# demod_deframer

demod_deframer, placed cells, one color a class:
The bar under the picture is 20 um long. Fill, decap, tap and diode cells in gray.
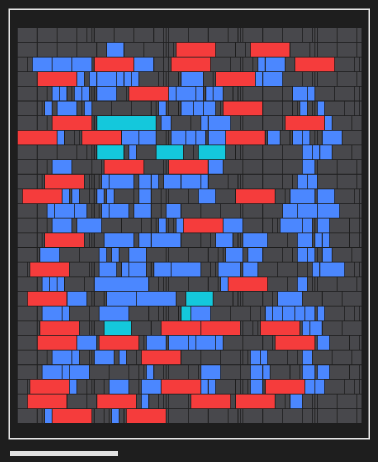

--- src/rtl/demod_deframer.sv ---
// demod_deframer: recovers bits from an oversampled demodulator stream,
// hunts for the 8'hA5 sync word, then deframes 8-bit LSB-first bytes each
// followed by a stop bit.
//
// Ports:
//   clk        - single clock, all logic on the rising edge
//   rst        - synchronous active-high reset (wins over ena)
//   ena        - clock enable; low freezes all state and suppresses strobes
//   sel[1:0]   - oversampling: 00=4, 01=8, 10=16, 11=32 clocks per bit
//   demod_in   - asynchronous demodulated serial bit stream
//   data_out   - last byte received with a good stop bit
//   data_valid - one-cycle strobe marking a new data_out
//   locked     - high from sync-word detection until a bad stop bit
//   frame_err  - one-cycle strobe on a bad stop bit
module demod_deframer (
   input  logic       clk,
   input  logic       rst,
   input  logic       ena,
   input  logic [1:0] sel,
   input  logic       demod_in,
   output logic [7:0] data_out,
   output logic       data_valid,
   output logic       locked,
   output logic       frame_err
);

   localparam int unsigned PH_W   = 5;
   localparam int unsigned BYTE_W = 8;
   localparam int unsigned IDX_W  = 3;
   localparam logic [BYTE_W-1:0] SYNC_WORD = 8'hA5;

   typedef enum logic [1:0] {
      HUNT = 2'd0,
      DATA = 2'd1,
      STOP = 2'd2
   } state_t;

   state_t              state_q;
   logic                sync1_q;
   logic                sync2_q;
   logic                s_prev_q;
   logic [PH_W-1:0]     phase_q;
   logic [1:0]          sel_lat_q;
   logic [BYTE_W-1:0]   hunt_q;
   logic [BYTE_W-1:0]   byte_q;
   logic [IDX_W-1:0]    bit_idx_q;
   logic [BYTE_W-1:0]   data_out_q;
   logic                data_valid_q;
   logic                locked_q;
   logic                frame_err_q;

   logic [1:0]          eff_sel;
   logic [PH_W-1:0]     n_max;
   logic [PH_W-1:0]     n_half;
   logic                edge_det;
   logic                take_bit;
   logic [PH_W-1:0]     phase_d;
   logic [BYTE_W-1:0]   hunt_d;

   // Oversampling ratio: live from sel while hunting, latched once framed.
   always_comb begin
      eff_sel = (state_q == HUNT) ? sel : sel_lat_q;
      n_max   = 5'd3;
      n_half  = 5'd2;
      case (eff_sel)
         2'b00: begin n_max = 5'd3;  n_half = 5'd2;  end
         2'b01: begin n_max = 5'd7;  n_half = 5'd4;  end
         2'b10: begin n_max = 5'd15; n_half = 5'd8;  end
         2'b11: begin n_max = 5'd31; n_half = 5'd16; end
         default: begin n_max = 5'd3; n_half = 5'd2; end
      endcase
   end

   // Edge re-centres the bit clock; an edge cycle never yields a bit. The
   // >= compare also folds a phase left over from a larger N back to 0.
   always_comb begin
      edge_det = sync2_q ^ s_prev_q;
      take_bit = !edge_det && (phase_q == n_half);
      if (edge_det) begin
         phase_d = 5'd1;
      end else if (phase_q >= n_max) begin
         phase_d = '0;
      end else begin
         phase_d = phase_q + 5'd1;
      end
      hunt_d = {hunt_q[BYTE_W-2:0], sync2_q};
   end

   // Synchronizer, bit clock and framing state machine.
   always_ff @(posedge clk) begin
      if (rst) begin
         state_q      <= HUNT;
         sync1_q      <= 1'b0;
         sync2_q      <= 1'b0;
         s_prev_q     <= 1'b0;
         phase_q      <= '0;
         sel_lat_q    <= '0;
         hunt_q       <= '0;
         byte_q       <= '0;
         bit_idx_q    <= '0;
         data_out_q   <= '0;
         data_valid_q <= 1'b0;
         locked_q     <= 1'b0;
         frame_err_q  <= 1'b0;
      end else begin
         data_valid_q <= 1'b0;
         frame_err_q  <= 1'b0;
         if (ena) begin
            sync1_q  <= demod_in;
            sync2_q  <= sync1_q;
            s_prev_q <= sync2_q;
            phase_q  <= phase_d;
            if (state_q == HUNT) begin
               sel_lat_q <= sel;
            end
            if (take_bit) begin
               case (state_q)
                  HUNT: begin
                     hunt_q <= hunt_d;
                     if (hunt_d == SYNC_WORD) begin
                        state_q   <= DATA;
                        locked_q  <= 1'b1;
                        bit_idx_q <= '0;
                     end
                  end
                  DATA: begin
                     byte_q[bit_idx_q] <= sync2_q;
                     bit_idx_q         <= bit_idx_q + 3'd1;
                     if (bit_idx_q == 3'd7) begin
                        state_q <= STOP;
                     end
                  end
                  STOP: begin
                     if (sync2_q) begin
                        data_out_q   <= byte_q;
                        data_valid_q <= 1'b1;
                        bit_idx_q    <= '0;
                        state_q      <= DATA;
                     end else begin
                        frame_err_q <= 1'b1;
                        locked_q    <= 1'b0;
                        hunt_q      <= '0;
                        state_q     <= HUNT;
                     end
                  end
                  default: state_q <= HUNT;
               endcase
            end
         end
      end
   end

   assign data_out   = data_out_q;
   assign data_valid = data_valid_q;
   assign locked     = locked_q;
   assign frame_err  = frame_err_q;

endmodule
--- config.mk ---
export PLATFORM = sky130hd
export DESIGN_NAME = demod_deframer
export DESIGN_NICKNAME = d
export VERILOG_FILES = /design/src/rtl/demod_deframer.sv
export SDC_FILE = /design/constraint.sdc
export NUM_CORES = 1
export LEC_CHECK = 0
export ABC_AREA = 0
export ABC_CLOCK_PERIOD_IN_PS = 6500
export CELL_PAD_IN_SITES_DETAIL_PLACEMENT = 0
export CELL_PAD_IN_SITES_GLOBAL_PLACEMENT = 2
export CORE_ASPECT_RATIO = 1.2
export CORE_UTILIZATION = 42
export CTS_CLUSTER_SIZE = 28
export DETAILED_ROUTE_END_ITERATION = 8
export DONT_BUFFER_PORTS = 1
export PLACE_DENSITY_LB_ADDON = 0.1
export SLEW_MARGIN = 15
export SYNTH_ARGS = -nofsm -noshare
export SYNTH_HDL_FRONTEND = slang
export SYNTH_SLANG_ARGS = --single-unit
export TNS_END_PERCENT = 100
--- constraint.sdc ---
create_clock -name clk -period 6.5 [get_ports clk]
set_input_delay 1.3 -clock clk [delete_from_list [all_inputs] [get_ports clk]]
set_output_delay 1.3 -clock clk [all_outputs]
set_load 0.02 [all_outputs]
# timer_display

<file path="src/rtl/timer_display_pkg.sv">
`default_nettype none
// +----------------------------------------------------------------------+
// | timer_display_pkg                                                    |
// | Shared 7-segment codes, anode patterns and converter state encoding. |
// | Revision: 1.0                                                        |
// +----------------------------------------------------------------------+
package timer_display_pkg;

   // Segment codes {g,f,e,d,c,b,a}, active-low
   localparam logic [6:0] SEG_0     = 7'h40;
   localparam logic [6:0] SEG_1     = 7'h79;
   localparam logic [6:0] SEG_2     = 7'h24;
   localparam logic [6:0] SEG_3     = 7'h30;
   localparam logic [6:0] SEG_4     = 7'h19;
   localparam logic [6:0] SEG_5     = 7'h12;
   localparam logic [6:0] SEG_6     = 7'h02;
   localparam logic [6:0] SEG_7     = 7'h78;
   localparam logic [6:0] SEG_8     = 7'h00;
   localparam logic [6:0] SEG_9     = 7'h10;
   localparam logic [6:0] SEG_BLANK = 7'h7F;

   localparam logic [3:0] AN_SEC_ONES = 4'b1110;
   localparam logic [3:0] AN_SEC_TENS = 4'b1101;
   localparam logic [3:0] AN_MIN_ONES = 4'b1011;
   localparam logic [3:0] AN_MIN_TENS = 4'b0111;
   localparam logic [3:0] AN_OFF      = 4'b1111;

   typedef enum logic [1:0] {
      CONV_IDLE    = 2'd0,
      CONV_CAPTURE = 2'd1,
      CONV_DIV     = 2'd2,
      CONV_COMMIT  = 2'd3
   } conv_state_t;

   function automatic logic [6:0] seg_decode(input logic [3:0] i_digit);
      logic [6:0] w_code;
      case (i_digit)
         4'd0:    w_code = SEG_0;
         4'd1:    w_code = SEG_1;
         4'd2:    w_code = SEG_2;
         4'd3:    w_code = SEG_3;
         4'd4:    w_code = SEG_4;
         4'd5:    w_code = SEG_5;
         4'd6:    w_code = SEG_6;
         4'd7:    w_code = SEG_7;
         4'd8:    w_code = SEG_8;
         4'd9:    w_code = SEG_9;
         default: w_code = SEG_BLANK;
      endcase
      return w_code;
   endfunction

endpackage
`default_nettype wire

</file>
<file path="src/rtl/timer_display_bin2bcd_iter.sv">
`default_nettype none
// +----------------------------------------------------------------------+
// | bin2bcd_iter                                                         |
// | Iterative repeated-subtract converter for the MM and SS pair.        |
// | Revision: 1.0                                                        |
// +----------------------------------------------------------------------+
module bin2bcd_iter
   import timer_display_pkg::*;
(
   input  logic       clk,
   input  logic       rst,
   input  logic [5:0] min,
   input  logic [5:0] sec,
   output logic [3:0] o_min_tens,
   output logic [3:0] o_min_ones,
   output logic [3:0] o_sec_tens,
   output logic [3:0] o_sec_ones
);

   conv_state_t r_state;
   logic [5:0]  r_cap_min;
   logic [5:0]  r_cap_sec;
   logic [5:0]  r_wmin;
   logic [5:0]  r_wsec;
   logic [2:0]  r_tmin;
   logic [2:0]  r_tsec;

   logic        w_min_ge10;
   logic        w_sec_ge10;
   logic [5:0]  w_wmin_nxt;
   logic [5:0]  w_wsec_nxt;

   always_comb begin
      w_min_ge10 = (r_wmin >= 6'd10);
      w_sec_ge10 = (r_wsec >= 6'd10);
      w_wmin_nxt = w_min_ge10 ? (r_wmin - 6'd10) : r_wmin;
      w_wsec_nxt = w_sec_ge10 ? (r_wsec - 6'd10) : r_wsec;
   end

   always_ff @(posedge clk) begin
      if (rst) begin
         r_state    <= CONV_IDLE;
         r_cap_min  <= '0;
         r_cap_sec  <= '0;
         r_wmin     <= '0;
         r_wsec     <= '0;
         r_tmin     <= '0;
         r_tsec     <= '0;
         o_min_tens <= '0;
         o_min_ones <= '0;
         o_sec_tens <= '0;
         o_sec_ones <= '0;
      end else begin
         case (r_state)
            CONV_IDLE: begin
               if ({min, sec} != {r_cap_min, r_cap_sec})
                  r_state <= CONV_CAPTURE;
            end
            CONV_CAPTURE: begin
               r_cap_min <= min;
               r_cap_sec <= sec;
               r_wmin    <= min;
               r_wsec    <= sec;
               r_tmin    <= '0;
               r_tsec    <= '0;
               r_state   <= CONV_DIV;
            end
            CONV_DIV: begin
               r_wmin <= w_wmin_nxt;
               r_wsec <= w_wsec_nxt;
               if (w_min_ge10) r_tmin <= r_tmin + 3'd1;
               if (w_sec_ge10) r_tsec <= r_tsec + 3'd1;
               // Leave as soon as the remainders that will be stored are final
               if ((w_wmin_nxt < 6'd10) && (w_wsec_nxt < 6'd10))
                  r_state <= CONV_COMMIT;
            end
            CONV_COMMIT: begin
               o_min_tens <= {1'b0, r_tmin};
               o_min_ones <= r_wmin[3:0];
               o_sec_tens <= {1'b0, r_tsec};
               o_sec_ones <= r_wsec[3:0];
               r_state    <= CONV_IDLE;
            end
            default: r_state <= CONV_IDLE;
         endcase
      end
   end

endmodule
`default_nettype wire

</file>
<file path="src/rtl/timer_display.sv">
`default_nettype none
// +----------------------------------------------------------------------+
// | timer_display                                                        |
// | MM:SS multiplexed 7-segment driver with time-up blink and alarm.     |
// | Revision: 1.0                                                        |
// +----------------------------------------------------------------------+
module timer_display
   import timer_display_pkg::*;
#(
   parameter int REFRESH_DIV = 50000,
   parameter int BLINK_DIV   = 25000000
)
(
   input  logic       clk,
   input  logic       rst,
   input  logic [5:0] min,
   input  logic [5:0] sec,
   input  logic       timeUp,
   output logic [6:0] seg,
   output logic       dp,
   output logic [3:0] an,
   output logic       alarm
);

   localparam int REF_W   = (REFRESH_DIV > 1) ? $clog2(REFRESH_DIV) : 1;
   localparam int BLINK_W = (BLINK_DIV > 1) ? $clog2(BLINK_DIV) : 1;
   localparam logic [REF_W-1:0]   C_REF_LAST   = REF_W'(REFRESH_DIV - 1);
   localparam logic [BLINK_W-1:0] C_BLINK_LAST = BLINK_W'(BLINK_DIV - 1);

   logic [3:0]         w_min_tens;
   logic [3:0]         w_min_ones;
   logic [3:0]         w_sec_tens;
   logic [3:0]         w_sec_ones;
   logic [3:0]         w_digit;
   logic [3:0]         w_an;
   logic               w_blank;

   logic [REF_W-1:0]   r_ref_cnt;
   logic [1:0]         r_idx;
   logic [BLINK_W-1:0] r_blink_cnt;
   logic               r_phase_on;
   logic [6:0]         r_seg;
   logic               r_dp;
   logic [3:0]         r_an;
   logic               r_alarm;

   bin2bcd_iter u_conv (
      .clk        (clk),
      .rst        (rst),
      .min        (min),
      .sec        (sec),
      .o_min_tens (w_min_tens),
      .o_min_ones (w_min_ones),
      .o_sec_tens (w_sec_tens),
      .o_sec_ones (w_sec_ones)
   );

   always_comb begin
      w_digit = w_sec_ones;
      w_an    = AN_SEC_ONES;
      case (r_idx)
         2'd0: begin w_digit = w_sec_ones; w_an = AN_SEC_ONES; end
         2'd1: begin w_digit = w_sec_tens; w_an = AN_SEC_TENS; end
         2'd2: begin w_digit = w_min_ones; w_an = AN_MIN_ONES; end
         2'd3: begin w_digit = w_min_tens; w_an = AN_MIN_TENS; end
         default: begin w_digit = w_sec_ones; w_an = AN_SEC_ONES; end
      endcase
      w_blank = timeUp && !r_phase_on;
   end

   always_ff @(posedge clk) begin
      if (rst) begin
         r_ref_cnt   <= '0;
         r_idx       <= '0;
         r_blink_cnt <= '0;
         r_phase_on  <= 1'b1;
         r_seg       <= SEG_BLANK;
         r_dp        <= 1'b1;
         r_an        <= AN_OFF;
         r_alarm     <= 1'b0;
      end else begin
         if (r_ref_cnt == C_REF_LAST) begin
            r_ref_cnt <= '0;
            r_idx     <= r_idx + 2'd1;
         end else begin
            r_ref_cnt <= r_ref_cnt + 1'b1;
         end

         // Dropping timeUp wins over a wrap on the same edge, so the next blink starts ON
         if (!timeUp) begin
            r_blink_cnt <= '0;
            r_phase_on  <= 1'b1;
         end else if (r_blink_cnt == C_BLINK_LAST) begin
            r_blink_cnt <= '0;
            r_phase_on  <= !r_phase_on;
         end else begin
            r_blink_cnt <= r_blink_cnt + 1'b1;
         end

         // Anode, segment and dp all derive from the same r_idx, so they switch together
         r_seg   <= seg_decode(w_digit);
         r_an    <= w_blank ? AN_OFF : w_an;
         r_dp    <= !((r_idx == 2'd2) && !w_blank);
         r_alarm <= timeUp && r_phase_on;
      end
   end

   assign seg   = r_seg;
   assign dp    = r_dp;
   assign an    = r_an;
   assign alarm = r_alarm;

endmodule
`default_nettype wire
</file>
<file path="config.mk">
export PLATFORM = sky130hd
export DESIGN_NAME = timer_display
export DESIGN_NICKNAME = d
export VERILOG_FILES = /design/src/rtl/timer_display_pkg.sv /design/src/rtl/timer_display_bin2bcd_iter.sv /design/src/rtl/timer_display.sv
export SDC_FILE = /design/constraint.sdc
export NUM_CORES = 1
export LEC_CHECK = 0
export CORE_ASPECT_RATIO = 0.8
export CORE_MARGIN = 1.5
export CORE_UTILIZATION = 50
export DETAILED_ROUTE_END_ITERATION = 7
export PLACE_DENSITY = 0.69
export SKIP_CTS_REPAIR_TIMING = 1
export SLEW_MARGIN = 20
export SYNTH_ARGS = -nofsm -noshare
export SYNTH_HDL_FRONTEND = slang
export SYNTH_SLANG_ARGS = --single-unit
</file>
<file path="constraint.sdc">
create_clock -name clk -period 5 [get_ports clk]
set_input_delay 0.5 -clock clk [delete_from_list [all_inputs] [get_ports clk]]
set_output_delay 0.5 -clock clk [all_outputs]
set_load 0.01 [all_outputs]
</file>
# ibex_csr_shadowed_flat

$ cat config.mk
export PLATFORM = sky130hd
export DESIGN_NAME = ibex_csr_shadowed_flat
export DESIGN_NICKNAME = d
export VERILOG_FILES = /design/src/rtl/ibex_csr_shadowed_if.sv /design/src/rtl/ibex_csr_shadowed.sv /design/src/flat_wrapper.sv
export SDC_FILE = /design/constraint.sdc
export NUM_CORES = 1
export LEC_CHECK = 0
export CAP_MARGIN = 40
export CORE_MARGIN = 4
export CORE_UTILIZATION = 50
export CTS_BUF_LIST = sky130_fd_sc_hd__clkbuf_4 sky130_fd_sc_hd__clkbuf_8
export CTS_CLUSTER_DIAMETER = 60
export DETAILED_ROUTE_END_ITERATION = 10
export PLACE_DENSITY = 0.78
export SLEW_MARGIN = 20
export SYNTH_ARGS = -nofsm -noshare
export SYNTH_HDL_FRONTEND = slang
export SYNTH_SLANG_ARGS = --single-unit
export TNS_END_PERCENT = 5
$ cat constraint.sdc
create_clock -name clk_i -period 3.74 [get_ports clk_i]
set_clock_uncertainty 0.05 [all_clocks]
set_input_delay 1.122 -clock clk_i [delete_from_list [all_inputs] [get_ports clk_i]]
set_output_delay 1.122 -clock clk_i [all_outputs]
set_load 0.1 [all_outputs]
$ cat src/rtl/ibex_csr_shadowed_if.sv
// Write/read bundle for one protected CSR: write strobe, lock and error clear in; committed value and status out.
// The master drives the write side and the slave (the CSR primitive) drives the status side.
interface ibex_csr_shadowed_if #(
    parameter int Width = 32
);
    logic [Width-1:0] wr_data_i;
    logic             wr_en_i;
    logic             lock_i;
    logic             err_clr_i;
    logic [Width-1:0] rd_data_o;
    logic             wr_pend_o;
    logic             wr_mismatch_o;
    logic             rd_error_o;

    modport master (
        output wr_data_i, wr_en_i, lock_i, err_clr_i,
        input  rd_data_o, wr_pend_o, wr_mismatch_o, rd_error_o
    );

    modport slave (
        input  wr_data_i, wr_en_i, lock_i, err_clr_i,
        output rd_data_o, wr_pend_o, wr_mismatch_o, rd_error_o
    );
endinterface

$ cat src/rtl/ibex_csr_shadowed.sv
// Protected CSR flop: masked writes, optional two-step matching-write commit, optional inverted shadow check.
// Commit is visible the cycle after the committing write; no backpressure, lock simply drops writes.
module ibex_csr_shadowed #(
    parameter int               Width       = 32,
    parameter logic [Width-1:0] ResetValue  = '0,
    parameter logic [Width-1:0] WriteMask   = '1,
    parameter bit               ShadowCopy  = 1'b1,
    parameter bit               DoubleWrite = 1'b1
) (
    input  logic                 clk_i,
    input  logic                 rst_i,
    ibex_csr_shadowed_if.slave   bus
);
    typedef enum logic {S_IDLE, S_STAGED} state_e;

    state_e           r_state, w_state_nxt;
    logic [Width-1:0] r_rdata;
    logic [Width-1:0] r_staged, w_staged_nxt;
    logic [Width-1:0] w_eff;
    logic             r_mismatch, w_mismatch_nxt;
    logic             w_commit;

    // Read-only bits are pinned to their reset value before any compare or commit.
    assign w_eff = (bus.wr_data_i & WriteMask) | (ResetValue & ~WriteMask);

    always_comb begin
        w_state_nxt    = r_state;
        w_staged_nxt   = r_staged;
        w_commit       = 1'b0;
        w_mismatch_nxt = 1'b0;
        if (!DoubleWrite) begin
            w_state_nxt = S_IDLE;
            w_commit    = bus.wr_en_i & ~bus.lock_i;
        end else begin
            case (r_state)
                S_IDLE: begin
                    if (bus.wr_en_i && !bus.lock_i) begin
                        w_staged_nxt = w_eff;
                        w_state_nxt  = S_STAGED;
                    end
                end
                S_STAGED: begin
                    if (bus.lock_i) begin
                        w_staged_nxt = '0;
                        w_state_nxt  = S_IDLE;
                    end else if (bus.wr_en_i) begin
                        w_state_nxt  = S_IDLE;
                        w_staged_nxt = '0;
                        if (w_eff == r_staged) begin
                            w_commit = 1'b1;
                        end else begin
                            w_mismatch_nxt = 1'b1;
                        end
                    end
                end
                default: w_state_nxt = S_IDLE;
            endcase
        end
    end

    always_ff @(posedge clk_i or posedge rst_i) begin
        if (rst_i) begin
            r_state    <= S_IDLE;
            r_rdata    <= ResetValue;
            r_staged   <= '0;
            r_mismatch <= 1'b0;
        end else begin
            r_state    <= w_state_nxt;
            r_staged   <= w_staged_nxt;
            r_mismatch <= w_mismatch_nxt;
            if (w_commit) begin
                r_rdata <= w_eff;
            end
        end
    end

    assign bus.rd_data_o     = r_rdata;
    assign bus.wr_pend_o     = (r_state == S_STAGED);
    assign bus.wr_mismatch_o = r_mismatch;

    generate
        if (ShadowCopy) begin : g_shadow
            logic [Width-1:0] r_shadow;
            logic             r_err;
            logic             w_live_err;

            assign w_live_err = (r_rdata != ~r_shadow);

            always_ff @(posedge clk_i or posedge rst_i) begin
                if (rst_i) begin
                    r_shadow <= ~ResetValue;
                end else if (w_commit) begin
                    r_shadow <= ~w_eff;
                end
            end

            // A live mismatch must win over a same-cycle clear so no error is ever lost.
            always_ff @(posedge clk_i or posedge rst_i) begin
                if (rst_i) begin
                    r_err <= 1'b0;
                end else if (w_live_err) begin
                    r_err <= 1'b1;
                end else if (bus.err_clr_i) begin
                    r_err <= 1'b0;
                end
            end

            assign bus.rd_error_o = w_live_err | r_err;
        end else begin : g_no_shadow
            logic w_unused_err_clr;
            assign w_unused_err_clr = bus.err_clr_i;
            assign bus.rd_error_o   = 1'b0;
        end
    endgenerate
endmodule
$ cat src/flat_wrapper.sv
// flat-port wrapper written by rule: the top's interface ports become plain ports
module ibex_csr_shadowed_flat 
#(
    parameter int               Width       = 32,
    parameter logic [Width-1:0] ResetValue  = '0,
    parameter logic [Width-1:0] WriteMask   = '1,
    parameter bit               ShadowCopy  = 1'b1,
    parameter bit               DoubleWrite = 1'b1
)
  (clk_i, rst_i, bus_wr_data_i, bus_wr_en_i, bus_lock_i, bus_err_clr_i, bus_rd_data_o, bus_wr_pend_o, bus_wr_mismatch_o, bus_rd_error_o);
  ibex_csr_shadowed_if #(.Width(Width)) bus_i ();
  input  logic clk_i;
  input  logic rst_i;
  input wire logic [$bits(bus_i.wr_data_i)-1:0] bus_wr_data_i;
  input wire logic [$bits(bus_i.wr_en_i)-1:0] bus_wr_en_i;
  input wire logic [$bits(bus_i.lock_i)-1:0] bus_lock_i;
  input wire logic [$bits(bus_i.err_clr_i)-1:0] bus_err_clr_i;
  output wire logic [$bits(bus_i.rd_data_o)-1:0] bus_rd_data_o;
  output wire logic [$bits(bus_i.wr_pend_o)-1:0] bus_wr_pend_o;
  output wire logic [$bits(bus_i.wr_mismatch_o)-1:0] bus_wr_mismatch_o;
  output wire logic [$bits(bus_i.rd_error_o)-1:0] bus_rd_error_o;
  assign bus_i.wr_data_i = bus_wr_data_i;
  assign bus_i.wr_en_i = bus_wr_en_i;
  assign bus_i.lock_i = bus_lock_i;
  assign bus_i.err_clr_i = bus_err_clr_i;
  assign bus_rd_data_o = bus_i.rd_data_o;
  assign bus_wr_pend_o = bus_i.wr_pend_o;
  assign bus_wr_mismatch_o = bus_i.wr_mismatch_o;
  assign bus_rd_error_o = bus_i.rd_error_o;
  ibex_csr_shadowed #(.Width(Width), .ResetValue(ResetValue), .WriteMask(WriteMask), .ShadowCopy(ShadowCopy), .DoubleWrite(DoubleWrite)) u_core (.clk_i(clk_i), .rst_i(rst_i), .bus(bus_i));
endmodule
# lsu_dp_master

==> src/rtl/lsu_pkg.sv <==
// Shared types and helpers for the load/store data-port initiator.
// Op codes, FSM states, alignment check and byte-lane mask.
package lsu_pkg;

    typedef enum logic [2:0] {
        OP_LB  = 3'b000,
        OP_LBU = 3'b001,
        OP_LH  = 3'b010,
        OP_LHU = 3'b011,
        OP_LW  = 3'b100,
        OP_SB  = 3'b101,
        OP_SH  = 3'b110,
        OP_SW  = 3'b111
    } lsu_op_t;

    typedef enum logic {
        ST_IDLE,
        ST_ACCESS
    } lsu_state_t;

    function automatic logic is_store(lsu_op_t op);
        return (op == OP_SB) || (op == OP_SH) || (op == OP_SW);
    endfunction

    function automatic logic misaligned(lsu_op_t op, logic [1:0] a);
        logic m;
        unique case (op)
            OP_LH, OP_LHU, OP_SH: m = a[0];
            OP_LW, OP_SW:         m = (a != 2'b00);
            default:              m = 1'b0;
        endcase
        return m;
    endfunction

    function automatic logic [3:0] lane_be(lsu_op_t op, logic [1:0] a);
        logic [3:0] be;
        unique case (op)
            OP_LB, OP_LBU, OP_SB: be = 4'b0001 << a;
            OP_LH, OP_LHU, OP_SH: be = a[1] ? 4'b1100 : 4'b0011;
            default:              be = 4'b1111;
        endcase
        return be;
    endfunction

endpackage

==> src/rtl/lsu_lane_align.sv <==
// Combinational lane logic: byteenable, store replication, load extraction.
// Ports: op/lane select, wdata in, dp_data in; byteenable, writedata, load_data out.
module lsu_lane_align
    import lsu_pkg::*;
(
    input  lsu_op_t     op,
    input  logic [1:0]  lane,
    input  logic [31:0] wdata,
    input  logic [31:0] dp_data,
    output logic [3:0]  byteenable,
    output logic [31:0] writedata,
    output logic [31:0] load_data
);

    logic [7:0]  b;
    logic [15:0] h;

    always_comb begin
        byteenable = lane_be(op, lane);
        b = 8'(dp_data >> {lane, 3'b000});
        h = lane[1] ? dp_data[31:16] : dp_data[15:0];

        writedata = 32'h0;
        unique case (op)
            OP_SB:   writedata = {4{wdata[7:0]}};
            OP_SH:   writedata = {2{wdata[15:0]}};
            OP_SW:   writedata = wdata;
            default: writedata = 32'h0;
        endcase

        load_data = dp_data;
        unique case (op)
            OP_LB:   load_data = {{24{b[7]}}, b};
            OP_LBU:  load_data = {24'h0, b};
            OP_LH:   load_data = {{16{h[15]}}, h};
            OP_LHU:  load_data = {16'h0, h};
            default: load_data = dp_data;
        endcase
    end

endmodule

==> src/rtl/lsu_dp_master.sv <==
// Load/store initiator: one request -> one word-aligned data-port access.
// Ports: clk/rst, CPU req/op/addr/wdata -> busy/done/err/rdata; data-port master side.
module lsu_dp_master
    import lsu_pkg::*;
#(
    parameter int MAX_WAIT = 255
) (
    input  logic        clk,
    input  logic        rst,
    input  logic        req,
    input  logic [2:0]  op,
    input  logic [31:0] addr,
    input  logic [31:0] wdata,
    output logic        busy,
    output logic        done,
    output logic        err,
    output logic [31:0] rdata,
    output logic [31:0] dp_address,
    output logic [31:0] writedata,
    output logic [3:0]  byteenable,
    output logic        read_dp,
    output logic        write_dp,
    input  logic [31:0] dp_data,
    input  logic        stall
);

    localparam logic [7:0] MAX_W = 8'(MAX_WAIT);

    lsu_state_t  state, state_d;
    lsu_op_t     op_in, op_q, op_d, al_op;
    logic [1:0]  lane_q, lane_d, al_lane;
    logic [7:0]  wait_q, wait_d;
    logic [3:0]  al_be, be_d;
    logic [31:0] al_wd, al_ld, wd_d, addr_d, rdata_d;
    logic        done_d, err_d, rd_d, wr_d;

    assign op_in = lsu_op_t'(op);

    // One lane unit serves both phases: request fields while idle
    // (issue), latched fields while accessing (load formatting).
    assign al_op   = (state == ST_IDLE) ? op_in : op_q;
    assign al_lane = (state == ST_IDLE) ? addr[1:0] : lane_q;

    lsu_lane_align u_align (
        .op         (al_op),
        .lane       (al_lane),
        .wdata      (wdata),
        .dp_data    (dp_data),
        .byteenable (al_be),
        .writedata  (al_wd),
        .load_data  (al_ld)
    );

    always_comb begin
        state_d = state;
        wait_d  = wait_q;
        op_d    = op_q;
        lane_d  = lane_q;
        done_d  = 1'b0;
        err_d   = 1'b0;
        rdata_d = rdata;
        addr_d  = dp_address;
        wd_d    = writedata;
        be_d    = byteenable;
        rd_d    = read_dp;
        wr_d    = write_dp;

        unique case (state)
            ST_IDLE: begin
                if (req) begin
                    if (misaligned(op_in, addr[1:0])) begin
                        done_d = 1'b1;
                        err_d  = 1'b1;
                    end else begin
                        state_d = ST_ACCESS;
                        wait_d  = 8'd0;
                        op_d    = op_in;
                        lane_d  = addr[1:0];
                        addr_d  = {addr[31:2], 2'b00};
                        be_d    = al_be;
                        wd_d    = al_wd;
                        rd_d    = !is_store(op_in);
                        wr_d    = is_store(op_in);
                    end
                end
            end
            ST_ACCESS: begin
                if (!stall || wait_q == MAX_W) begin
                    state_d = ST_IDLE;
                    done_d  = 1'b1;
                    err_d   = stall;
                    rd_d    = 1'b0;
                    wr_d    = 1'b0;
                    wd_d    = 32'h0;
                    be_d    = 4'b0000;
                    if (!stall && !is_store(op_q))
                        rdata_d = al_ld;
                end else begin
                    wait_d = wait_q + 8'd1;
                end
            end
        endcase
    end

    always_ff @(posedge clk or posedge rst) begin
        if (rst)
            state <= ST_IDLE;
        else
            state <= state_d;
    end

    always_ff @(posedge clk or posedge rst) begin
        if (rst) begin
            wait_q     <= 8'd0;
            op_q       <= OP_LB;
            lane_q     <= 2'b00;
            busy       <= 1'b0;
            done       <= 1'b0;
            err        <= 1'b0;
            rdata      <= 32'h0;
            dp_address <= 32'h0;
            writedata  <= 32'h0;
            byteenable <= 4'b0000;
            read_dp    <= 1'b0;
            write_dp   <= 1'b0;
        end else begin
            wait_q     <= wait_d;
            op_q       <= op_d;
            lane_q     <= lane_d;
            busy       <= (state_d == ST_ACCESS);
            done       <= done_d;
            err        <= err_d;
            rdata      <= rdata_d;
            dp_address <= addr_d;
            writedata  <= wd_d;
            byteenable <= be_d;
            read_dp    <= rd_d;
            write_dp   <= wr_d;
        end
    end

endmodule

==> config.mk <==
export PLATFORM = sky130hd
export DESIGN_NAME = lsu_dp_master
export DESIGN_NICKNAME = d
export VERILOG_FILES = /design/src/rtl/lsu_pkg.sv /design/src/rtl/lsu_lane_align.sv /design/src/rtl/lsu_dp_master.sv
export SDC_FILE = /design/constraint.sdc
export NUM_CORES = 1
export LEC_CHECK = 0
export CAP_MARGIN = 30
export CELL_PAD_IN_SITES_DETAIL_PLACEMENT = 0
export CELL_PAD_IN_SITES_GLOBAL_PLACEMENT = 1
export CORE_UTILIZATION = 37
export DETAILED_ROUTE_END_ITERATION = 7
export PLACE_DENSITY = 0.94
export SLEW_MARGIN = 20
export SYNTH_ARGS = -nofsm -noshare
export SYNTH_HDL_FRONTEND = slang
export SYNTH_SLANG_ARGS = --single-unit
==> constraint.sdc <==
create_clock -name clk -period 12.1 [get_ports clk]
set_input_delay 2.42 -clock clk [delete_from_list [all_inputs] [get_ports clk]]
set_output_delay 2.42 -clock clk [all_outputs]
set_load 0.02 [all_outputs]
lsu_dp_master, the metal 1 layer:
Supply wires on this layer in gray.
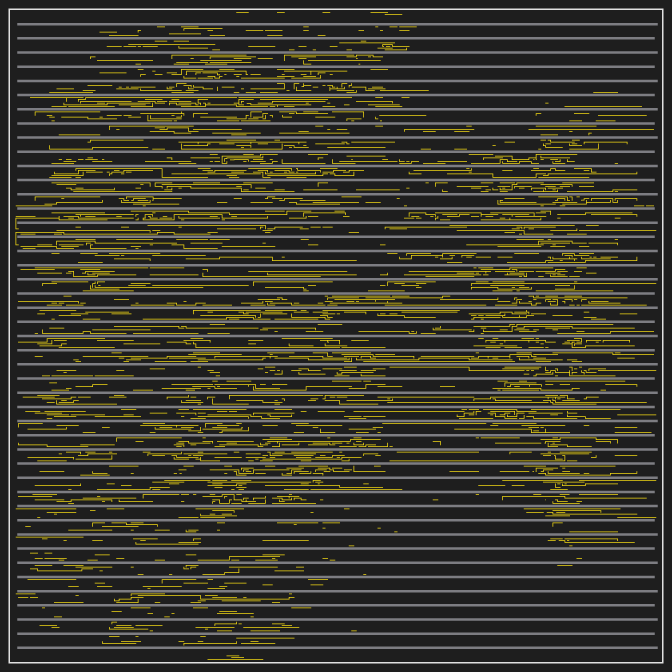
main direction: horizontal
longest straight run: 35.4 um

lsu_dp_master, local utilization:
13 x 13 tiles, from white (low) to dark blue (high), 0 to 100% covered.
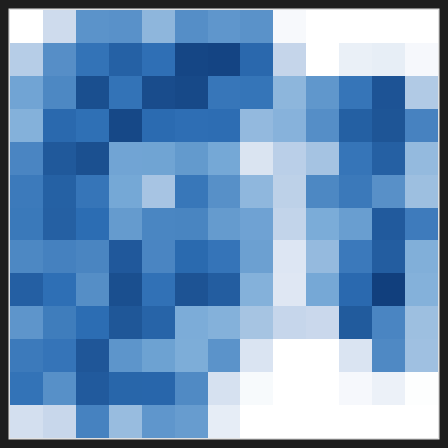
tiles over 75% full: 23%
nearly empty tiles: 10%
emptiest ninth of the die: south-east
densest ninth of the die: west
fullest tile: 94%
Init Core Util: 0.383
Core Region: 14600 um2
Layout Utilization: 0.573

==> GITHUB_STEP_SUMMARY, lsu_dp_master <==
### Yosys + OpenROAD results

| Metric | Value |
|---|---|
| Outcome | `finished, violations left` |
| Failing checks | `DRC` |
| Clock latency (worst-skew pair) | `0.41 ns` |
| WL met3 | `1510 um` |
| R2R Setup Slk | `9.31 ns` |
| Tmin final | `4.52 ns` |
| Met3 usage | `0.0702` |
| Leading area contributor after synthesis | `dfrtp_1` |
| Htree depth | `4` |
| Flops & latches, synth | `116` |
| Total grt overflow | `0` |
| Post-synthesis cell area | `5610 um2` |
| Setup WS post-layout | `7.58 ns` |
| Largest net degree at the start of global routing | `61` |
| Power, Total | `0.00174 W` |
| MI comb cells | `314` |
| Vias per cell | `5.57` |
| Worst hold endpoint | `dp_address[3]` |
| M1 GR Usage | `0.285` |
| Reg2Reg Depth | `4` |
| Final setup fails | `0` |
| Share of layout cells above drive strength 1 | `0.169` |
| Mapped Cells | `479` |
| Top Layer Used | `met4` |
| Die width | `125 um` |
| Arrival @ worst endpoint | `4.84 ns` |
| CP startpoint | `op[1]` |
| Largest cell class | `flip-flops and latches` |
| CP max-delay cell | `or4_2` |
| Antenna cells | `0` |
| Residual DRC | `32` |
| Switching share of power | `0.346` |
ibex_csr_shadowed_flat, local utilization:
10 x 10 tiles, from white (low) to dark blue (high), 0 to 100% covered.
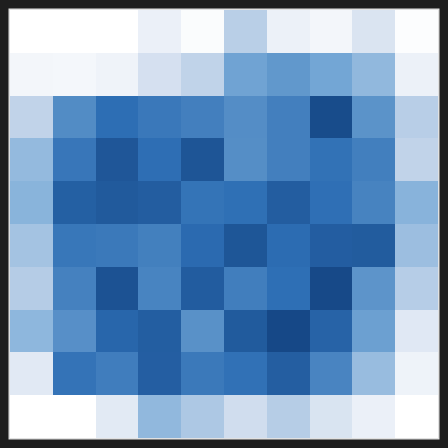
densest ninth of the die: center
fullest tile: 91%
emptiest ninth of the die: north-west
Init Core Util: 0.519
Layout Utilization: 0.631

==> GITHUB_STEP_SUMMARY, ibex_csr_shadowed_flat <==
### Yosys + OpenROAD results

| Metric | Value |
|---|---|
| Power, Total | `0.00208 W` |
| Mapped Cells | `339` |
| Max Transition Viols Final | `0` |
| Mux share | `0.171` |
| Worst hold endpoint | `u_core.g_shadow.r_shadow[13]` |
| Max-Cap Viols | `0` |
| Xor/xnor share | `0.124` |
| Ports | `72` |
| Chip area | `10800 um2` |
| Filler-free cell count of the finished design | `533` |
| Outcome | `finished, final reports clean` |
| CP Capture Type | `primary output` |
| GP Congestion | `0.756` |
| Setup TNS Final | `0 ns` |
| GR Util met2 | `0.293` |
| Measured slew at the worst slew-check pin | `0.584 ns` |
| Final nets | `457` |
| Filler cells | `724` |
| Detail Route Antenna Nets | `0` |
| Post-synthesis cell area | `4590 um2` |
| Routed WL | `9650 um` |
| Vias in the first global route | `3033` |
| Syn nets | `376` |
| Share of layout cells above drive strength 1 | `0.311` |
| Sequential cell area fraction in the yosys report | `0.548` |
| Metal1 wirelength | `4490 um` |
| R2r endpoint | `u_core.bus.rd_data_o[19]` |
| TAP cells | `108` |
| Setup WS post-layout | `0.371 ns` |
| Number of enable flip-flop cells | `0` |
| Post-Synth Adder-Cell Area | `0` |
| Storage cell area | `2520 um2` |
| R2R Setup Slk | `1.35 ns` |
| Sequential share of cell area | `0.451` |
| Synth top area share | `0.365` |
| Ys cells | `339` |
demod_deframer, the metal 1 layer:
Supply wires on this layer in gray.
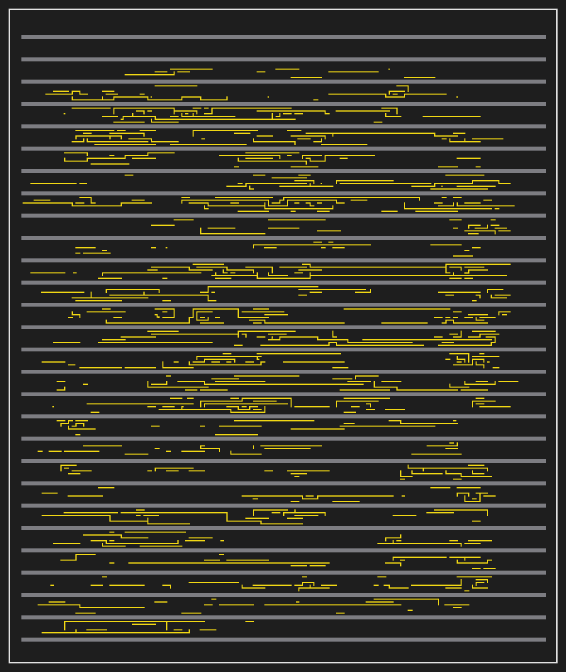
longest straight run: 24.4 um
main direction: horizontal
Routed WL: 4290 um
M1 GR Usage: 0.211
Via Count: 1620

## Picture notes: 'placed cells, one color a class' of demod_deframer
| class | color | cells |
|---|---|---|
| registers | red | 41 |
| clock drivers and dummy loads | cyan | 7 |
| remaining logic cells | blue | 177 |

==> GITHUB_STEP_SUMMARY, demod_deframer <==
### Yosys + OpenROAD results

| Metric | Value |
|---|---|
| WL met3 | `124 um` |
| Outcome | `finished, final reports clean` |
| Compound-Gate Fraction of Synth Area | `0.182` |
| Worst hold endpoint | `byte_q[3]` |
| Worst Hold Class | `reg2reg` |
| Req. time, crit path | `6.71 ns` |
| PortBufs | `0` |
| Signal buffers | `0` |
| All-Layer GR Usage | `0.175` |
| Max-Cap Viols | `0` |
| Inst Count DP | `276` |
| Init Core Util | `0.447` |
| Crit Path Class | `in2reg` |
| Storage cell area | `821 um2` |
| DP HPWL | `3060 um` |
| Synth top area share | `0.391` |
| Setup bufs post-CTS | `0` |
| Tmin final | `3.76 ns` |
| Leakage | `0.771 nW` |
| Tool warnings | `26` |
| CTS root buf | `clkbuf_8` |
| Internal | `0.000375 W` |
| Share of layout cells above drive strength 1 | `0.0933` |
| Die H | `79.5 um` |
| Non-clock inverters | `5` |
| Critical path peak fanout | `15` |
| Flop Count | `41` |
timer_display, local utilization:
11 x 9 tiles, from white (low) to dark blue (high), 0 to 100% covered.
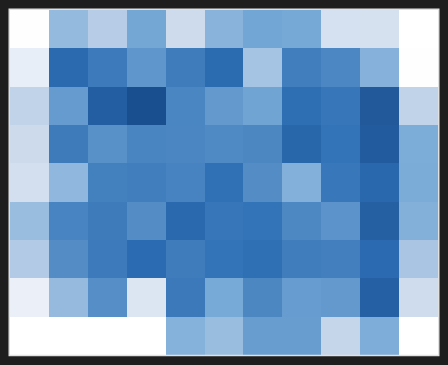
emptiest ninth of the die: south-west
fullest tile: 88%
mean over tiles: 52%

timer_display, the metal 1 layer:
Supply wires on this layer in gray.
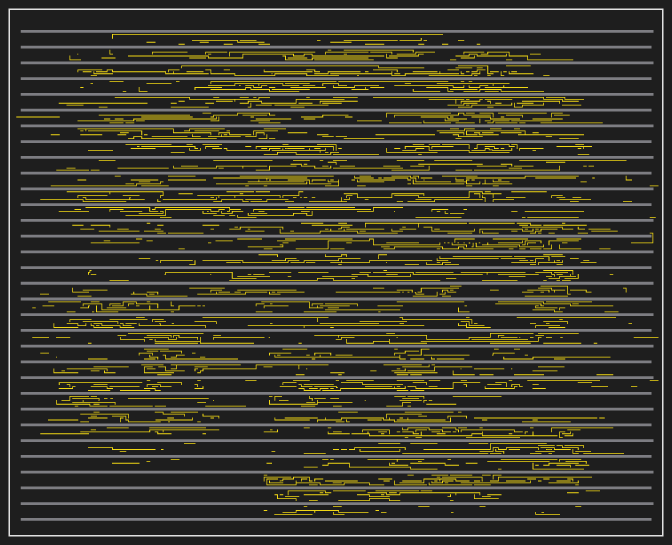
main direction: horizontal
nets with wire on the layer: 549
share of all routed wire: 56%
wire length on this layer: 5160 um
longest straight run: 57.0 um

==> GITHUB_STEP_SUMMARY, timer_display <==
### Yosys + OpenROAD results

| Metric | Value |
|---|---|
| WP depth | `6` |
| Top Layer Used | `met4` |
| Htree depth | `3` |
| Data buffer area share | `0.0500` |
| Top cells excl fill/tap | `dfxtp_1 (103), nor2_1 (94), nand2_1 (36)` |
| Max Transition Viols Final | `0` |
| Internal | `0.00168 W` |
| Syn nets | `574` |
| MI comb cells | `394` |
| Die width | `113 um` |
| First-pass GRT wire length | `15800 um` |
| Hold depth | `3` |
| Clock-pin transition on the worst setup and hold timing paths | `0.07 ns` |
| Rows | `31` |
| Layout Utilization | `0.594` |
| R2R Setup Slk | `2.51 ns` |
| Ys cells | `540` |
| Metal1 wirelength | `5160 um` |
| Largest register by flop count | `r_blink_cnt` |
| Critical path peak fanout | `25` |
| Max Freq | `0.402 GHz` |
| CLK BUF | `9` |
| Placed cell areas | `5100 um2` |
| Outcome | `finished, final reports clean` |
| Flops & latches, synth | `103` |
| Max Root-Sink Buffers | `2` |
| TAP cells | `115` |
| CP top delay family | `simple AND/OR/NAND/NOR gates` |
| Mux share | `0.0710` |
| M1 GR Usage | `0.289` |
| Measured slew at the worst slew-check pin | `0.941 ns` |
| Ports | `28` |

# otp_auth_ctrl

otp_auth_ctrl, the metal 4 layer:
The bar under the picture is 50 um long. Supply wires on this layer in gray.
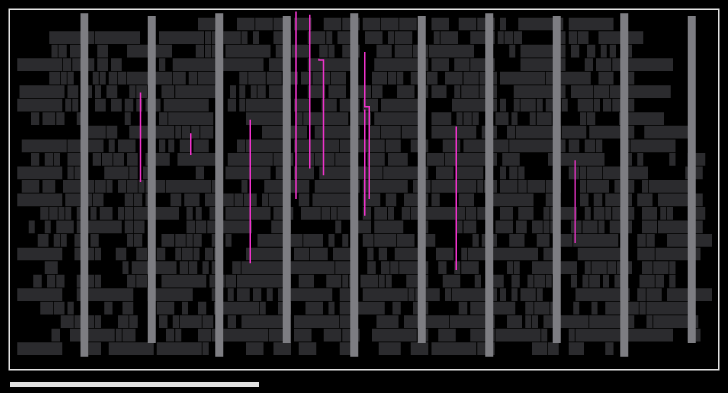

[config.mk]
export PLATFORM = sky130hd
export DESIGN_NAME = otp_auth_ctrl
export DESIGN_NICKNAME = d
export VERILOG_FILES = /design/src/rtl/otp_auth_ctrl.sv
export SDC_FILE = /design/constraint.sdc
export NUM_CORES = 1
export LEC_CHECK = 0
export CAP_MARGIN = 0
export CORE_ASPECT_RATIO = 0.5
export CORE_UTILIZATION = 56
export DETAILED_ROUTE_END_ITERATION = 7
export GPL_TIMING_DRIVEN = 0
export HOLD_SLACK_MARGIN = 0.08
export PLACE_DENSITY_LB_ADDON = 0.12
export SYNTH_ARGS = -nofsm -noshare
export SYNTH_HDL_FRONTEND = slang
export SYNTH_SLANG_ARGS = --single-unit
[constraint.sdc]
create_clock -name clk -period 4.46 [get_ports clk]
set_clock_uncertainty 0.2 [all_clocks]
set_input_delay 0.892 -clock clk [delete_from_list [all_inputs] [get_ports clk]]
set_output_delay 0.892 -clock clk [all_outputs]
set_load 0.02 [all_outputs]
[src/rtl/otp_auth_ctrl.sv]
// OTP authentication controller: captures a generated OTP, collects DIGITS user digits, compares,
// with session timeout, attempt limit and timed lockout. Optional backspace via OTP_BACKSPACE_EN.
module otp_auth_ctrl #(
    parameter int DIGITS         = 4,
    parameter int DIGIT_W        = 4,
    parameter int MAX_ATTEMPTS   = 3,
    parameter int ENTRY_TIMEOUT  = 1_500_000_000,
    parameter int HOLD_CYCLES    = 250_000_000,
    parameter int LOCKOUT_CYCLES = 500_000_000
) (
    input  logic                              clk,
    input  logic                              reset,
    input  logic [DIGITS*DIGIT_W-1:0]         otp_in,
    input  logic                              otp_valid,
    input  logic [DIGIT_W-1:0]                digit_in,
    input  logic                              digit_valid,
    input  logic                              digit_clear,
    output logic [DIGITS*DIGIT_W-1:0]         otp,
    output logic [DIGITS*DIGIT_W-1:0]         user_otp,
    output logic [$clog2(DIGITS+1)-1:0]       digit_cnt,
    output logic [$clog2(MAX_ATTEMPTS+1)-1:0] wrng_atmpt,
    output logic                              unlock,
    output logic                              expired,
    output logic                              locked_out,
    output logic                              fail_pulse,
    output logic [2:0]                        state
);

    localparam int OTP_W    = DIGITS * DIGIT_W;
    localparam int CNT_W    = $clog2(DIGITS + 1);
    localparam int ATT_W    = $clog2(MAX_ATTEMPTS + 1);
    localparam int SES_W    = (ENTRY_TIMEOUT > 1) ? $clog2(ENTRY_TIMEOUT) : 1;
    localparam int HOLD_MAX = (HOLD_CYCLES > LOCKOUT_CYCLES) ? HOLD_CYCLES : LOCKOUT_CYCLES;
    localparam int HLD_W    = (HOLD_MAX > 1) ? $clog2(HOLD_MAX) : 1;

    typedef enum logic [2:0] {
        S_IDLE     = 3'd0,
        S_GEN      = 3'd1,
        S_ENTER    = 3'd2,
        S_CHECK    = 3'd3,
        S_UNLOCKED = 3'd4,
        S_EXPIRED  = 3'd5,
        S_LOCKOUT  = 3'd6
    } state_t;

    state_t             state_q, state_d;
    logic [OTP_W-1:0]   otp_q, otp_d;
    logic [OTP_W-1:0]   user_otp_q, user_otp_d;
    logic [CNT_W-1:0]   digit_cnt_q, digit_cnt_d;
    logic [ATT_W-1:0]   wrng_q, wrng_d;
    logic [SES_W-1:0]   ses_q, ses_d;
    logic [HLD_W-1:0]   hold_q, hold_d;
    logic               unlock_q, expired_q, locked_q, fail_q, fail_d;

`ifndef OTP_BACKSPACE_EN
    logic unused_digit_clear;
    assign unused_digit_clear = digit_clear;
`endif

    always_comb begin
        state_d     = state_q;
        otp_d       = otp_q;
        user_otp_d  = user_otp_q;
        digit_cnt_d = digit_cnt_q;
        wrng_d      = wrng_q;
        ses_d       = ses_q;
        hold_d      = hold_q;
        fail_d      = 1'b0;
        case (state_q)
            S_IDLE: state_d = S_GEN;
            S_GEN: begin
                if (otp_valid) begin
                    otp_d   = otp_in;
                    ses_d   = '0;
                    state_d = S_ENTER;
                end
            end
            S_ENTER: begin
                ses_d = ses_q + SES_W'(1);
                // Timeout has priority: a digit arriving in the expiry cycle is dropped.
                if (ses_q == SES_W'(ENTRY_TIMEOUT - 1)) begin
                    ses_d   = '0;
                    state_d = S_EXPIRED;
`ifdef OTP_BACKSPACE_EN
                end else if (digit_clear) begin
                    if (digit_cnt_q != '0) begin
                        for (int i = 0; i < DIGITS; i++) begin
                            if (digit_cnt_q == CNT_W'(i + 1))
                                user_otp_d[(DIGITS-1-i)*DIGIT_W +: DIGIT_W] = '0;
                        end
                        digit_cnt_d = digit_cnt_q - CNT_W'(1);
                    end
`endif
                end else if (digit_valid) begin
                    for (int i = 0; i < DIGITS; i++) begin
                        if (digit_cnt_q == CNT_W'(i))
                            user_otp_d[(DIGITS-1-i)*DIGIT_W +: DIGIT_W] = digit_in;
                    end
                    digit_cnt_d = digit_cnt_q + CNT_W'(1);
                    if (digit_cnt_q == CNT_W'(DIGITS - 1))
                        state_d = S_CHECK;
                end
            end
            S_CHECK: begin
                if (otp_q == user_otp_q) begin
                    state_d = S_UNLOCKED;
                end else begin
                    fail_d      = 1'b1;
                    wrng_d      = wrng_q + ATT_W'(1);
                    user_otp_d  = '0;
                    digit_cnt_d = '0;
                    state_d     = (wrng_d == ATT_W'(MAX_ATTEMPTS)) ? S_LOCKOUT : S_ENTER;
                end
            end
            S_UNLOCKED, S_EXPIRED: begin
                if (hold_q == HLD_W'(HOLD_CYCLES - 1)) state_d = S_IDLE;
                else                                    hold_d  = hold_q + HLD_W'(1);
            end
            S_LOCKOUT: begin
                if (hold_q == HLD_W'(LOCKOUT_CYCLES - 1)) state_d = S_IDLE;
                else                                       hold_d  = hold_q + HLD_W'(1);
            end
            default: state_d = S_IDLE;
        endcase
        // Everything is wiped on entry to IDLE so IDLE itself presents all-zero outputs.
        if (state_d == S_IDLE) begin
            otp_d       = '0;
            user_otp_d  = '0;
            digit_cnt_d = '0;
            wrng_d      = '0;
            ses_d       = '0;
            hold_d      = '0;
        end
    end

    always_ff @(posedge clk or negedge reset) begin
        if (!reset) begin
            state_q     <= S_IDLE;
            otp_q       <= '0;
            user_otp_q  <= '0;
            digit_cnt_q <= '0;
            wrng_q      <= '0;
            ses_q       <= '0;
            hold_q      <= '0;
            unlock_q    <= 1'b0;
            expired_q   <= 1'b0;
            locked_q    <= 1'b0;
            fail_q      <= 1'b0;
        end else begin
            state_q     <= state_d;
            otp_q       <= otp_d;
            user_otp_q  <= user_otp_d;
            digit_cnt_q <= digit_cnt_d;
            wrng_q      <= wrng_d;
            ses_q       <= ses_d;
            hold_q      <= hold_d;
            unlock_q    <= (state_d == S_UNLOCKED);
            expired_q   <= (state_d == S_EXPIRED);
            locked_q    <= (state_d == S_LOCKOUT);
            fail_q      <= fail_d;
        end
    end

    assign otp        = otp_q;
    assign user_otp   = user_otp_q;
    assign digit_cnt  = digit_cnt_q;
    assign wrng_atmpt = wrng_q;
    assign unlock     = unlock_q;
    assign expired    = expired_q;
    assign locked_out = locked_q;
    assign fail_pulse = fail_q;
    assign state      = state_q;

endmodule

# co2_gate_interlock

==> src/rtl/co2_pulse_pkg.sv <==
// Shared state encodings, safe output levels and counter width for the CO2 gate interlock.
`timescale 1ns/1ps
package co2_pulse_pkg;

    localparam int   CO2_CW             = 16;
    localparam logic CO2_LASER_ON_LEVEL = 1'b1;
    localparam logic CO2_SHUTTER_SAFE   = 1'b0;

    typedef enum logic [2:0] {
        ST_SAFE     = 3'd0,
        ST_READY    = 3'd1,
        ST_ON       = 3'd2,
        ST_COOLDOWN = 3'd3,
        ST_FAULT    = 3'd4
    } co2_state_t;

endpackage

==> src/rtl/co2_tick_counter.sv <==
// Saturating CW-bit tick counter; synchronous clear has priority over the tick enable.
`timescale 1ns/1ps
module co2_tick_counter
    import co2_pulse_pkg::*;
#(
    parameter int CW = CO2_CW
) (
    input  logic          i_clk,
    input  logic          i_rst_n,
    input  logic          i_clr,
    input  logic          i_tick,
    output logic [CW-1:0] o_count
);

    localparam logic [CW-1:0] ONE = {{(CW-1){1'b0}}, 1'b1};
    localparam logic [CW-1:0] MAX = {CW{1'b1}};

    logic [CW-1:0] r_count;

    always_ff @(posedge i_clk or negedge i_rst_n) begin
        if (!i_rst_n) begin
            r_count <= '0;
        end else if (i_clr) begin
            r_count <= '0;
        end else if (i_tick && (r_count != MAX)) begin
            r_count <= r_count + ONE;
        end
    end

    assign o_count = r_count;

endmodule

==> src/rtl/co2_gate_interlock.sv <==
// CO2 laser gate/shutter safety interlock: max emission time, min cool-down, sticky fault. Outputs registered (1 cycle).
// Define CO2_INTERLOCK_SYNC_EN to pass arm/requests/clear through 2-flop synchronisers (3-cycle latency).
`timescale 1ns/1ps
module co2_gate_interlock
    import co2_pulse_pkg::*;
#(
    parameter logic LASER_ON_LEVEL = CO2_LASER_ON_LEVEL,
    parameter logic SHUTTER_SAFE   = CO2_SHUTTER_SAFE,
    parameter int   CW             = CO2_CW
) (
    input  logic          clk_pll,
    input  logic          rst_n,
    input  logic          tick,
    input  logic          arm,
    input  logic          clear_fault,
    input  logic          laser_req,
    input  logic          shutter_req,
    input  logic [CW-1:0] max_on_time,
    input  logic [CW-1:0] min_off_time,
    output logic          laser_gate_out,
    output logic          shutter_out,
    output logic          fault,
    output logic [2:0]    state,
    output logic [CW-1:0] on_count,
    output logic [CW-1:0] shot_count
);

    localparam logic [CW-1:0] ONE = {{(CW-1){1'b0}}, 1'b1};

    logic w_arm;
    logic w_laser_req;
    logic w_shutter_req;
    logic w_clear;

`ifdef CO2_INTERLOCK_SYNC_EN
    logic [1:0] r_arm_sync;
    logic [1:0] r_req_sync;
    logic [1:0] r_shut_sync;
    logic [1:0] r_clr_sync;
    logic       r_clr_prev;

    // Synchronisers reset to the safe side so nothing emits while they fill.
    always_ff @(posedge clk_pll or negedge rst_n) begin
        if (!rst_n) begin
            r_arm_sync  <= 2'b00;
            r_req_sync  <= {2{~LASER_ON_LEVEL}};
            r_shut_sync <= {2{SHUTTER_SAFE}};
            r_clr_sync  <= 2'b00;
            r_clr_prev  <= 1'b0;
        end else begin
            r_arm_sync  <= {r_arm_sync[0], arm};
            r_req_sync  <= {r_req_sync[0], laser_req};
            r_shut_sync <= {r_shut_sync[0], shutter_req};
            r_clr_sync  <= {r_clr_sync[0], clear_fault};
            r_clr_prev  <= r_clr_sync[1];
        end
    end

    assign w_arm         = r_arm_sync[1];
    assign w_laser_req   = r_req_sync[1];
    assign w_shutter_req = r_shut_sync[1];
    assign w_clear       = r_clr_sync[1] & ~r_clr_prev;
`else
    assign w_arm         = arm;
    assign w_laser_req   = laser_req;
    assign w_shutter_req = shutter_req;
    assign w_clear       = clear_fault;
`endif

    co2_state_t    r_state;
    logic          r_gate;
    logic          r_shutter;
    logic          r_fault;
    logic [CW-1:0] r_shot_count;

    logic [CW-1:0] w_on_count;
    logic [CW-1:0] w_off_count;
    logic          w_laser_on;
    logic          w_fault_hit;
    logic          w_off_done;
    logic          w_clear_ok;
    logic          w_on_clr;
    logic          w_on_inc;
    logic          w_off_clr;
    logic          w_off_inc;

    assign w_laser_on  = (w_laser_req == LASER_ON_LEVEL);
    // >= so that lowering the limit below the running count still trips at once.
    assign w_fault_hit = (r_state == ST_ON) && (max_on_time != '0) && (w_on_count >= max_on_time);
    assign w_off_done  = (w_off_count >= min_off_time);
    assign w_clear_ok  = w_clear && !w_laser_on;

    assign w_on_clr  = w_arm && (r_state == ST_READY) && w_laser_on;
    assign w_on_inc  = tick && (r_state == ST_ON) && !w_fault_hit;
    assign w_off_clr = w_arm && (((r_state == ST_ON) && !w_fault_hit && !w_laser_on) ||
                                 ((r_state == ST_FAULT) && w_clear_ok));
    assign w_off_inc = tick && (r_state == ST_COOLDOWN);

    co2_tick_counter #(.CW(CW)) u_on_cnt (
        .i_clk   (clk_pll),
        .i_rst_n (rst_n),
        .i_clr   (w_on_clr),
        .i_tick  (w_on_inc),
        .o_count (w_on_count)
    );

    co2_tick_counter #(.CW(CW)) u_off_cnt (
        .i_clk   (clk_pll),
        .i_rst_n (rst_n),
        .i_clr   (w_off_clr),
        .i_tick  (w_off_inc),
        .o_count (w_off_count)
    );

    always_ff @(posedge clk_pll or negedge rst_n) begin
        if (!rst_n) begin
            r_state      <= ST_SAFE;
            r_gate       <= ~LASER_ON_LEVEL;
            r_shutter    <= SHUTTER_SAFE;
            r_fault      <= 1'b0;
            r_shot_count <= '0;
        end else if (!w_arm) begin
            r_state   <= ST_SAFE;
            r_gate    <= ~LASER_ON_LEVEL;
            r_shutter <= SHUTTER_SAFE;
        end else begin
            r_gate    <= ~LASER_ON_LEVEL;
            r_shutter <= w_shutter_req;
            case (r_state)
                ST_SAFE: begin
                    // A fault latched before disarming must still be cleared explicitly.
                    if (r_fault) begin
                        r_state   <= ST_FAULT;
                        r_shutter <= SHUTTER_SAFE;
                    end else begin
                        r_state <= ST_READY;
                    end
                end
                ST_READY: begin
                    if (w_laser_on) begin
                        r_state <= ST_ON;
                        r_gate  <= LASER_ON_LEVEL;
                    end
                end
                ST_ON: begin
                    if (w_fault_hit) begin
                        r_state   <= ST_FAULT;
                        r_shutter <= SHUTTER_SAFE;
                        r_fault   <= 1'b1;
                    end else if (!w_laser_on) begin
                        r_state      <= ST_COOLDOWN;
                        r_shot_count <= r_shot_count + ONE;
                    end else begin
                        r_gate <= LASER_ON_LEVEL;
                    end
                end
                ST_COOLDOWN: begin
                    if (w_off_done) begin
                        r_state <= ST_READY;
                    end
                end
                ST_FAULT: begin
                    if (w_clear_ok) begin
                        r_state <= ST_COOLDOWN;
                        r_fault <= 1'b0;
                    end else begin
                        r_shutter <= SHUTTER_SAFE;
                    end
                end
                default: begin
                    r_state   <= ST_SAFE;
                    r_shutter <= SHUTTER_SAFE;
                end
            endcase
        end
    end

    assign laser_gate_out = r_gate;
    assign shutter_out    = r_shutter;
    assign fault          = r_fault;
    assign state          = r_state;
    assign on_count       = w_on_count;
    assign shot_count     = r_shot_count;

endmodule

==> config.mk <==
export PLATFORM = sky130hd
export DESIGN_NAME = co2_gate_interlock
export DESIGN_NICKNAME = d
export VERILOG_FILES = /design/src/rtl/co2_pulse_pkg.sv /design/src/rtl/co2_tick_counter.sv /design/src/rtl/co2_gate_interlock.sv
export SDC_FILE = /design/constraint.sdc
export NUM_CORES = 1
export LEC_CHECK = 0
export CAP_MARGIN = 25
export CORE_MARGIN = 2
export CORE_UTILIZATION = 30
export CTS_CLUSTER_DIAMETER = 200
export DETAILED_ROUTE_END_ITERATION = 10
export GPL_ROUTABILITY_DRIVEN = 0
export HOLD_SLACK_MARGIN = 0.06
export PLACE_DENSITY = 0.53
export SLEW_MARGIN = 25
export SYNTH_ARGS = -nofsm -noshare
export SYNTH_HDL_FRONTEND = slang
export SYNTH_HIERARCHICAL = 1
export SYNTH_SLANG_ARGS = --single-unit
==> constraint.sdc <==
create_clock -name clk_pll -period 3.7 [get_ports clk_pll]
set_input_delay 1.11 -clock clk_pll [delete_from_list [all_inputs] [get_ports clk_pll]]
set_output_delay 1.11 -clock clk_pll [all_outputs]
set_load 0.01 [all_outputs]
otp_auth_ctrl, placed cells, one color a class:
The bar under the picture is 50 um long. Fill, decap, tap and diode cells in gray.
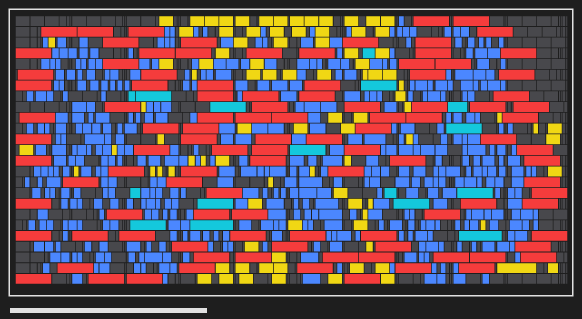
| class | color | cells |
|---|---|---|
| registers | red | 104 |
| clock drivers and dummy loads | cyan | 16 |
| remaining buffers and delay cells | yellow | 93 |
| remaining logic cells | blue | 459 |

## Picture notes: 'the metal 4 layer' of otp_auth_ctrl
wire length on this layer: 239 um
nets with wire on the layer: 9
longest straight run: 37.4 um
share of all routed wire: 1.7%
main direction: vertical
Routed WL: 13700 um
Via Count: 4620

==> GITHUB_STEP_SUMMARY, otp_auth_ctrl <==
### Yosys + OpenROAD results

| Metric | Value |
|---|---|
| Outcome | `finished, final reports clean` |
| Initial antenna violation count | `0` |
| Leading area contributor after synthesis | `dfrtp_1` |
| Max-Cap Viols | `0` |
| DP HPWL | `9910 um` |
| Synthesized area per cell | `9.38 um2` |
| CP Capture Type | `flop` |
| Signal buffers | `93` |
| Filler cells | `775` |
| CP startpoint | `ses_q[14]` |
| Inst Count DP | `791` |
| RSZ-0062 raised after global routing | `no` |
| PD cells | `655 nW/um2` |
| Crit Path Class | `reg2reg` |
| Critical Path End | `ses_q[30]` |
| Clock latency (worst-skew pair) | `0.35 ns` |
| Arrival @ worst endpoint | `3.74 ns` |
| Share of layout cells above drive strength 1 | `0.0833` |
| Top pwr grp | `combinational logic` |
| CTS tree | `built` |
| Chip area | `10300 um2` |
| Largest net degree at the start of global routing | `71` |
| Critical path peak fanout | `10` |
| MI comb cells | `439` |
| Sequential share of power | `0.311` |
| CP bufs+invs | `1` |
| Leakage | `2.80 nW` |
| Filler-free cell count of the finished design | `807` |
co2_gate_interlock, local utilization:
12 x 12 tiles, from white (low) to dark blue (high), 0 to 100% covered.
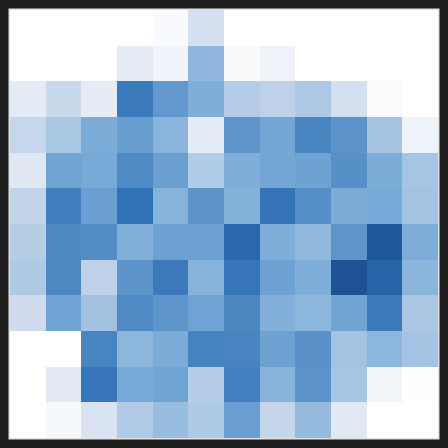
tiles over 75% full: 2.8%
emptiest ninth of the die: north-east
fullest tile: 86%
mean over tiles: 37%
nearly empty tiles: 17%
Core Region: 12700 um2
Layout Utilization: 0.423
Init Core Util: 0.309

==> GITHUB_STEP_SUMMARY, co2_gate_interlock <==
### Yosys + OpenROAD results

| Metric | Value |
|---|---|
| Final clock-cell share | `0.0274` |
| Met3 usage | `0.0333` |
| CP startpoint | `max_on_time[6]` |
| Arrival @ worst endpoint | `3.70 ns` |
| Final Hold Viols | `0` |
| Final setup fails | `0` |
| Synth Area in Simple Gates | `0.262` |
| Top Layer Used | `met4` |
| Vias per cell | `5.25` |
| All-Layer GR Usage | `0.153` |
| R2r endpoint | `u_on_cnt/o_count[6]` |
| WL met3 | `471 um` |
| Outcome | `finished, final reports clean` |
| Reg2Reg Depth | `11` |
| Num CTS Buffers | `5` |
| Filler cells | `1312` |
| Mapped Cells | `432` |
| Ys cells | `432` |
| RSZ-0062 raised after global routing | `no` |
| Maximum vdd drop | `0.180 mV` |
| Setup TNS Final | `0 ns` |
| CP Capture Type | `flop` |
| WP depth | `13` |
| CP bufs+invs | `4` |
| Switching pwr | `0.000800 W` |
| Hold depth | `1` |
| Setup bufs post-CTS | `4` |
| Max Transition Viols Final | `0` |
| Number of enable flip-flop cells | `0` |

==> screenshots <==
Routing congestion.
picture 1
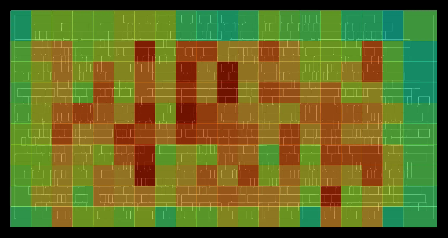
picture 2
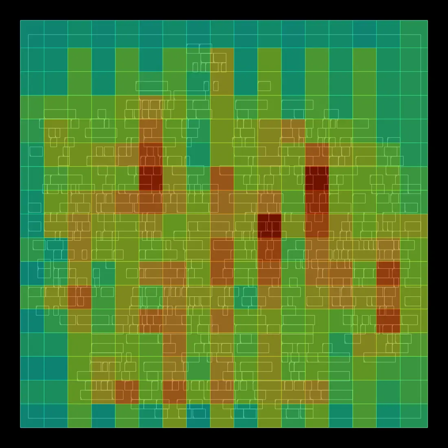
The one with the highest track usage is picture 1.
The one with the highest utilization is picture 1.
Picture 1 comes from otp_auth_ctrl.
Picture 2 comes from co2_gate_interlock.


# neuron_accum_fire_flat

neuron_accum_fire_flat, nets reached from selected ports:
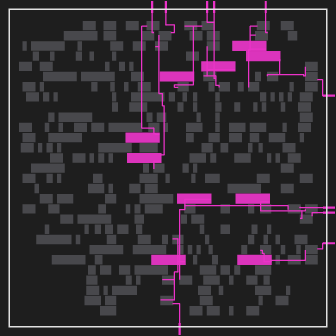

File: config.mk
export PLATFORM = sky130hd
export DESIGN_NAME = neuron_accum_fire_flat
export DESIGN_NICKNAME = d
export VERILOG_FILES = /design/src/rtl/neuron_pkg.sv /design/src/rtl/neuron_accum_fire_if.sv /design/src/rtl/cyc_timer.sv /design/src/rtl/neuron_accum_fire.sv /design/src/flat_wrapper.sv
export SDC_FILE = /design/constraint.sdc
export NUM_CORES = 1
export LEC_CHECK = 0
export CAP_MARGIN = 20
export CELL_PAD_IN_SITES_DETAIL_PLACEMENT = 1
export CELL_PAD_IN_SITES_GLOBAL_PLACEMENT = 2
export CORE_MARGIN = 1.5
export CORE_UTILIZATION = 28
export DETAILED_ROUTE_END_ITERATION = 16
export PLACE_DENSITY_LB_ADDON = 0.1
export SLEW_MARGIN = 25
export SYNTH_ARGS = -nofsm -noshare
export SYNTH_HDL_FRONTEND = slang
export SYNTH_SLANG_ARGS = --single-unit
File: constraint.sdc
create_clock -name clk -period 3.98 [get_ports clk]
set_input_delay 0.995 -clock clk [delete_from_list [all_inputs] [get_ports clk]]
set_output_delay 0.995 -clock clk [all_outputs]
set_load 0.01 [all_outputs]
File: src/rtl/neuron_pkg.sv
// Shared types and constants for the accumulate-and-fire neuron stage.
// Holds the data width, the saturation ceiling, the FSM state type and the capture rule.
package neuron_pkg;

  localparam int NW = 10;
  localparam logic [NW-1:0] VMAX = 10'h3FF;

  typedef enum logic [1:0] {
    IDLE   = 2'd0,
    SETTLE = 2'd1,
    REFRAC = 2'd2
  } nf_state_t;

  // A carry out of the adder means the true sum exceeded VMAX.
  function automatic logic [NW-1:0] capture_value(input logic sat,
                                                  input logic cout,
                                                  input logic [NW-1:0] sum);
    logic [NW-1:0] v;
    if (sat && cout) begin
      v = VMAX;
    end else begin
      v = sum;
    end
    return v;
  endfunction

endpackage

File: src/rtl/neuron_accum_fire_if.sv
// Weight handshake plus the operand/result wiring to the external adder.
// The neuron block is the slave; the weight source and adder form the master side.
interface neuron_accum_fire_if;
  import neuron_pkg::*;

  logic          in_valid;
  logic          in_ready;
  logic [NW-1:0] in_weight;
  logic [NW-1:0] add_a;
  logic [NW-1:0] add_b;
  logic [NW-1:0] add_sum;
  logic          add_cout;

  modport master (
    output in_valid, in_weight, add_sum, add_cout,
    input  in_ready, add_a, add_b
  );

  modport slave (
    input  in_valid, in_weight, add_sum, add_cout,
    output in_ready, add_a, add_b
  );

endinterface

File: src/rtl/cyc_timer.sv
// 4-bit loadable down-counter shared by the settle and refractory phases.
// Counts down to zero and parks there; zero flags the last cycle of a phase.
module cyc_timer (
  input  logic       clk,
  input  logic       rst_n,
  input  logic       clear,
  input  logic       load,
  input  logic [3:0] load_val,
  output logic       zero
);

  logic [3:0] cnt_r;

  // Load wins over the decrement; clear wins over both.
  always_ff @(posedge clk or negedge rst_n) begin
    if (!rst_n) begin
      cnt_r <= 4'd0;
    end else if (clear) begin
      cnt_r <= 4'd0;
    end else if (load) begin
      cnt_r <= load_val;
    end else if (cnt_r != 4'd0) begin
      cnt_r <= cnt_r - 4'd1;
    end else begin
      cnt_r <= cnt_r;
    end
  end

  assign zero = (cnt_r == 4'd0);

endmodule

File: src/rtl/neuron_accum_fire.sv
// Membrane-potential accumulator: feeds vmem and a latched weight to an external adder,
// captures the settled sum, and fires a one-cycle spike with a refractory hold-off.
module neuron_accum_fire
  import neuron_pkg::*;
#(
  parameter int            SETTLE_CYC = 4,
  parameter int            REFRAC_CYC = 3,
  parameter logic [NW-1:0] VRESET     = 10'd0,
  parameter bit            SAT        = 1'b1
) (
  input  logic                 clk,
  input  logic                 rst_n,
  input  logic                 clear,
  neuron_accum_fire_if.slave   nf,
  input  logic [NW-1:0]        thresh,
  output logic                 spike,
  output logic [NW-1:0]        vmem
);

  localparam logic [3:0] SETTLE_LOAD = 4'(SETTLE_CYC - 1);
  localparam logic [3:0] REFRAC_LOAD = (REFRAC_CYC > 0) ? 4'(REFRAC_CYC - 1) : 4'd0;

  nf_state_t     state_r, state_n_s;
  logic [NW-1:0] vmem_r, vmem_n_s;
  logic [NW-1:0] add_b_r, add_b_n_s;
  logic          spike_r, spike_n_s;
  logic          in_ready_r, in_ready_n_s;
  logic          tmr_load_s;
  logic [3:0]    tmr_val_s;
  logic          tmr_zero_s;
  logic          accept_s;
  logic [NW-1:0] newv_s;
  logic          fire_s;

  cyc_timer u_timer (
    .clk      (clk),
    .rst_n    (rst_n),
    .clear    (clear),
    .load     (tmr_load_s),
    .load_val (tmr_val_s),
    .zero     (tmr_zero_s)
  );

  // Next-state and next-output logic; in_ready trails the return to IDLE by one cycle.
  always_comb begin
    state_n_s  = state_r;
    vmem_n_s   = vmem_r;
    add_b_n_s  = add_b_r;
    spike_n_s  = 1'b0;
    tmr_load_s = 1'b0;
    tmr_val_s  = 4'd0;
    accept_s   = nf.in_valid && in_ready_r && (state_r == IDLE);
    newv_s     = capture_value(SAT, nf.add_cout, nf.add_sum);
    fire_s     = (newv_s >= thresh);

    case (state_r)
      IDLE: begin
        if (accept_s) begin
          add_b_n_s  = nf.in_weight;
          tmr_load_s = 1'b1;
          tmr_val_s  = SETTLE_LOAD;
          state_n_s  = SETTLE;
        end else begin
          state_n_s  = IDLE;
        end
      end
      SETTLE: begin
        if (tmr_zero_s) begin
          add_b_n_s = {NW{1'b0}};
          if (fire_s) begin
            spike_n_s = 1'b1;
            vmem_n_s  = VRESET;
            if (REFRAC_CYC > 0) begin
              tmr_load_s = 1'b1;
              tmr_val_s  = REFRAC_LOAD;
              state_n_s  = REFRAC;
            end else begin
              state_n_s  = IDLE;
            end
          end else begin
            vmem_n_s  = newv_s;
            state_n_s = IDLE;
          end
        end else begin
          state_n_s = SETTLE;
        end
      end
      REFRAC: begin
        if (tmr_zero_s) begin
          state_n_s = IDLE;
        end else begin
          state_n_s = REFRAC;
        end
      end
      default: begin
        state_n_s = IDLE;
      end
    endcase

    in_ready_n_s = (state_r == IDLE) && !accept_s;
  end

  // State and output registers; clear discards any capture in the same cycle.
  always_ff @(posedge clk or negedge rst_n) begin
    if (!rst_n) begin
      state_r    <= IDLE;
      vmem_r     <= {NW{1'b0}};
      add_b_r    <= {NW{1'b0}};
      spike_r    <= 1'b0;
      in_ready_r <= 1'b1;
    end else if (clear) begin
      state_r    <= IDLE;
      vmem_r     <= {NW{1'b0}};
      add_b_r    <= {NW{1'b0}};
      spike_r    <= 1'b0;
      in_ready_r <= 1'b1;
    end else begin
      state_r    <= state_n_s;
      vmem_r     <= vmem_n_s;
      add_b_r    <= add_b_n_s;
      spike_r    <= spike_n_s;
      in_ready_r <= in_ready_n_s;
    end
  end

  assign nf.add_a    = vmem_r;
  assign nf.add_b    = add_b_r;
  assign nf.in_ready = in_ready_r;
  assign spike       = spike_r;
  assign vmem        = vmem_r;

endmodule

File: src/flat_wrapper.sv
// flat-port wrapper written by rule: the top's interface ports become plain ports
module neuron_accum_fire_flat import neuron_pkg::*;
#(
  parameter int            SETTLE_CYC = 4,
  parameter int            REFRAC_CYC = 3,
  parameter logic [NW-1:0] VRESET     = 10'd0,
  parameter bit            SAT        = 1'b1
)
  (clk, rst_n, clear, thresh, spike, vmem, nf_in_valid, nf_in_weight, nf_add_sum, nf_add_cout, nf_in_ready, nf_add_a, nf_add_b);
  neuron_accum_fire_if nf_i ();
  input  logic clk;
  input  logic rst_n;
  input  logic clear;
  input  logic [NW-1:0] thresh;
  output logic spike;
  output logic [NW-1:0] vmem;
  input wire logic [$bits(nf_i.in_valid)-1:0] nf_in_valid;
  input wire logic [$bits(nf_i.in_weight)-1:0] nf_in_weight;
  input wire logic [$bits(nf_i.add_sum)-1:0] nf_add_sum;
  input wire logic [$bits(nf_i.add_cout)-1:0] nf_add_cout;
  output wire logic [$bits(nf_i.in_ready)-1:0] nf_in_ready;
  output wire logic [$bits(nf_i.add_a)-1:0] nf_add_a;
  output wire logic [$bits(nf_i.add_b)-1:0] nf_add_b;
  assign nf_i.in_valid = nf_in_valid;
  assign nf_i.in_weight = nf_in_weight;
  assign nf_i.add_sum = nf_add_sum;
  assign nf_i.add_cout = nf_add_cout;
  assign nf_in_ready = nf_i.in_ready;
  assign nf_add_a = nf_i.add_a;
  assign nf_add_b = nf_i.add_b;
  neuron_accum_fire #(.SETTLE_CYC(SETTLE_CYC), .REFRAC_CYC(REFRAC_CYC), .VRESET(VRESET), .SAT(SAT)) u_core (.clk(clk), .rst_n(rst_n), .clear(clear), .nf(nf_i), .thresh(thresh), .spike(spike), .vmem(vmem));
endmodule
# deserializer_rst_flat

File: config.mk
export PLATFORM = sky130hd
export DESIGN_NAME = deserializer_rst_flat
export DESIGN_NICKNAME = d
export VERILOG_FILES = /design/src/rtl/deserializer_rst_if.sv /design/src/rtl/deserializer_rst.sv /design/src/flat_wrapper.sv
export SDC_FILE = /design/constraint.sdc
export NUM_CORES = 1
export LEC_CHECK = 0
export ABC_AREA = 1
export CAP_MARGIN = 10
export CORE_ASPECT_RATIO = 0.7
export CORE_MARGIN = 2
export CORE_UTILIZATION = 25
export CTS_CLUSTER_DIAMETER = 60
export DETAILED_ROUTE_END_ITERATION = 7
export PLACE_DENSITY_LB_ADDON = 0.25
export SLEW_MARGIN = 20
export SYNTH_ARGS = -nofsm -noshare
export SYNTH_HDL_FRONTEND = slang
export SYNTH_SLANG_ARGS = --single-unit
File: constraint.sdc
create_clock -name i_clk -period 2.9 [get_ports i_clk]
set_clock_uncertainty 0.1 [all_clocks]
set_input_delay 0.87 -clock i_clk [delete_from_list [all_inputs] [get_ports i_clk]]
set_output_delay 0.87 -clock i_clk [all_outputs]
set_load 0.02 [all_outputs]
File: src/rtl/deserializer_rst_if.sv
// Serial-in / parallel-out bundle for deserializer_rst: serial bit stream in,
// assembled word out with valid/ready handshake and status pulses.
interface deserializer_rst_if #(
  parameter int DATA_WIDTH = 8
);
  logic                  i_valid;
  logic                  i_data;
  logic                  i_ready;
  logic [DATA_WIDTH-1:0] o_data;
  logic                  o_valid;
  logic                  o_busy;
  logic                  o_overflow;
  logic                  o_abort;

  modport slave (
    input  i_valid, i_data, i_ready,
    output o_data, o_valid, o_busy, o_overflow, o_abort
  );

  modport master (
    output i_valid, i_data, i_ready,
    input  o_data, o_valid, o_busy, o_overflow, o_abort
  );
endinterface

File: src/rtl/deserializer_rst.sv
// Collects DATA_WIDTH serial bits into a word and holds it until the consumer
// takes it; a gap in i_valid mid-word aborts, a word arriving while full is dropped.
module deserializer_rst #(
  parameter int DATA_WIDTH = 8,
  parameter bit MSB_FIRST  = 1'b0
) (
  input  logic               i_clk,
  input  logic               i_rst,
  deserializer_rst_if.slave  bus
);
  localparam int CW = $clog2(DATA_WIDTH);

  typedef enum logic {IDLE, RECV} state_t;

  state_t                state_q, state_d;
  logic [CW-1:0]         cnt_q, cnt_d;
  logic [DATA_WIDTH-1:0] sr_q, sr_d;
  logic [DATA_WIDTH-1:0] data_q, data_d;
  logic [DATA_WIDTH-1:0] word;
  logic                  valid_q, valid_d;
  logic                  ovf_q, ovf_d;
  logic                  abort_q, abort_d;
  logic                  last_bit;

  // The incoming bit enters at the end that makes the first bit land on bit 0
  // (LSB first) or on bit DATA_WIDTH-1 (MSB first) once the word is full.
  always_comb begin
    if (MSB_FIRST) word = {sr_q[DATA_WIDTH-2:0], bus.i_data};
    else           word = {bus.i_data, sr_q[DATA_WIDTH-1:1]};
  end

  assign last_bit = bus.i_valid && (cnt_q == CW'(DATA_WIDTH - 1));

  // NOTE: every output of this block gets a default first so no path leaves
  // a variable unassigned, which would otherwise infer a latch.
  always_comb begin
    state_d = state_q;
    cnt_d   = cnt_q;
    sr_d    = sr_q;
    data_d  = data_q;
    valid_d = valid_q && !bus.i_ready;
    ovf_d   = 1'b0;
    abort_d = 1'b0;

    if (bus.i_valid) begin
      sr_d = word;
      if (last_bit) begin
        cnt_d   = '0;
        state_d = IDLE;
        // A slot frees up this edge if empty or being consumed right now.
        if (!valid_q || bus.i_ready) begin
          data_d  = word;
          valid_d = 1'b1;
        end else begin
          ovf_d = 1'b1;
        end
      end else begin
        cnt_d   = cnt_q + 1'b1;
        state_d = RECV;
      end
    end else if (state_q == RECV) begin
      cnt_d   = '0;
      sr_d    = '0;
      state_d = IDLE;
      abort_d = 1'b1;
    end
  end

  // NOTE: sequential state uses non-blocking assignments so every register
  // samples the pre-edge values regardless of statement order.
  always_ff @(posedge i_clk) begin
    if (i_rst) begin
      state_q <= IDLE;
      cnt_q   <= '0;
      sr_q    <= '0;
      data_q  <= '0;
      valid_q <= 1'b0;
      ovf_q   <= 1'b0;
      abort_q <= 1'b0;
    end else begin
      state_q <= state_d;
      cnt_q   <= cnt_d;
      sr_q    <= sr_d;
      data_q  <= data_d;
      valid_q <= valid_d;
      ovf_q   <= ovf_d;
      abort_q <= abort_d;
    end
  end

  assign bus.o_data     = data_q;
  assign bus.o_valid    = valid_q;
  assign bus.o_busy     = (state_q == RECV);
  assign bus.o_overflow = ovf_q;
  assign bus.o_abort    = abort_q;
endmodule

File: src/flat_wrapper.sv
// flat-port wrapper written by rule: the top's interface ports become plain ports
module deserializer_rst_flat 
#(
  parameter int DATA_WIDTH = 8,
  parameter bit MSB_FIRST  = 1'b0
)
  (i_clk, i_rst, bus_i_valid, bus_i_data, bus_i_ready, bus_o_data, bus_o_valid, bus_o_busy, bus_o_overflow, bus_o_abort);
  deserializer_rst_if #(.DATA_WIDTH(DATA_WIDTH)) bus_i ();
  input  logic i_clk;
  input  logic i_rst;
  input wire logic [$bits(bus_i.i_valid)-1:0] bus_i_valid;
  input wire logic [$bits(bus_i.i_data)-1:0] bus_i_data;
  input wire logic [$bits(bus_i.i_ready)-1:0] bus_i_ready;
  output wire logic [$bits(bus_i.o_data)-1:0] bus_o_data;
  output wire logic [$bits(bus_i.o_valid)-1:0] bus_o_valid;
  output wire logic [$bits(bus_i.o_busy)-1:0] bus_o_busy;
  output wire logic [$bits(bus_i.o_overflow)-1:0] bus_o_overflow;
  output wire logic [$bits(bus_i.o_abort)-1:0] bus_o_abort;
  assign bus_i.i_valid = bus_i_valid;
  assign bus_i.i_data = bus_i_data;
  assign bus_i.i_ready = bus_i_ready;
  assign bus_o_data = bus_i.o_data;
  assign bus_o_valid = bus_i.o_valid;
  assign bus_o_busy = bus_i.o_busy;
  assign bus_o_overflow = bus_i.o_overflow;
  assign bus_o_abort = bus_i.o_abort;
  deserializer_rst #(.DATA_WIDTH(DATA_WIDTH), .MSB_FIRST(MSB_FIRST)) u_core (.i_clk(i_clk), .i_rst(i_rst), .bus(bus_i));
endmodule
# life_grid_engine

[config.mk]
export PLATFORM = sky130hd
export DESIGN_NAME = life_grid_engine
export DESIGN_NICKNAME = d
export VERILOG_FILES = /design/src/rtl/life_grid_engine.sv
export SDC_FILE = /design/constraint.sdc
export NUM_CORES = 1
export LEC_CHECK = 0
export ABC_AREA = 1
export CORE_MARGIN = 2
export CORE_UTILIZATION = 50
export DETAILED_ROUTE_END_ITERATION = 10
export PLACE_DENSITY = 0.68
export SYNTH_ARGS = -nofsm -noshare
export SYNTH_HDL_FRONTEND = slang
export SYNTH_SLANG_ARGS = --single-unit
[constraint.sdc]
create_clock -name clock -period 11.55 [get_ports clock]
set_clock_uncertainty 0.1 [all_clocks]
set_input_delay 2.31 -clock clock [delete_from_list [all_inputs] [get_ports clock]]
set_output_delay 2.31 -clock clock [all_outputs]
set_load 0.02 [all_outputs]
[src/rtl/life_grid_engine.sv]
// Conway Game of Life engine: serial load, fully parallel generation stepping, non-destructive serial dump.
// Build option LIFE_WRAP_EN: toroidal neighbourhood instead of a dead border.
module life_grid_engine #(
  parameter int ROWS  = 6,
  parameter int COLS  = 6,
  parameter int GEN_W = 8
) (
  input  logic                            clock,
  input  logic                            reset,
  input  logic                            start_load,
  input  logic                            load_valid,
  input  logic                            load_bit,
  output logic                            load_ready,
  input  logic                            step_req,
  input  logic [GEN_W-1:0]                step_count,
  input  logic                            dump_req,
  output logic                            out_valid,
  output logic                            out_bit,
  output logic                            out_last,
  output logic                            busy,
  output logic                            done,
  output logic                            stable,
  output logic                            extinct,
  output logic [GEN_W-1:0]                gen_count,
  output logic [$clog2(ROWS*COLS+1)-1:0]  alive_count
);

  localparam int N  = ROWS * COLS;
  localparam int IW = $clog2(N);
  localparam int AW = $clog2(N + 1);

  typedef enum logic [1:0] {IDLE, LOAD, STEP, DUMP} state_t;

  state_t           state_q, state_d;
  logic [N-1:0]     grid_q, grid_d, next_s;
  logic [IW-1:0]    idx_q, idx_d;
  logic [GEN_W-1:0] rem_q, rem_d, gen_q, gen_d;
  logic             stable_q, stable_d, done_q, done_d;
  logic             out_valid_q, out_valid_d, out_bit_q, out_bit_d, out_last_q, out_last_d;
  logic [AW-1:0]    alive_s;

  // Neighbour lookup; the only place the border policy lives.
  function automatic logic [3:0] cell_at(input logic [N-1:0] g, input int r, input int c);
    logic [3:0] v;
`ifdef LIFE_WRAP_EN
    int rr;
    int cc;
    rr = (r + ROWS) % ROWS;
    cc = (c + COLS) % COLS;
    v  = {3'b000, g[IW'(rr * COLS + cc)]};
`else
    if (r < 0 || r >= ROWS || c < 0 || c >= COLS) begin
      v = 4'd0;
    end else begin
      v = {3'b000, g[IW'(r * COLS + c)]};
    end
`endif
    return v;
  endfunction

  for (genvar r = 0; r < ROWS; r++) begin : g_row
    for (genvar c = 0; c < COLS; c++) begin : g_col
      logic [3:0] sum_s;
      assign sum_s = cell_at(grid_q, r - 1, c - 1) + cell_at(grid_q, r - 1, c) +
                     cell_at(grid_q, r - 1, c + 1) + cell_at(grid_q, r, c - 1) +
                     cell_at(grid_q, r, c + 1)     + cell_at(grid_q, r + 1, c - 1) +
                     cell_at(grid_q, r + 1, c)     + cell_at(grid_q, r + 1, c + 1);
      assign next_s[r*COLS+c] = (sum_s == 4'd3) || (grid_q[r*COLS+c] && (sum_s == 4'd2));
    end
  end

  // Population count of the current grid.
  always_comb begin
    alive_s = {AW{1'b0}};
    for (int i = 0; i < N; i++) begin
      alive_s = alive_s + AW'(grid_q[i]);
    end
  end

  // Next-state and datapath control.
  always_comb begin
    state_d  = state_q;
    grid_d   = grid_q;
    idx_d    = idx_q;
    rem_d    = rem_q;
    gen_d    = gen_q;
    stable_d = stable_q;
    done_d   = 1'b0;
    case (state_q)
      IDLE: begin
        idx_d = {IW{1'b0}};
        if (start_load) begin
          state_d  = LOAD;
          gen_d    = {GEN_W{1'b0}};
          stable_d = 1'b0;
        end else if (step_req) begin
          state_d  = STEP;
          rem_d    = step_count;
          stable_d = 1'b0;
        end else if (dump_req) begin
          state_d = DUMP;
        end else begin
          state_d = IDLE;
        end
      end
      LOAD: begin
        if (load_valid) begin
          grid_d[idx_q] = load_bit;
          if (idx_q == IW'(N - 1)) begin
            state_d = IDLE;
          end else begin
            idx_d = idx_q + 1'b1;
          end
        end else begin
          state_d = LOAD;
        end
      end
      STEP: begin
        if (rem_q == {GEN_W{1'b0}}) begin
          state_d = IDLE;
          done_d  = 1'b1;
        end else begin
          rem_d = rem_q - 1'b1;
          if (gen_q != {GEN_W{1'b1}}) begin
            gen_d = gen_q + 1'b1;
          end else begin
            gen_d = gen_q;
          end
          // A still life is counted as a generation but the grid is left as is.
          if (next_s == grid_q) begin
            stable_d = 1'b1;
            state_d  = IDLE;
            done_d   = 1'b1;
          end else begin
            grid_d = next_s;
            if ((next_s == {N{1'b0}}) || (rem_q == {{(GEN_W-1){1'b0}}, 1'b1})) begin
              state_d = IDLE;
              done_d  = 1'b1;
            end else begin
              state_d = STEP;
            end
          end
        end
      end
      DUMP: begin
        if (idx_q == IW'(N - 1)) begin
          state_d = IDLE;
        end else begin
          idx_d = idx_q + 1'b1;
        end
      end
      default: begin
        state_d = IDLE;
      end
    endcase
    out_valid_d = (state_d == DUMP);
    out_bit_d   = out_valid_d ? grid_q[idx_d] : 1'b0;
    out_last_d  = out_valid_d && (idx_d == IW'(N - 1));
  end

  // State and output registers with synchronous reset.
  always_ff @(posedge clock) begin
    if (reset) begin
      state_q     <= IDLE;
      grid_q      <= {N{1'b0}};
      idx_q       <= {IW{1'b0}};
      rem_q       <= {GEN_W{1'b0}};
      gen_q       <= {GEN_W{1'b0}};
      stable_q    <= 1'b0;
      done_q      <= 1'b0;
      out_valid_q <= 1'b0;
      out_bit_q   <= 1'b0;
      out_last_q  <= 1'b0;
    end else begin
      state_q     <= state_d;
      grid_q      <= grid_d;
      idx_q       <= idx_d;
      rem_q       <= rem_d;
      gen_q       <= gen_d;
      stable_q    <= stable_d;
      done_q      <= done_d;
      out_valid_q <= out_valid_d;
      out_bit_q   <= out_bit_d;
      out_last_q  <= out_last_d;
    end
  end

  assign load_ready  = (state_q == LOAD);
  assign busy        = (state_q != IDLE);
  assign done        = done_q;
  assign stable      = stable_q;
  assign gen_count   = gen_q;
  assign out_valid   = out_valid_q;
  assign out_bit     = out_bit_q;
  assign out_last    = out_last_q;
  assign alive_count = alive_s;
  assign extinct     = (alive_s == {AW{1'b0}});

endmodule

# seq_ripple_adder

### src/rtl/seq_adder_pkg.sv
// seq_adder_pkg: FSM state encoding and sizing helpers shared by the sequential ripple adder
package seq_adder_pkg;
  typedef enum logic [1:0] {IDLE, RUN, DONE} state_t;
  function automatic int nchunk(input int width, input int chunk);
    return width / chunk;
  endfunction
  function automatic int idx_w(input int n);
    return n > 1 ? $clog2(n) : 1;
  endfunction
endpackage

### src/rtl/chunk_adder.sv
// chunk_adder: CHUNK-bit combinational ripple of full adders; ports a, b, cin -> sum, cout, c_msb_in (carry into top bit)
module chunk_adder #(
  parameter int CHUNK = 2
) (
  input  logic [CHUNK-1:0] a,
  input  logic [CHUNK-1:0] b,
  input  logic             cin,
  output logic [CHUNK-1:0] sum,
  output logic             cout,
  output logic             c_msb_in
);
  logic c;
  always_comb begin
    sum = '0;
    c = cin;
    c_msb_in = cin;
    for (int i = 0; i < CHUNK; i++) begin
      c_msb_in = c;
      sum[i] = a[i] ^ b[i] ^ c;
      c = (a[i] & b[i]) | (c & (a[i] ^ b[i]));
    end
    cout = c;
  end
endmodule

### src/rtl/seq_ripple_adder.sv
// seq_ripple_adder: multi-cycle CHUNK-per-cycle add/sub with valid/ready; ports in_valid/in_ready/x/y/ci/sub -> out_valid/out_ready/s/co/ovf
module seq_ripple_adder
  import seq_adder_pkg::*;
#(
  parameter int WIDTH = 8,
  parameter int CHUNK = 2
) (
  input  logic             clk,
  input  logic             rst_n,
  input  logic             in_valid,
  output logic             in_ready,
  input  logic [WIDTH-1:0] x,
  input  logic [WIDTH-1:0] y,
  input  logic             ci,
  input  logic             sub,
  output logic             out_valid,
  input  logic             out_ready,
  output logic [WIDTH-1:0] s,
  output logic             co,
  output logic             ovf
);
  localparam int NCHUNK = nchunk(WIDTH, CHUNK);
  localparam int IW = idx_w(NCHUNK);
  localparam logic [IW-1:0] K_LAST = IW'(NCHUNK - 1);
  state_t state;
  logic [IW-1:0] k;
  logic carry;
  logic [WIDTH-1:0] xr, yr;
  logic [CHUNK-1:0] sum;
  logic cout, c_msb_in;
  chunk_adder #(.CHUNK(CHUNK)) u_chunk (
    .a(xr[k*CHUNK +: CHUNK]),
    .b(yr[k*CHUNK +: CHUNK]),
    .cin(carry),
    .sum(sum),
    .cout(cout),
    .c_msb_in(c_msb_in)
  );
  assign in_ready = state == IDLE;
  assign out_valid = state == DONE;
  // Subtraction is x + ~y + ~borrow, so invert y and the incoming borrow at capture.
  always_ff @(posedge clk or negedge rst_n) begin
    if (!rst_n) begin
      state <= IDLE;
      k <= '0;
      carry <= 1'b0;
      xr <= '0;
      yr <= '0;
      s <= '0;
      co <= 1'b0;
      ovf <= 1'b0;
    end else begin
      case (state)
        IDLE: if (in_valid) begin
          xr <= x;
          yr <= y ^ {WIDTH{sub}};
          carry <= ci ^ sub;
          k <= '0;
          state <= RUN;
        end
        RUN: begin
          s[k*CHUNK +: CHUNK] <= sum;
          carry <= cout;
          if (k == K_LAST) begin
            co <= cout;
            ovf <= c_msb_in ^ cout;
            state <= DONE;
          end else k <= k + IW'(1);
        end
        DONE: if (out_ready) state <= IDLE;
        default: state <= IDLE;
      endcase
    end
  end
endmodule

### config.mk
export PLATFORM = sky130hd
export DESIGN_NAME = seq_ripple_adder
export DESIGN_NICKNAME = d
export VERILOG_FILES = /design/src/rtl/seq_adder_pkg.sv /design/src/rtl/chunk_adder.sv /design/src/rtl/seq_ripple_adder.sv
export SDC_FILE = /design/constraint.sdc
export NUM_CORES = 1
export LEC_CHECK = 0
export CAP_MARGIN = 40
export CORE_MARGIN = 2
export CORE_UTILIZATION = 45
export DETAILED_ROUTE_END_ITERATION = 10
export PLACE_DENSITY = 0.72
export SYNTH_ARGS = -nofsm -noshare
export SYNTH_HDL_FRONTEND = slang
export SYNTH_SLANG_ARGS = --single-unit
export TNS_END_PERCENT = 100
### constraint.sdc
create_clock -name clk -period 2.85 [get_ports clk]
set_input_delay 0.285 -clock clk [delete_from_list [all_inputs] [get_ports clk]]
set_output_delay 0.285 -clock clk [all_outputs]
set_load 0.02 [all_outputs]
neuron_accum_fire_flat, the metal 1 layer:
Supply wires on this layer in gray.
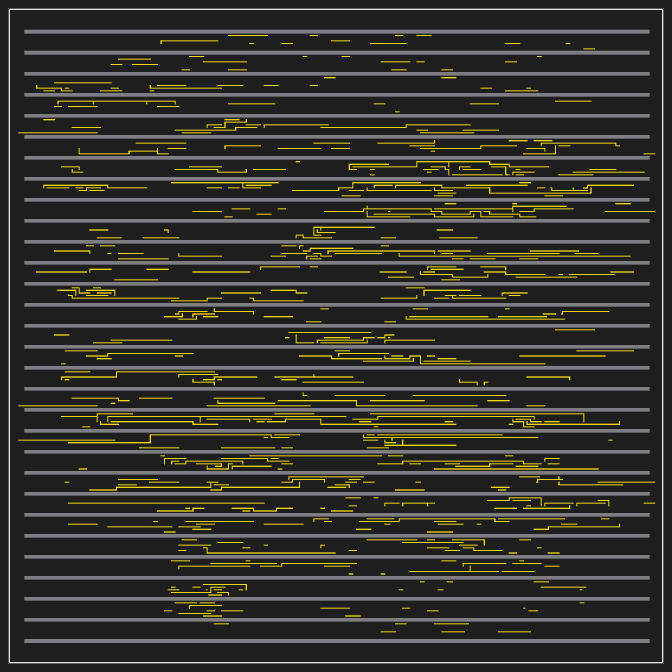
nets with wire on the layer: 265
main direction: horizontal
longest straight run: 30.8 um

neuron_accum_fire_flat, placed cells, one color a class:
The bar under the picture is 20 um long. Fill, decap, tap and diode cells in gray.
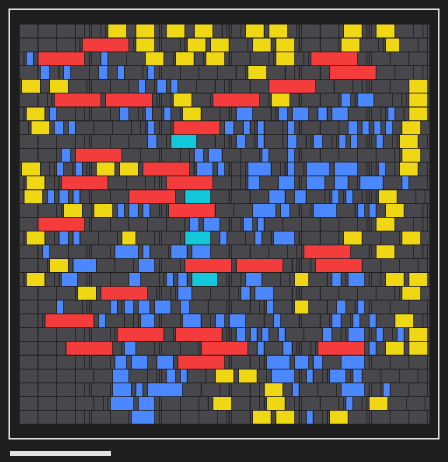
| class | color | cells |
|---|---|---|
| registers | red | 28 |
| clock drivers and dummy loads | cyan | 4 |
| remaining buffers and delay cells | yellow | 70 |
| remaining logic cells | blue | 157 |

About 'nets reached from selected ports' of neuron_accum_fire_flat:
| port | color | bits | direction | edge | end cells | buffers | wire |
|---|---|---|---|---|---|---|---|
| vmem | magenta | 10 | output | 5 north, 4 east, 1 south | 10 | 10 | 361 um |
Ports: 67
PortBufs: 66

==> GITHUB_STEP_SUMMARY, neuron_accum_fire_flat <==
### Yosys + OpenROAD results

| Metric | Value |
|---|---|
| Vias per cell | `4.82` |
| Outcome | `finished, final reports clean` |
| Critical Path End | `u_core.state_r[1]` |
| CP top delay family | `AND-OR/OR-AND gates` |
| Share of layout cells above drive strength 1 | `0.0618` |
| WP depth | `7` |
| DP HPWL | `3590 um` |
| CTS tree | `built` |
| Distinct lib cells | `44` |
| Synth Area in Simple Gates | `0.186` |
| Max incr delay on CP | `0.63 ns` |
| Comb/total area | `0.349` |
| RSZ-0062 raised after global routing | `no` |
| Final clock-cell share | `0.0221` |
| Logic pwr share | `0.448` |
| Critical path peak fanout | `13` |
| CTS root buf | `clkbuf_8` |
| Placed cell areas | `2440 um2` |
| Clock latency (worst-skew pair) | `0.27 ns` |
| R2R Setup Slk | `1.70 ns` |
| WL met3 | `241 um` |
| Max Freq | `0.306 GHz` |
| Rows | `29` |
seq_ripple_adder, placed cells, one color a class:
The bar under the picture is 20 um long. Fill, decap, tap and diode cells in gray.
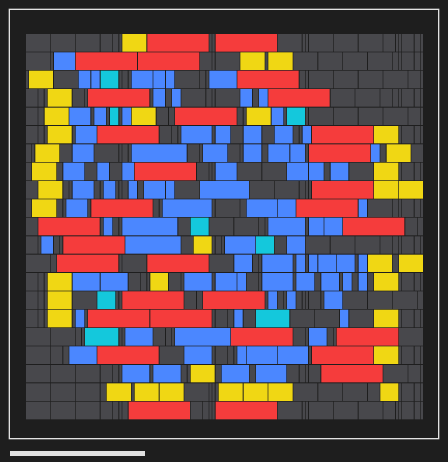
| class | color | cells |
|---|---|---|
| clock drivers and dummy loads | cyan | 8 |
| registers | red | 31 |
| remaining logic cells | blue | 90 |
| remaining buffers and delay cells | yellow | 36 |
sequential share of cell area: 0.387
Core Region: 3360 um2
Rows: 21

==> GITHUB_STEP_SUMMARY, seq_ripple_adder <==
### Yosys + OpenROAD results

| Metric | Value |
|---|---|
| TAP cells | `46` |
| CP startpoint | `k[0]` |
| Vias per cell | `5.02` |
| Setup WS post-layout | `0.404 ns` |
| Number of enable flip-flop cells | `0` |
| Outcome | `finished, final reports clean` |
| Distinct lib cells | `28` |
| Max Transition Viols Final | `0` |
| Leakage | `0.819 nW` |
| Worst reg2reg path startpoint | `k[0]` |
| Async SR Flop Fraction | `1.00` |
| Clk power | `0.000288 W` |
| Final Hold Viols | `0` |
| Internal | `0.00137 W` |
| Largest cell class | `flip-flops and latches` |
| Max Root-Sink Buffers | `2` |
| Filler cells | `300` |
| Met3 usage | `0.0464` |
| Flop Count | `31` |
| GP Congestion | `0.756` |
| CLK BUF | `8` |
| Worst Hold Class | `in2async` |
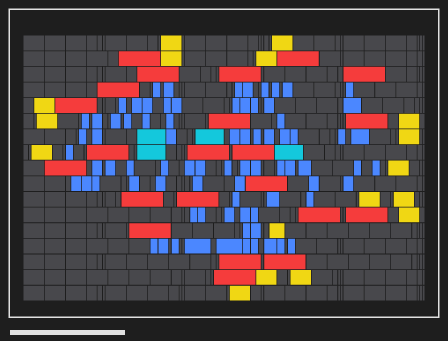
deserializer_rst_flat: placed cells, one color a class
The bar under the picture is 20 um long. Fill, decap, tap and diode cells in gray.
| class | color | cells |
|---|---|---|
| remaining logic cells | blue | 80 |
| remaining buffers and delay cells | yellow | 17 |
| registers | red | 22 |
| clock drivers and dummy loads | cyan | 4 |
Rows: 17
Core Region: 3230 um2
Layout Utilization: 0.341

==> GITHUB_STEP_SUMMARY, deserializer_rst_flat <==
### Yosys + OpenROAD results

| Metric | Value |
|---|---|
| CP top delay family | `buffers and inverters` |
| Place WS | `0.605 ns` |
| Residual DRC | `0` |
| Die H | `53.3 um` |
| Hold depth | `2` |
| Setup bufs post-CTS | `0` |
| Outcome | `finished, final reports clean` |
| Internal | `0.000441 W` |
| CTS resizes | `0` |
| Compound-Gate Fraction of Synth Area | `0.112` |
| Via Count | `691` |
| M1 GR Usage | `0.120` |
| CLK BUF | `4` |
| Ports | `17` |
| Max Freq | `0.452 GHz` |
| Data buffer area share | `0.152` |
| RSZ-0062 raised after global routing | `no` |
| Critical path peak fanout | `3` |
| CTS root buf | `clkbuf_8` |
| Htree depth | `1` |
| Switching pwr | `0.000116 W` |
| Metal1 wirelength | `830 um` |
| CP max-delay cell | `clkdlybuf4s50_1` |
| CTS tree | `built` |
| CP Capture Type | `primary output` |
life_grid_engine, local utilization:
14 x 14 tiles, from white (low) to dark blue (high), 0 to 100% covered.
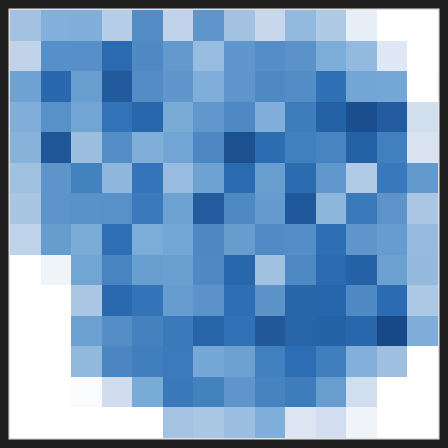
emptiest ninth of the die: south-west
tiles over 75% full: 15%
fullest tile: 90%

==> GITHUB_STEP_SUMMARY, life_grid_engine <==
### Yosys + OpenROAD results

| Metric | Value |
|---|---|
| Tmin final | `8.44 ns` |
| Rows | `48` |
| Max incr delay on CP | `0.65 ns` |
| Via Count | `8361` |
| Largest net degree at the start of global routing | `73` |
| Worst hold endpoint | `gen_count[7]` |
| Post-layout period usage | `0.731` |
| R2R Setup Slk | `5.46 ns` |
| RSZ-0062 raised after global routing | `no` |
| Compound-Gate Fraction of Synth Area | `0.0988` |
| Setup bufs post-CTS | `0` |
| CLK BUF | `9` |
| Routed WL | `26500 um` |
| Max Root-Sink Buffers | `2` |
| Final instance area | `9470 um2` |
| Setup TNS Final | `0 ns` |
| R2r endpoint | `grid_q[17]` |
| Number of enable flip-flop cells | `0` |
| Final setup fails | `0` |
| Clock power frac | `0.266` |
| All-Layer GR Usage | `0.304` |
| Xor/xnor share | `0.0111` |
| Outcome | `finished, final reports clean` |
| Async SR Flop Fraction | `0` |
| Internal | `0.000612 W` |
| Top Layer Used | `met5` |
| Top cell types by occurrence after synthesis | `inv_1 (255), nand2_1 (233), nor2_1 (116)` |
| Die width | `136 um` |
| CP top delay family | `adder cells` |
| Routed length per instance | `17.9 um` |
| Setup WS post-layout | `3.11 ns` |
| Most frequent logic cell in the layout | `inv_1` |
| Yosys stat chip area | `8700 um2` |
| Final nets | `1424` |
| Maximum vdd drop | `0.217 mV` |
| Data buffer area share | `0.0420` |
| Most used flip-flop cell | `dfxtp_1` |
| Crit Path Class | `reg2out` |
| Largest register by flop count | `grid_q` |

# lvg_loader

lvg_loader, the metal 4 layer:
The bar under the picture is 100 um long. Supply wires on this layer in gray.
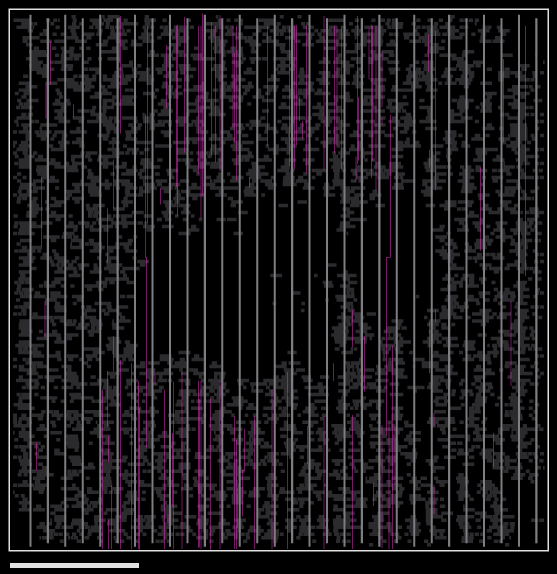

==> src/rtl/lvg_loader.sv <==
`default_nettype none
// ============================================================================
// Module   : lvg_loader
// Brief    : Streams 32 words into the lvg 4x4 right/left matrix inputs, then
//            issues load-right, load-left and compute, and pulses done.
// Revision : 1.0 - initial release
// ============================================================================
module lvg_loader #(
    parameter int DATA_W         = 32,
    parameter int COMPUTE_CYCLES = 16
) (
    input  logic                 clk,
    input  logic                 rst,
    input  logic [DATA_W-1:0]    in_data,
    input  logic                 in_valid,
    output logic                 in_ready,
    output logic [16*DATA_W-1:0] r_flat,
    output logic [16*DATA_W-1:0] l_flat,
    output logic [15:0]          instr,
    output logic                 lvg_rst,
    output logic                 busy,
    output logic                 done
);

    localparam int              CC_W    = (COMPUTE_CYCLES > 1) ? $clog2(COMPUTE_CYCLES) : 1;
    localparam logic [CC_W-1:0] CC_LAST = CC_W'(COMPUTE_CYCLES - 1);

    localparam logic [7:0] OP_NONE    = 8'd0;
    localparam logic [7:0] OP_LOAD_L  = 8'd1;
    localparam logic [7:0] OP_LOAD_R  = 8'd2;
    localparam logic [7:0] OP_COMPUTE = 8'd3;

    typedef enum logic [2:0] {
        S_IDLE    = 3'd0,
        S_RECV_R  = 3'd1,
        S_RECV_L  = 3'd2,
        S_ISSUE_R = 3'd3,
        S_ISSUE_L = 3'd4,
        S_COMPUTE = 3'd5,
        S_DONE    = 3'd6
    } state_t;

    state_t            state_q, state_d;
    logic [4:0]        wc_q, wc_d;
    logic [CC_W-1:0]   cc_q, cc_d;
    logic              busy_q, busy_d;
    logic [DATA_W-1:0] r_q [16];
    logic [DATA_W-1:0] l_q [16];
    logic              w_accept;

    assign w_accept = in_valid && ((state_q == S_RECV_R) || (state_q == S_RECV_L));

    always_ff @(posedge clk or negedge rst) begin
        if (!rst) begin
            state_q <= S_IDLE;
            wc_q    <= '0;
            cc_q    <= '0;
            busy_q  <= 1'b0;
        end else begin
            state_q <= state_d;
            wc_q    <= wc_d;
            cc_q    <= cc_d;
            busy_q  <= busy_d;
        end
    end

    always_comb begin
        state_d  = state_q;
        wc_d     = w_accept ? wc_q + 5'd1 : wc_q;
        cc_d     = '0;
        busy_d   = busy_q;
        in_ready = 1'b0;
        lvg_rst  = 1'b0;
        done     = 1'b0;
        instr    = {8'd0, OP_NONE};

        if (w_accept && (wc_q == 5'd0)) begin
            busy_d = 1'b1;
        end

        case (state_q)
            S_IDLE: begin
                lvg_rst = 1'b1;
                state_d = S_RECV_R;
            end
            S_RECV_R: begin
                lvg_rst  = 1'b1;
                in_ready = 1'b1;
                if (w_accept && (wc_q == 5'd15)) state_d = S_RECV_L;
            end
            S_RECV_L: begin
                lvg_rst  = 1'b1;
                in_ready = 1'b1;
                if (w_accept && (wc_q == 5'd31)) state_d = S_ISSUE_R;
            end
            S_ISSUE_R: begin
                instr   = {8'd0, OP_LOAD_R};
                state_d = S_ISSUE_L;
            end
            S_ISSUE_L: begin
                instr   = {8'd0, OP_LOAD_L};
                state_d = S_COMPUTE;
            end
            S_COMPUTE: begin
                instr = {8'd0, OP_COMPUTE};
                if (cc_q == CC_LAST) begin
                    state_d = S_DONE;
                end else begin
                    cc_d = cc_q + 1'b1;
                end
            end
            S_DONE: begin
                done    = 1'b1;
                busy_d  = 1'b0;
                state_d = S_RECV_R;
            end
            default: begin
                state_d = S_IDLE;
            end
        endcase
    end

    // Matrix storage only changes on an accepted word, so it is stable while the engine runs.
    always_ff @(posedge clk or negedge rst) begin
        if (!rst) begin
            for (int k = 0; k < 16; k++) begin
                r_q[k] <= '0;
                l_q[k] <= '0;
            end
        end else if (w_accept) begin
            if (!wc_q[4]) begin
                r_q[wc_q[3:0]] <= in_data;
            end else begin
                l_q[wc_q[3:0]] <= in_data;
            end
        end
    end

    for (genvar k = 0; k < 16; k++) begin : g_flat
        assign r_flat[k*DATA_W +: DATA_W] = r_q[k];
        assign l_flat[k*DATA_W +: DATA_W] = l_q[k];
    end

    assign busy = busy_q;

endmodule
`default_nettype wire
==> config.mk <==
export PLATFORM = sky130hd
export DESIGN_NAME = lvg_loader
export DESIGN_NICKNAME = d
export VERILOG_FILES = /design/src/rtl/lvg_loader.sv
export SDC_FILE = /design/constraint.sdc
export NUM_CORES = 1
export LEC_CHECK = 0
export CAP_MARGIN = 20
export CELL_PAD_IN_SITES_DETAIL_PLACEMENT = 0
export CELL_PAD_IN_SITES_GLOBAL_PLACEMENT = 2
export CORE_AREA = 2 2 416 418
export DETAILED_ROUTE_END_ITERATION = 16
export DIE_AREA = 0 0 418 420
export HOLD_SLACK_MARGIN = 0.06
export PLACE_DENSITY_LB_ADDON = 0.1
export SETUP_SLACK_MARGIN = 0.1
export SLEW_MARGIN = 20
export SYNTH_ARGS = -nofsm -noshare
export SYNTH_HDL_FRONTEND = slang
export SYNTH_SLANG_ARGS = --single-unit
export TNS_END_PERCENT = 10
==> constraint.sdc <==
create_clock -name clk -period 2.8 [get_ports clk]
set_clock_uncertainty 0.2 [all_clocks]
set_input_delay 0.7 -clock clk [delete_from_list [all_inputs] [get_ports clk]]
set_output_delay 0.7 -clock clk [all_outputs]
set_load 0.05 [all_outputs]
# idss_window_bank_flat

File: src/rtl/idss_window_bank_if.sv
// -----------------------------------------------------------------------------
// idss_window_bank_if
// Purpose : bundles the column-load handshake, mode controls and per-unit window
//           handshake of idss_window_bank into one interface.
// Signals :
//   col_in    [K*W]      input column, row r at [r*W +: W]
//   col_valid / col_ready  column handshake (source -> bank)
//   bcast                 1 = broadcast column to every unit, 0 = round-robin
//   tile_mode             0 = sliding (stride 1), 1 = tiled (stride K)
//   clear                 synchronous flush of fill state and pointer
//   win_valid / win_ready [N] per-unit window handshake (bank -> consumer)
//   win_data  [N*K*K*W]   element (u,c,r) at ((u*K + c)*K + r)*W, c=0 oldest
// Modports: master = column source / window consumer side, slave = the bank.
// -----------------------------------------------------------------------------
interface idss_window_bank_if #(
    parameter int IO_DATA_WIDTH = 16,
    parameter int KERNEL_SIZE   = 3,
    parameter int NB_UNITS      = 4
) ();
    localparam int COL_W = KERNEL_SIZE * IO_DATA_WIDTH;
    localparam int WIN_W = KERNEL_SIZE * COL_W;

    logic [COL_W-1:0]          col_in;
    logic                      col_valid;
    logic                      col_ready;
    logic                      bcast;
    logic                      tile_mode;
    logic                      clear;
    logic [NB_UNITS-1:0]       win_valid;
    logic [NB_UNITS-1:0]       win_ready;
    logic [NB_UNITS*WIN_W-1:0] win_data;

    modport master (
        output col_in, col_valid, bcast, tile_mode, clear, win_ready,
        input  col_ready, win_valid, win_data
    );

    modport slave (
        input  col_in, col_valid, bcast, tile_mode, clear, win_ready,
        output col_ready, win_valid, win_data
    );
endinterface

File: src/rtl/idss_window_bank.sv
// -----------------------------------------------------------------------------
// idss_window_bank
// Purpose : input-data shift bank for the convolution PE array. Holds NB_UNITS
//           independent KERNEL_SIZE x KERNEL_SIZE activation windows, loaded one
//           column per accepted beat into the round-robin unit or into all units
//           (broadcast). Each unit flags a complete, unconsumed window.
// Ports   :
//   clk        clock
//   arst_n_in  asynchronous reset, active low
//   bus        idss_window_bank_if.slave (column in, window out handshakes)
// -----------------------------------------------------------------------------
module idss_window_bank #(
    parameter int IO_DATA_WIDTH = 16,
    parameter int KERNEL_SIZE   = 3,
    parameter int NB_UNITS      = 4
) (
    input  logic              clk,
    input  logic              arst_n_in,
    idss_window_bank_if.slave bus
);
    localparam int COL_W  = KERNEL_SIZE * IO_DATA_WIDTH;
    localparam int WIN_W  = KERNEL_SIZE * COL_W;
    localparam int FILL_W = $clog2(KERNEL_SIZE + 1);
    localparam int PTR_W  = (NB_UNITS > 1) ? $clog2(NB_UNITS) : 1;

    localparam logic [FILL_W-1:0] FILL_FULL = FILL_W'(KERNEL_SIZE);
    localparam logic [PTR_W-1:0]  PTR_LAST  = PTR_W'(NB_UNITS - 1);

    logic [PTR_W-1:0]    r_ptr;
    logic [NB_UNITS-1:0] w_pend;
    logic [NB_UNITS-1:0] w_sel;
    logic [NB_UNITS-1:0] w_unit_ok;
    logic [NB_UNITS-1:0] w_write;
    logic [NB_UNITS-1:0] w_consume;
    logic                w_target_ok;
    logic                w_col_ready;
    logic                w_accept;

    // A unit can take a column if it has no pending window, or if that window
    // is being consumed on the same edge.
    assign w_unit_ok   = ~w_pend | bus.win_ready;
    assign w_target_ok = bus.bcast ? (&w_unit_ok) : (|(w_unit_ok & w_sel));
    assign w_col_ready = !bus.clear && w_target_ok;
    assign w_accept    = bus.col_valid && w_col_ready;

    assign bus.col_ready = w_col_ready;
    assign bus.win_valid = w_pend;

    // Round-robin pointer; it only advances on round-robin loads.
    always_ff @(posedge clk or negedge arst_n_in) begin
        if (!arst_n_in) begin
            r_ptr <= '0;
        end else if (bus.clear) begin
            r_ptr <= '0;
        end else if (w_accept && !bus.bcast) begin
            r_ptr <= (r_ptr == PTR_LAST) ? '0 : r_ptr + PTR_W'(1);
        end
    end

    for (genvar gi = 0; gi < NB_UNITS; gi++) begin : g_unit
        logic [WIN_W-1:0]  r_win;
        logic [FILL_W-1:0] r_fill;
        logic              r_pend;
        logic [FILL_W-1:0] w_fill_inc;
        logic              w_arm;

        assign w_sel[gi]     = (r_ptr == PTR_W'(gi));
        assign w_write[gi]   = w_accept && (bus.bcast || w_sel[gi]);
        assign w_consume[gi] = r_pend && bus.win_ready[gi] && !bus.clear;
        assign w_pend[gi]    = r_pend;

        assign w_fill_inc = (r_fill == FILL_FULL) ? FILL_FULL : r_fill + FILL_W'(1);
        // A write arms the window when it completes the fill; in sliding mode a
        // write into an already-full unit also yields a fresh window.
        assign w_arm = (w_fill_inc == FILL_FULL) && (!bus.tile_mode || (r_fill != FILL_FULL));

        // Column shift: newest column enters at the top slice (c = K-1).
        always_ff @(posedge clk or negedge arst_n_in) begin
            if (!arst_n_in) begin
                r_win <= '0;
            end else if (w_write[gi]) begin
                r_win <= {bus.col_in, r_win[WIN_W-1:COL_W]};
            end
        end

        always_ff @(posedge clk or negedge arst_n_in) begin
            if (!arst_n_in) begin
                r_fill <= '0;
                r_pend <= 1'b0;
            end else if (bus.clear) begin
                r_fill <= '0;
                r_pend <= 1'b0;
            end else if (w_write[gi] && w_consume[gi]) begin
                if (bus.tile_mode) begin
                    // The written column starts the next tile.
                    r_fill <= FILL_W'(1);
                    r_pend <= 1'b0;
                end else begin
                    r_fill <= FILL_FULL;
                    r_pend <= 1'b1;
                end
            end else if (w_write[gi]) begin
                r_fill <= w_fill_inc;
                r_pend <= r_pend | w_arm;
            end else if (w_consume[gi]) begin
                r_pend <= 1'b0;
                if (bus.tile_mode) begin
                    r_fill <= '0;
                end
            end
        end

        assign bus.win_data[gi*WIN_W +: WIN_W] = r_win;
    end
endmodule

File: src/flat_wrapper.sv
// flat-port wrapper written by rule: the top's interface ports become plain ports
module idss_window_bank_flat 
#(
    parameter int IO_DATA_WIDTH = 16,
    parameter int KERNEL_SIZE   = 3,
    parameter int NB_UNITS      = 4
)
  (clk, arst_n_in, bus_col_in, bus_col_valid, bus_bcast, bus_tile_mode, bus_clear, bus_win_ready, bus_col_ready, bus_win_valid, bus_win_data);
  idss_window_bank_if #(.IO_DATA_WIDTH(IO_DATA_WIDTH), .KERNEL_SIZE(KERNEL_SIZE), .NB_UNITS(NB_UNITS)) bus_i ();
  input  logic clk;
  input  logic arst_n_in;
  input wire logic [$bits(bus_i.col_in)-1:0] bus_col_in;
  input wire logic [$bits(bus_i.col_valid)-1:0] bus_col_valid;
  input wire logic [$bits(bus_i.bcast)-1:0] bus_bcast;
  input wire logic [$bits(bus_i.tile_mode)-1:0] bus_tile_mode;
  input wire logic [$bits(bus_i.clear)-1:0] bus_clear;
  input wire logic [$bits(bus_i.win_ready)-1:0] bus_win_ready;
  output wire logic [$bits(bus_i.col_ready)-1:0] bus_col_ready;
  output wire logic [$bits(bus_i.win_valid)-1:0] bus_win_valid;
  output wire logic [$bits(bus_i.win_data)-1:0] bus_win_data;
  assign bus_i.col_in = bus_col_in;
  assign bus_i.col_valid = bus_col_valid;
  assign bus_i.bcast = bus_bcast;
  assign bus_i.tile_mode = bus_tile_mode;
  assign bus_i.clear = bus_clear;
  assign bus_i.win_ready = bus_win_ready;
  assign bus_col_ready = bus_i.col_ready;
  assign bus_win_valid = bus_i.win_valid;
  assign bus_win_data = bus_i.win_data;
  idss_window_bank #(.IO_DATA_WIDTH(IO_DATA_WIDTH), .KERNEL_SIZE(KERNEL_SIZE), .NB_UNITS(NB_UNITS)) u_core (.clk(clk), .arst_n_in(arst_n_in), .bus(bus_i));
endmodule
File: config.mk
export PLATFORM = sky130hd
export DESIGN_NAME = idss_window_bank_flat
export DESIGN_NICKNAME = d
export VERILOG_FILES = /design/src/rtl/idss_window_bank_if.sv /design/src/rtl/idss_window_bank.sv /design/src/flat_wrapper.sv
export SDC_FILE = /design/constraint.sdc
export NUM_CORES = 1
export LEC_CHECK = 0
export ABC_CLOCK_PERIOD_IN_PS = 2300
export CAP_MARGIN = 30
export CORE_AREA = 2 2 246 248
export CTS_CLUSTER_SIZE = 8
export DETAILED_ROUTE_END_ITERATION = 16
export DIE_AREA = 0 0 248 250
export GPL_ROUTABILITY_DRIVEN = 0
export PLACE_DENSITY = 0.74
export REMOVE_ABC_BUFFERS = 1
export SLEW_MARGIN = 0
export SYNTH_ARGS = -nofsm -noshare
export SYNTH_HDL_FRONTEND = slang
export SYNTH_SLANG_ARGS = --single-unit
File: constraint.sdc
create_clock -name clk -period 2.3 [get_ports clk]
set_input_delay 0.345 -clock clk [delete_from_list [all_inputs] [get_ports clk]]
set_output_delay 0.345 -clock clk [all_outputs]
set_load 0.05 [all_outputs]
lvg_loader, the metal 1 layer:
Supply wires on this layer in gray.
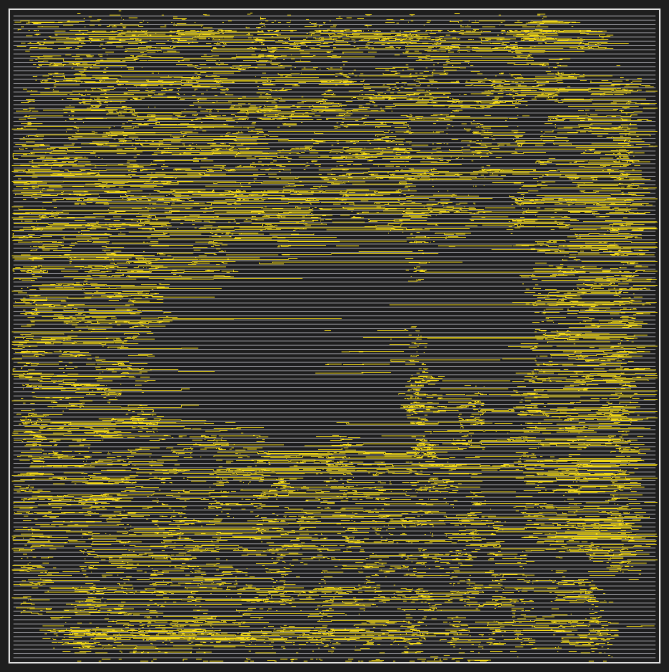
longest straight run: 129 um
wire length on this layer: 64.4 mm
nets with wire on the layer: 3196
Routed WL: 176000 um
M1 GR Usage: 0.215

About 'the metal 4 layer' of lvg_loader:
nets with wire on the layer: 69
longest straight run: 195 um
main direction: vertical
share of all routed wire: 4.6%
Via Count: 25400

==> GITHUB_STEP_SUMMARY, lvg_loader <==
### Yosys + OpenROAD results

| Metric | Value |
|---|---|
| Clock power frac | `0.188` |
| Sequential cell area fraction in the yosys report | `0.659` |
| WP depth | `1` |
| Final Hold Viols | `0` |
| Startpoint types | `flop` |
| Tmin final | `2.62 ns` |
| CTS hold repair buffers | `1` |
| Outcome | `finished, final reports clean` |
| Slew margin rel. | `0.244` |
| Htree depth | `3` |
| Tool warnings | `36` |
| Signal buffers | `1234` |
| All-Layer GR Usage | `0.196` |
| Max Transition Viols Final | `0` |
| CP max-delay cell | `dlygate4sd2_1` |
| Antenna cells | `5` |
| Worst hold endpoint | `cc_q[0]` |
| Largest net degree at the start of global routing | `102` |
| Storage cell area | `26000 um2` |
| PD cells | `1470 nW/um2` |
| Max Root-Sink Buffers | `3` |
| Chip area | `176000 um2` |
| Clock sink total | `1037` |
| Number of enable flip-flop cells | `0` |
| Internal | `0.0418 W` |
| DP HPWL | `126000 um` |
| Post-Synth Adder-Cell Area | `0.00222` |
| Core Region | `171000 um2` |
idss_window_bank_flat, local utilization:
25 x 25 tiles, from white (low) to dark blue (high), 0 to 100% covered.
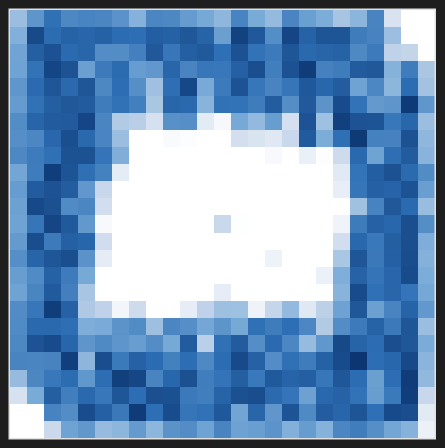
emptiest ninth of the die: center
tiles over 75% full: 31%
fullest tile: 98%
nearly empty tiles: 21%
mean over tiles: 51%
Core Region: 59600 um2
Layout Utilization: 0.551

==> GITHUB_STEP_SUMMARY, idss_window_bank_flat <==
### Yosys + OpenROAD results

| Metric | Value |
|---|---|
| CTS root buf | `clkbuf_16` |
| Comb/total area | `0.216` |
| Synth Warn # | `0` |
| Final setup fails | `1` |
| Crit Path Class | `reg2out` |
| WP depth | `6` |
| CP bufs+invs | `2` |
| Met3 usage | `0.0591` |
| Post-Synth Adder-Cell Area | `0.00224` |
| Logic pwr share | `0.487` |
| Reg2Reg Depth | `9` |
| Setup WS post-layout | `-0.00981 ns` |
| Max Transition Viols Final | `0` |
| Switching pwr | `0.0249 W` |
| Most frequent logic cell in the layout | `clkdlybuf4s50_1` |
| PortBufs | `638` |
| Logic area | `7100 um2` |
| Max incr delay on CP | `0.47 ns` |
| Setup bufs post-CTS | `3` |
| Ports | `639` |
| Cell area leaders | `dfrtp_1 (66%), mux2_1 (29%), buf_6 (1.3%), buf_4 (0.71%), buf_2 (0.47%)` |
| Initial antenna violation count | `0` |
| Power, Total | `0.0544 W` |
| Tmin final | `2.31 ns` |
| CP Capture Type | `primary output` |
| Largest register FFs | `576` |
| Tool warnings | `30` |
| Internal | `0.0295 W` |
| Most frequent cell after synthesis | `dfrtp_1` |
| Failing checks | `setup timing` |
| Htree depth | `3` |
| Routed WL | `61300 um` |
| Metal1 wirelength | `23600 um` |
| Max Freq | `0.433 GHz` |
| WL met2 | `31700 um` |
| Antenna cells | `0` |
| Top cells excl fill/tap | `clkdlybuf4s50_1 (625), dfrtp_1 (588), mux2_1 (580)` |
| Clock latency (worst-skew pair) | `0.62 ns` |
| Most used flip-flop cell | `dfrtp_1` |
| Top pwr grp | `combinational logic` |
| Outcome | `finished, violations left` |
| Grt peak-use layer | `met2` |
| Die width | `248 um` |
| Comb. pwr | `0.0265 W` |
| Via Count | `14100` |


==> notes/layouts.md <==
Pictures saved along the way, in no particular order.

Routing congestion.
Plate I
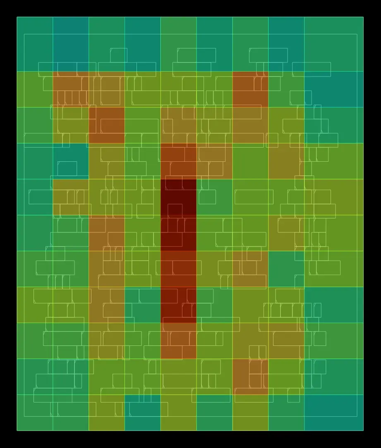
Plate II
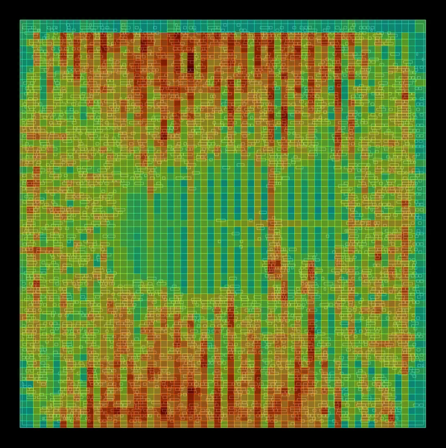
Plate III
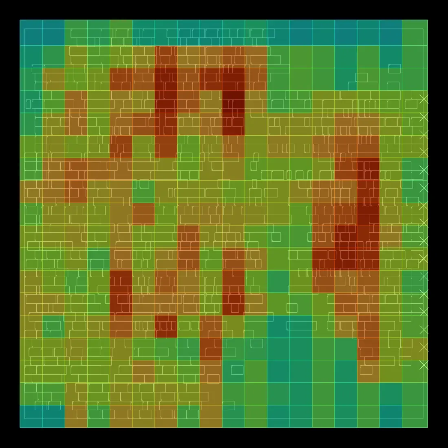
Plate IV
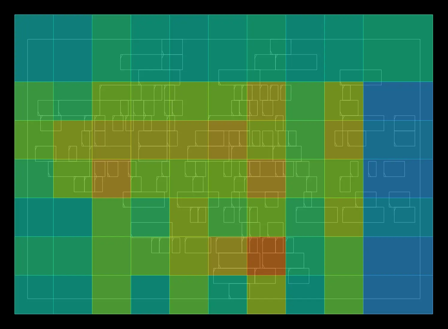
Plate V
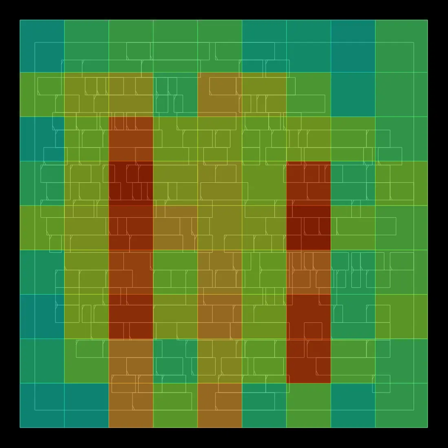
Plate VI
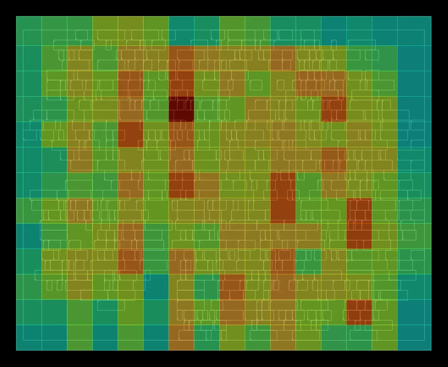
demod_deframer -> Plate I
deserializer_rst_flat -> Plate IV
lvg_loader -> Plate II
lsu_dp_master -> Plate III
seq_ripple_adder -> Plate V
timer_display -> Plate VI
Of these, lowest track usage: Plate IV
Of these, most wire per cell: Plate II


## Gallery

The metal 1 layer.
Supply wires on this layer in gray.
panel A
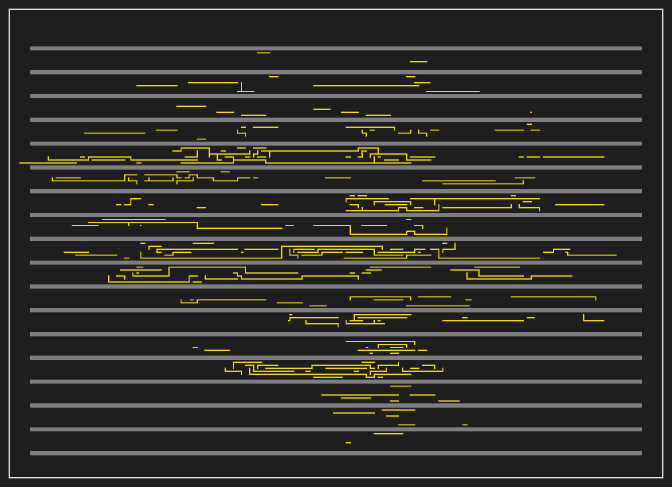
panel B
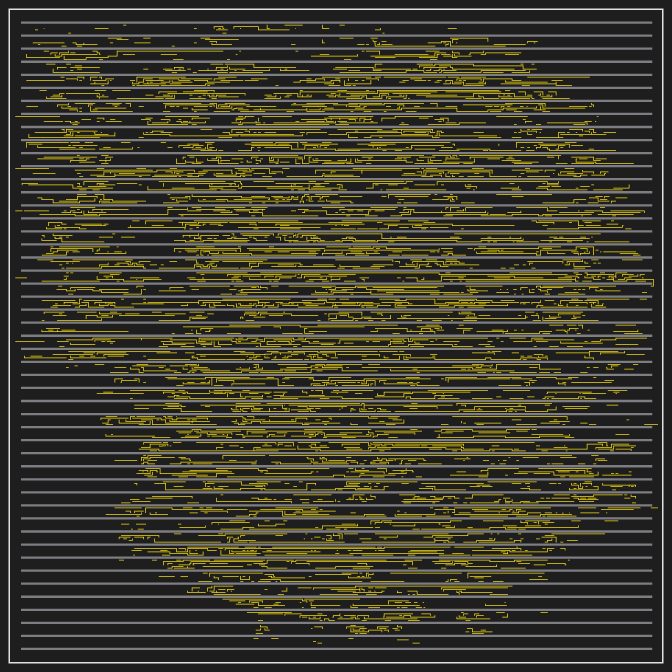
panel C
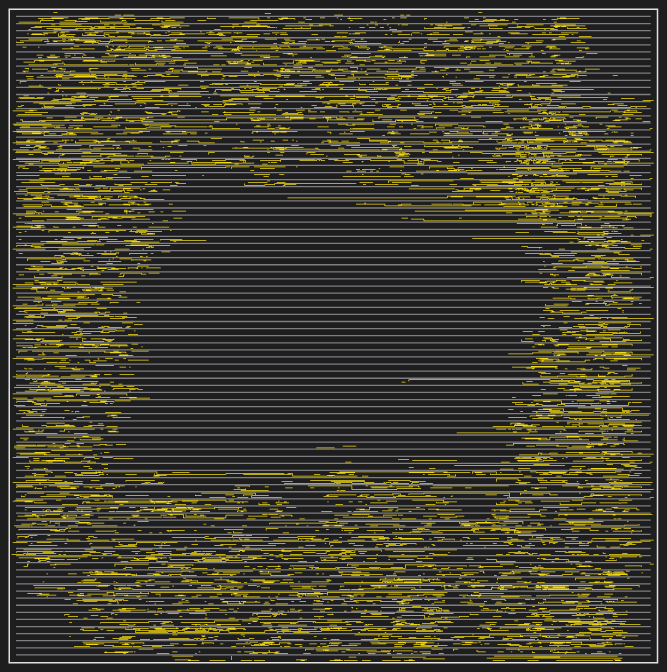
panel D
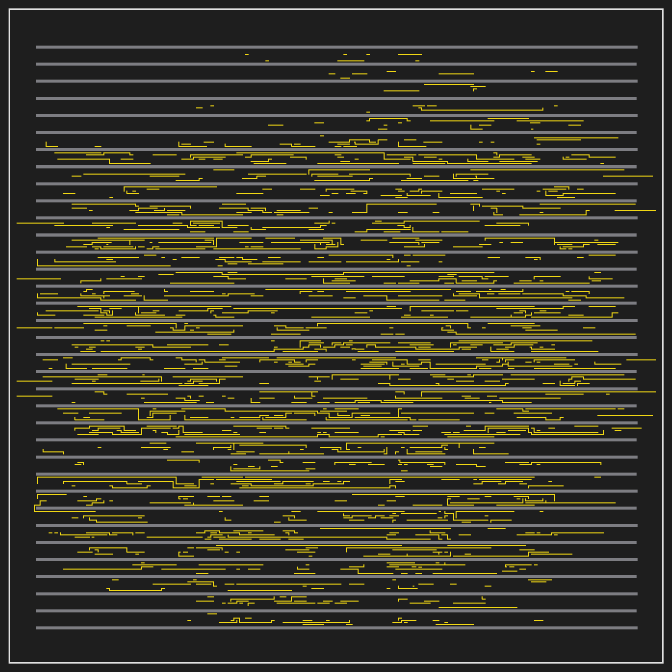
panel E
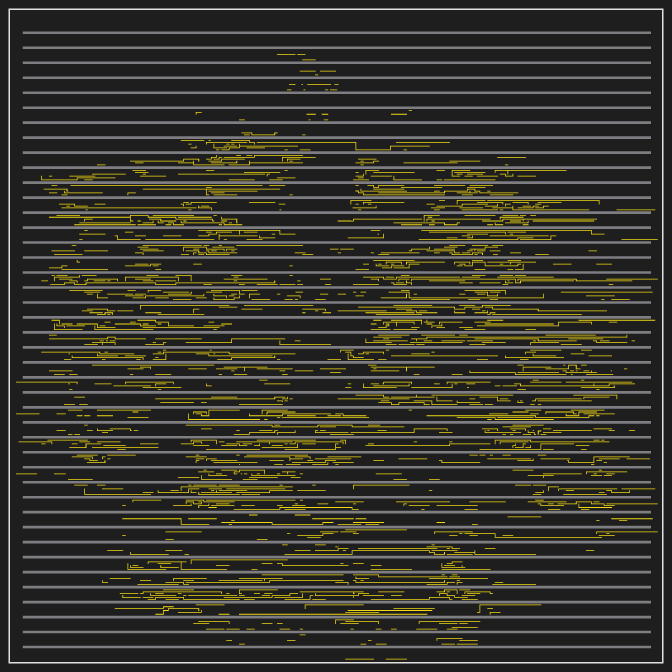
panel F
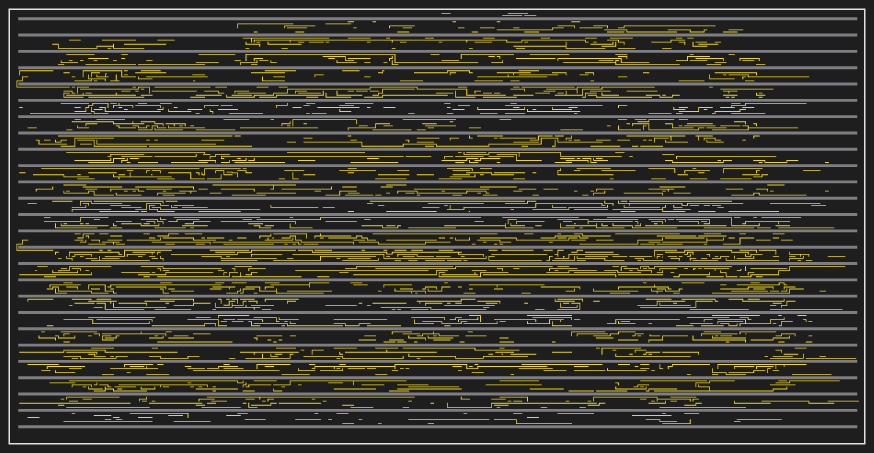
- panel F = otp_auth_ctrl
- panel E = co2_gate_interlock
- panel C = idss_window_bank_flat
- panel D = ibex_csr_shadowed_flat
- panel B = life_grid_engine
- panel A = deserializer_rst_flat

Key to panel A:
main direction: horizontal
longest straight run: 16.6 um

Power and IR drop assume default switching activity.
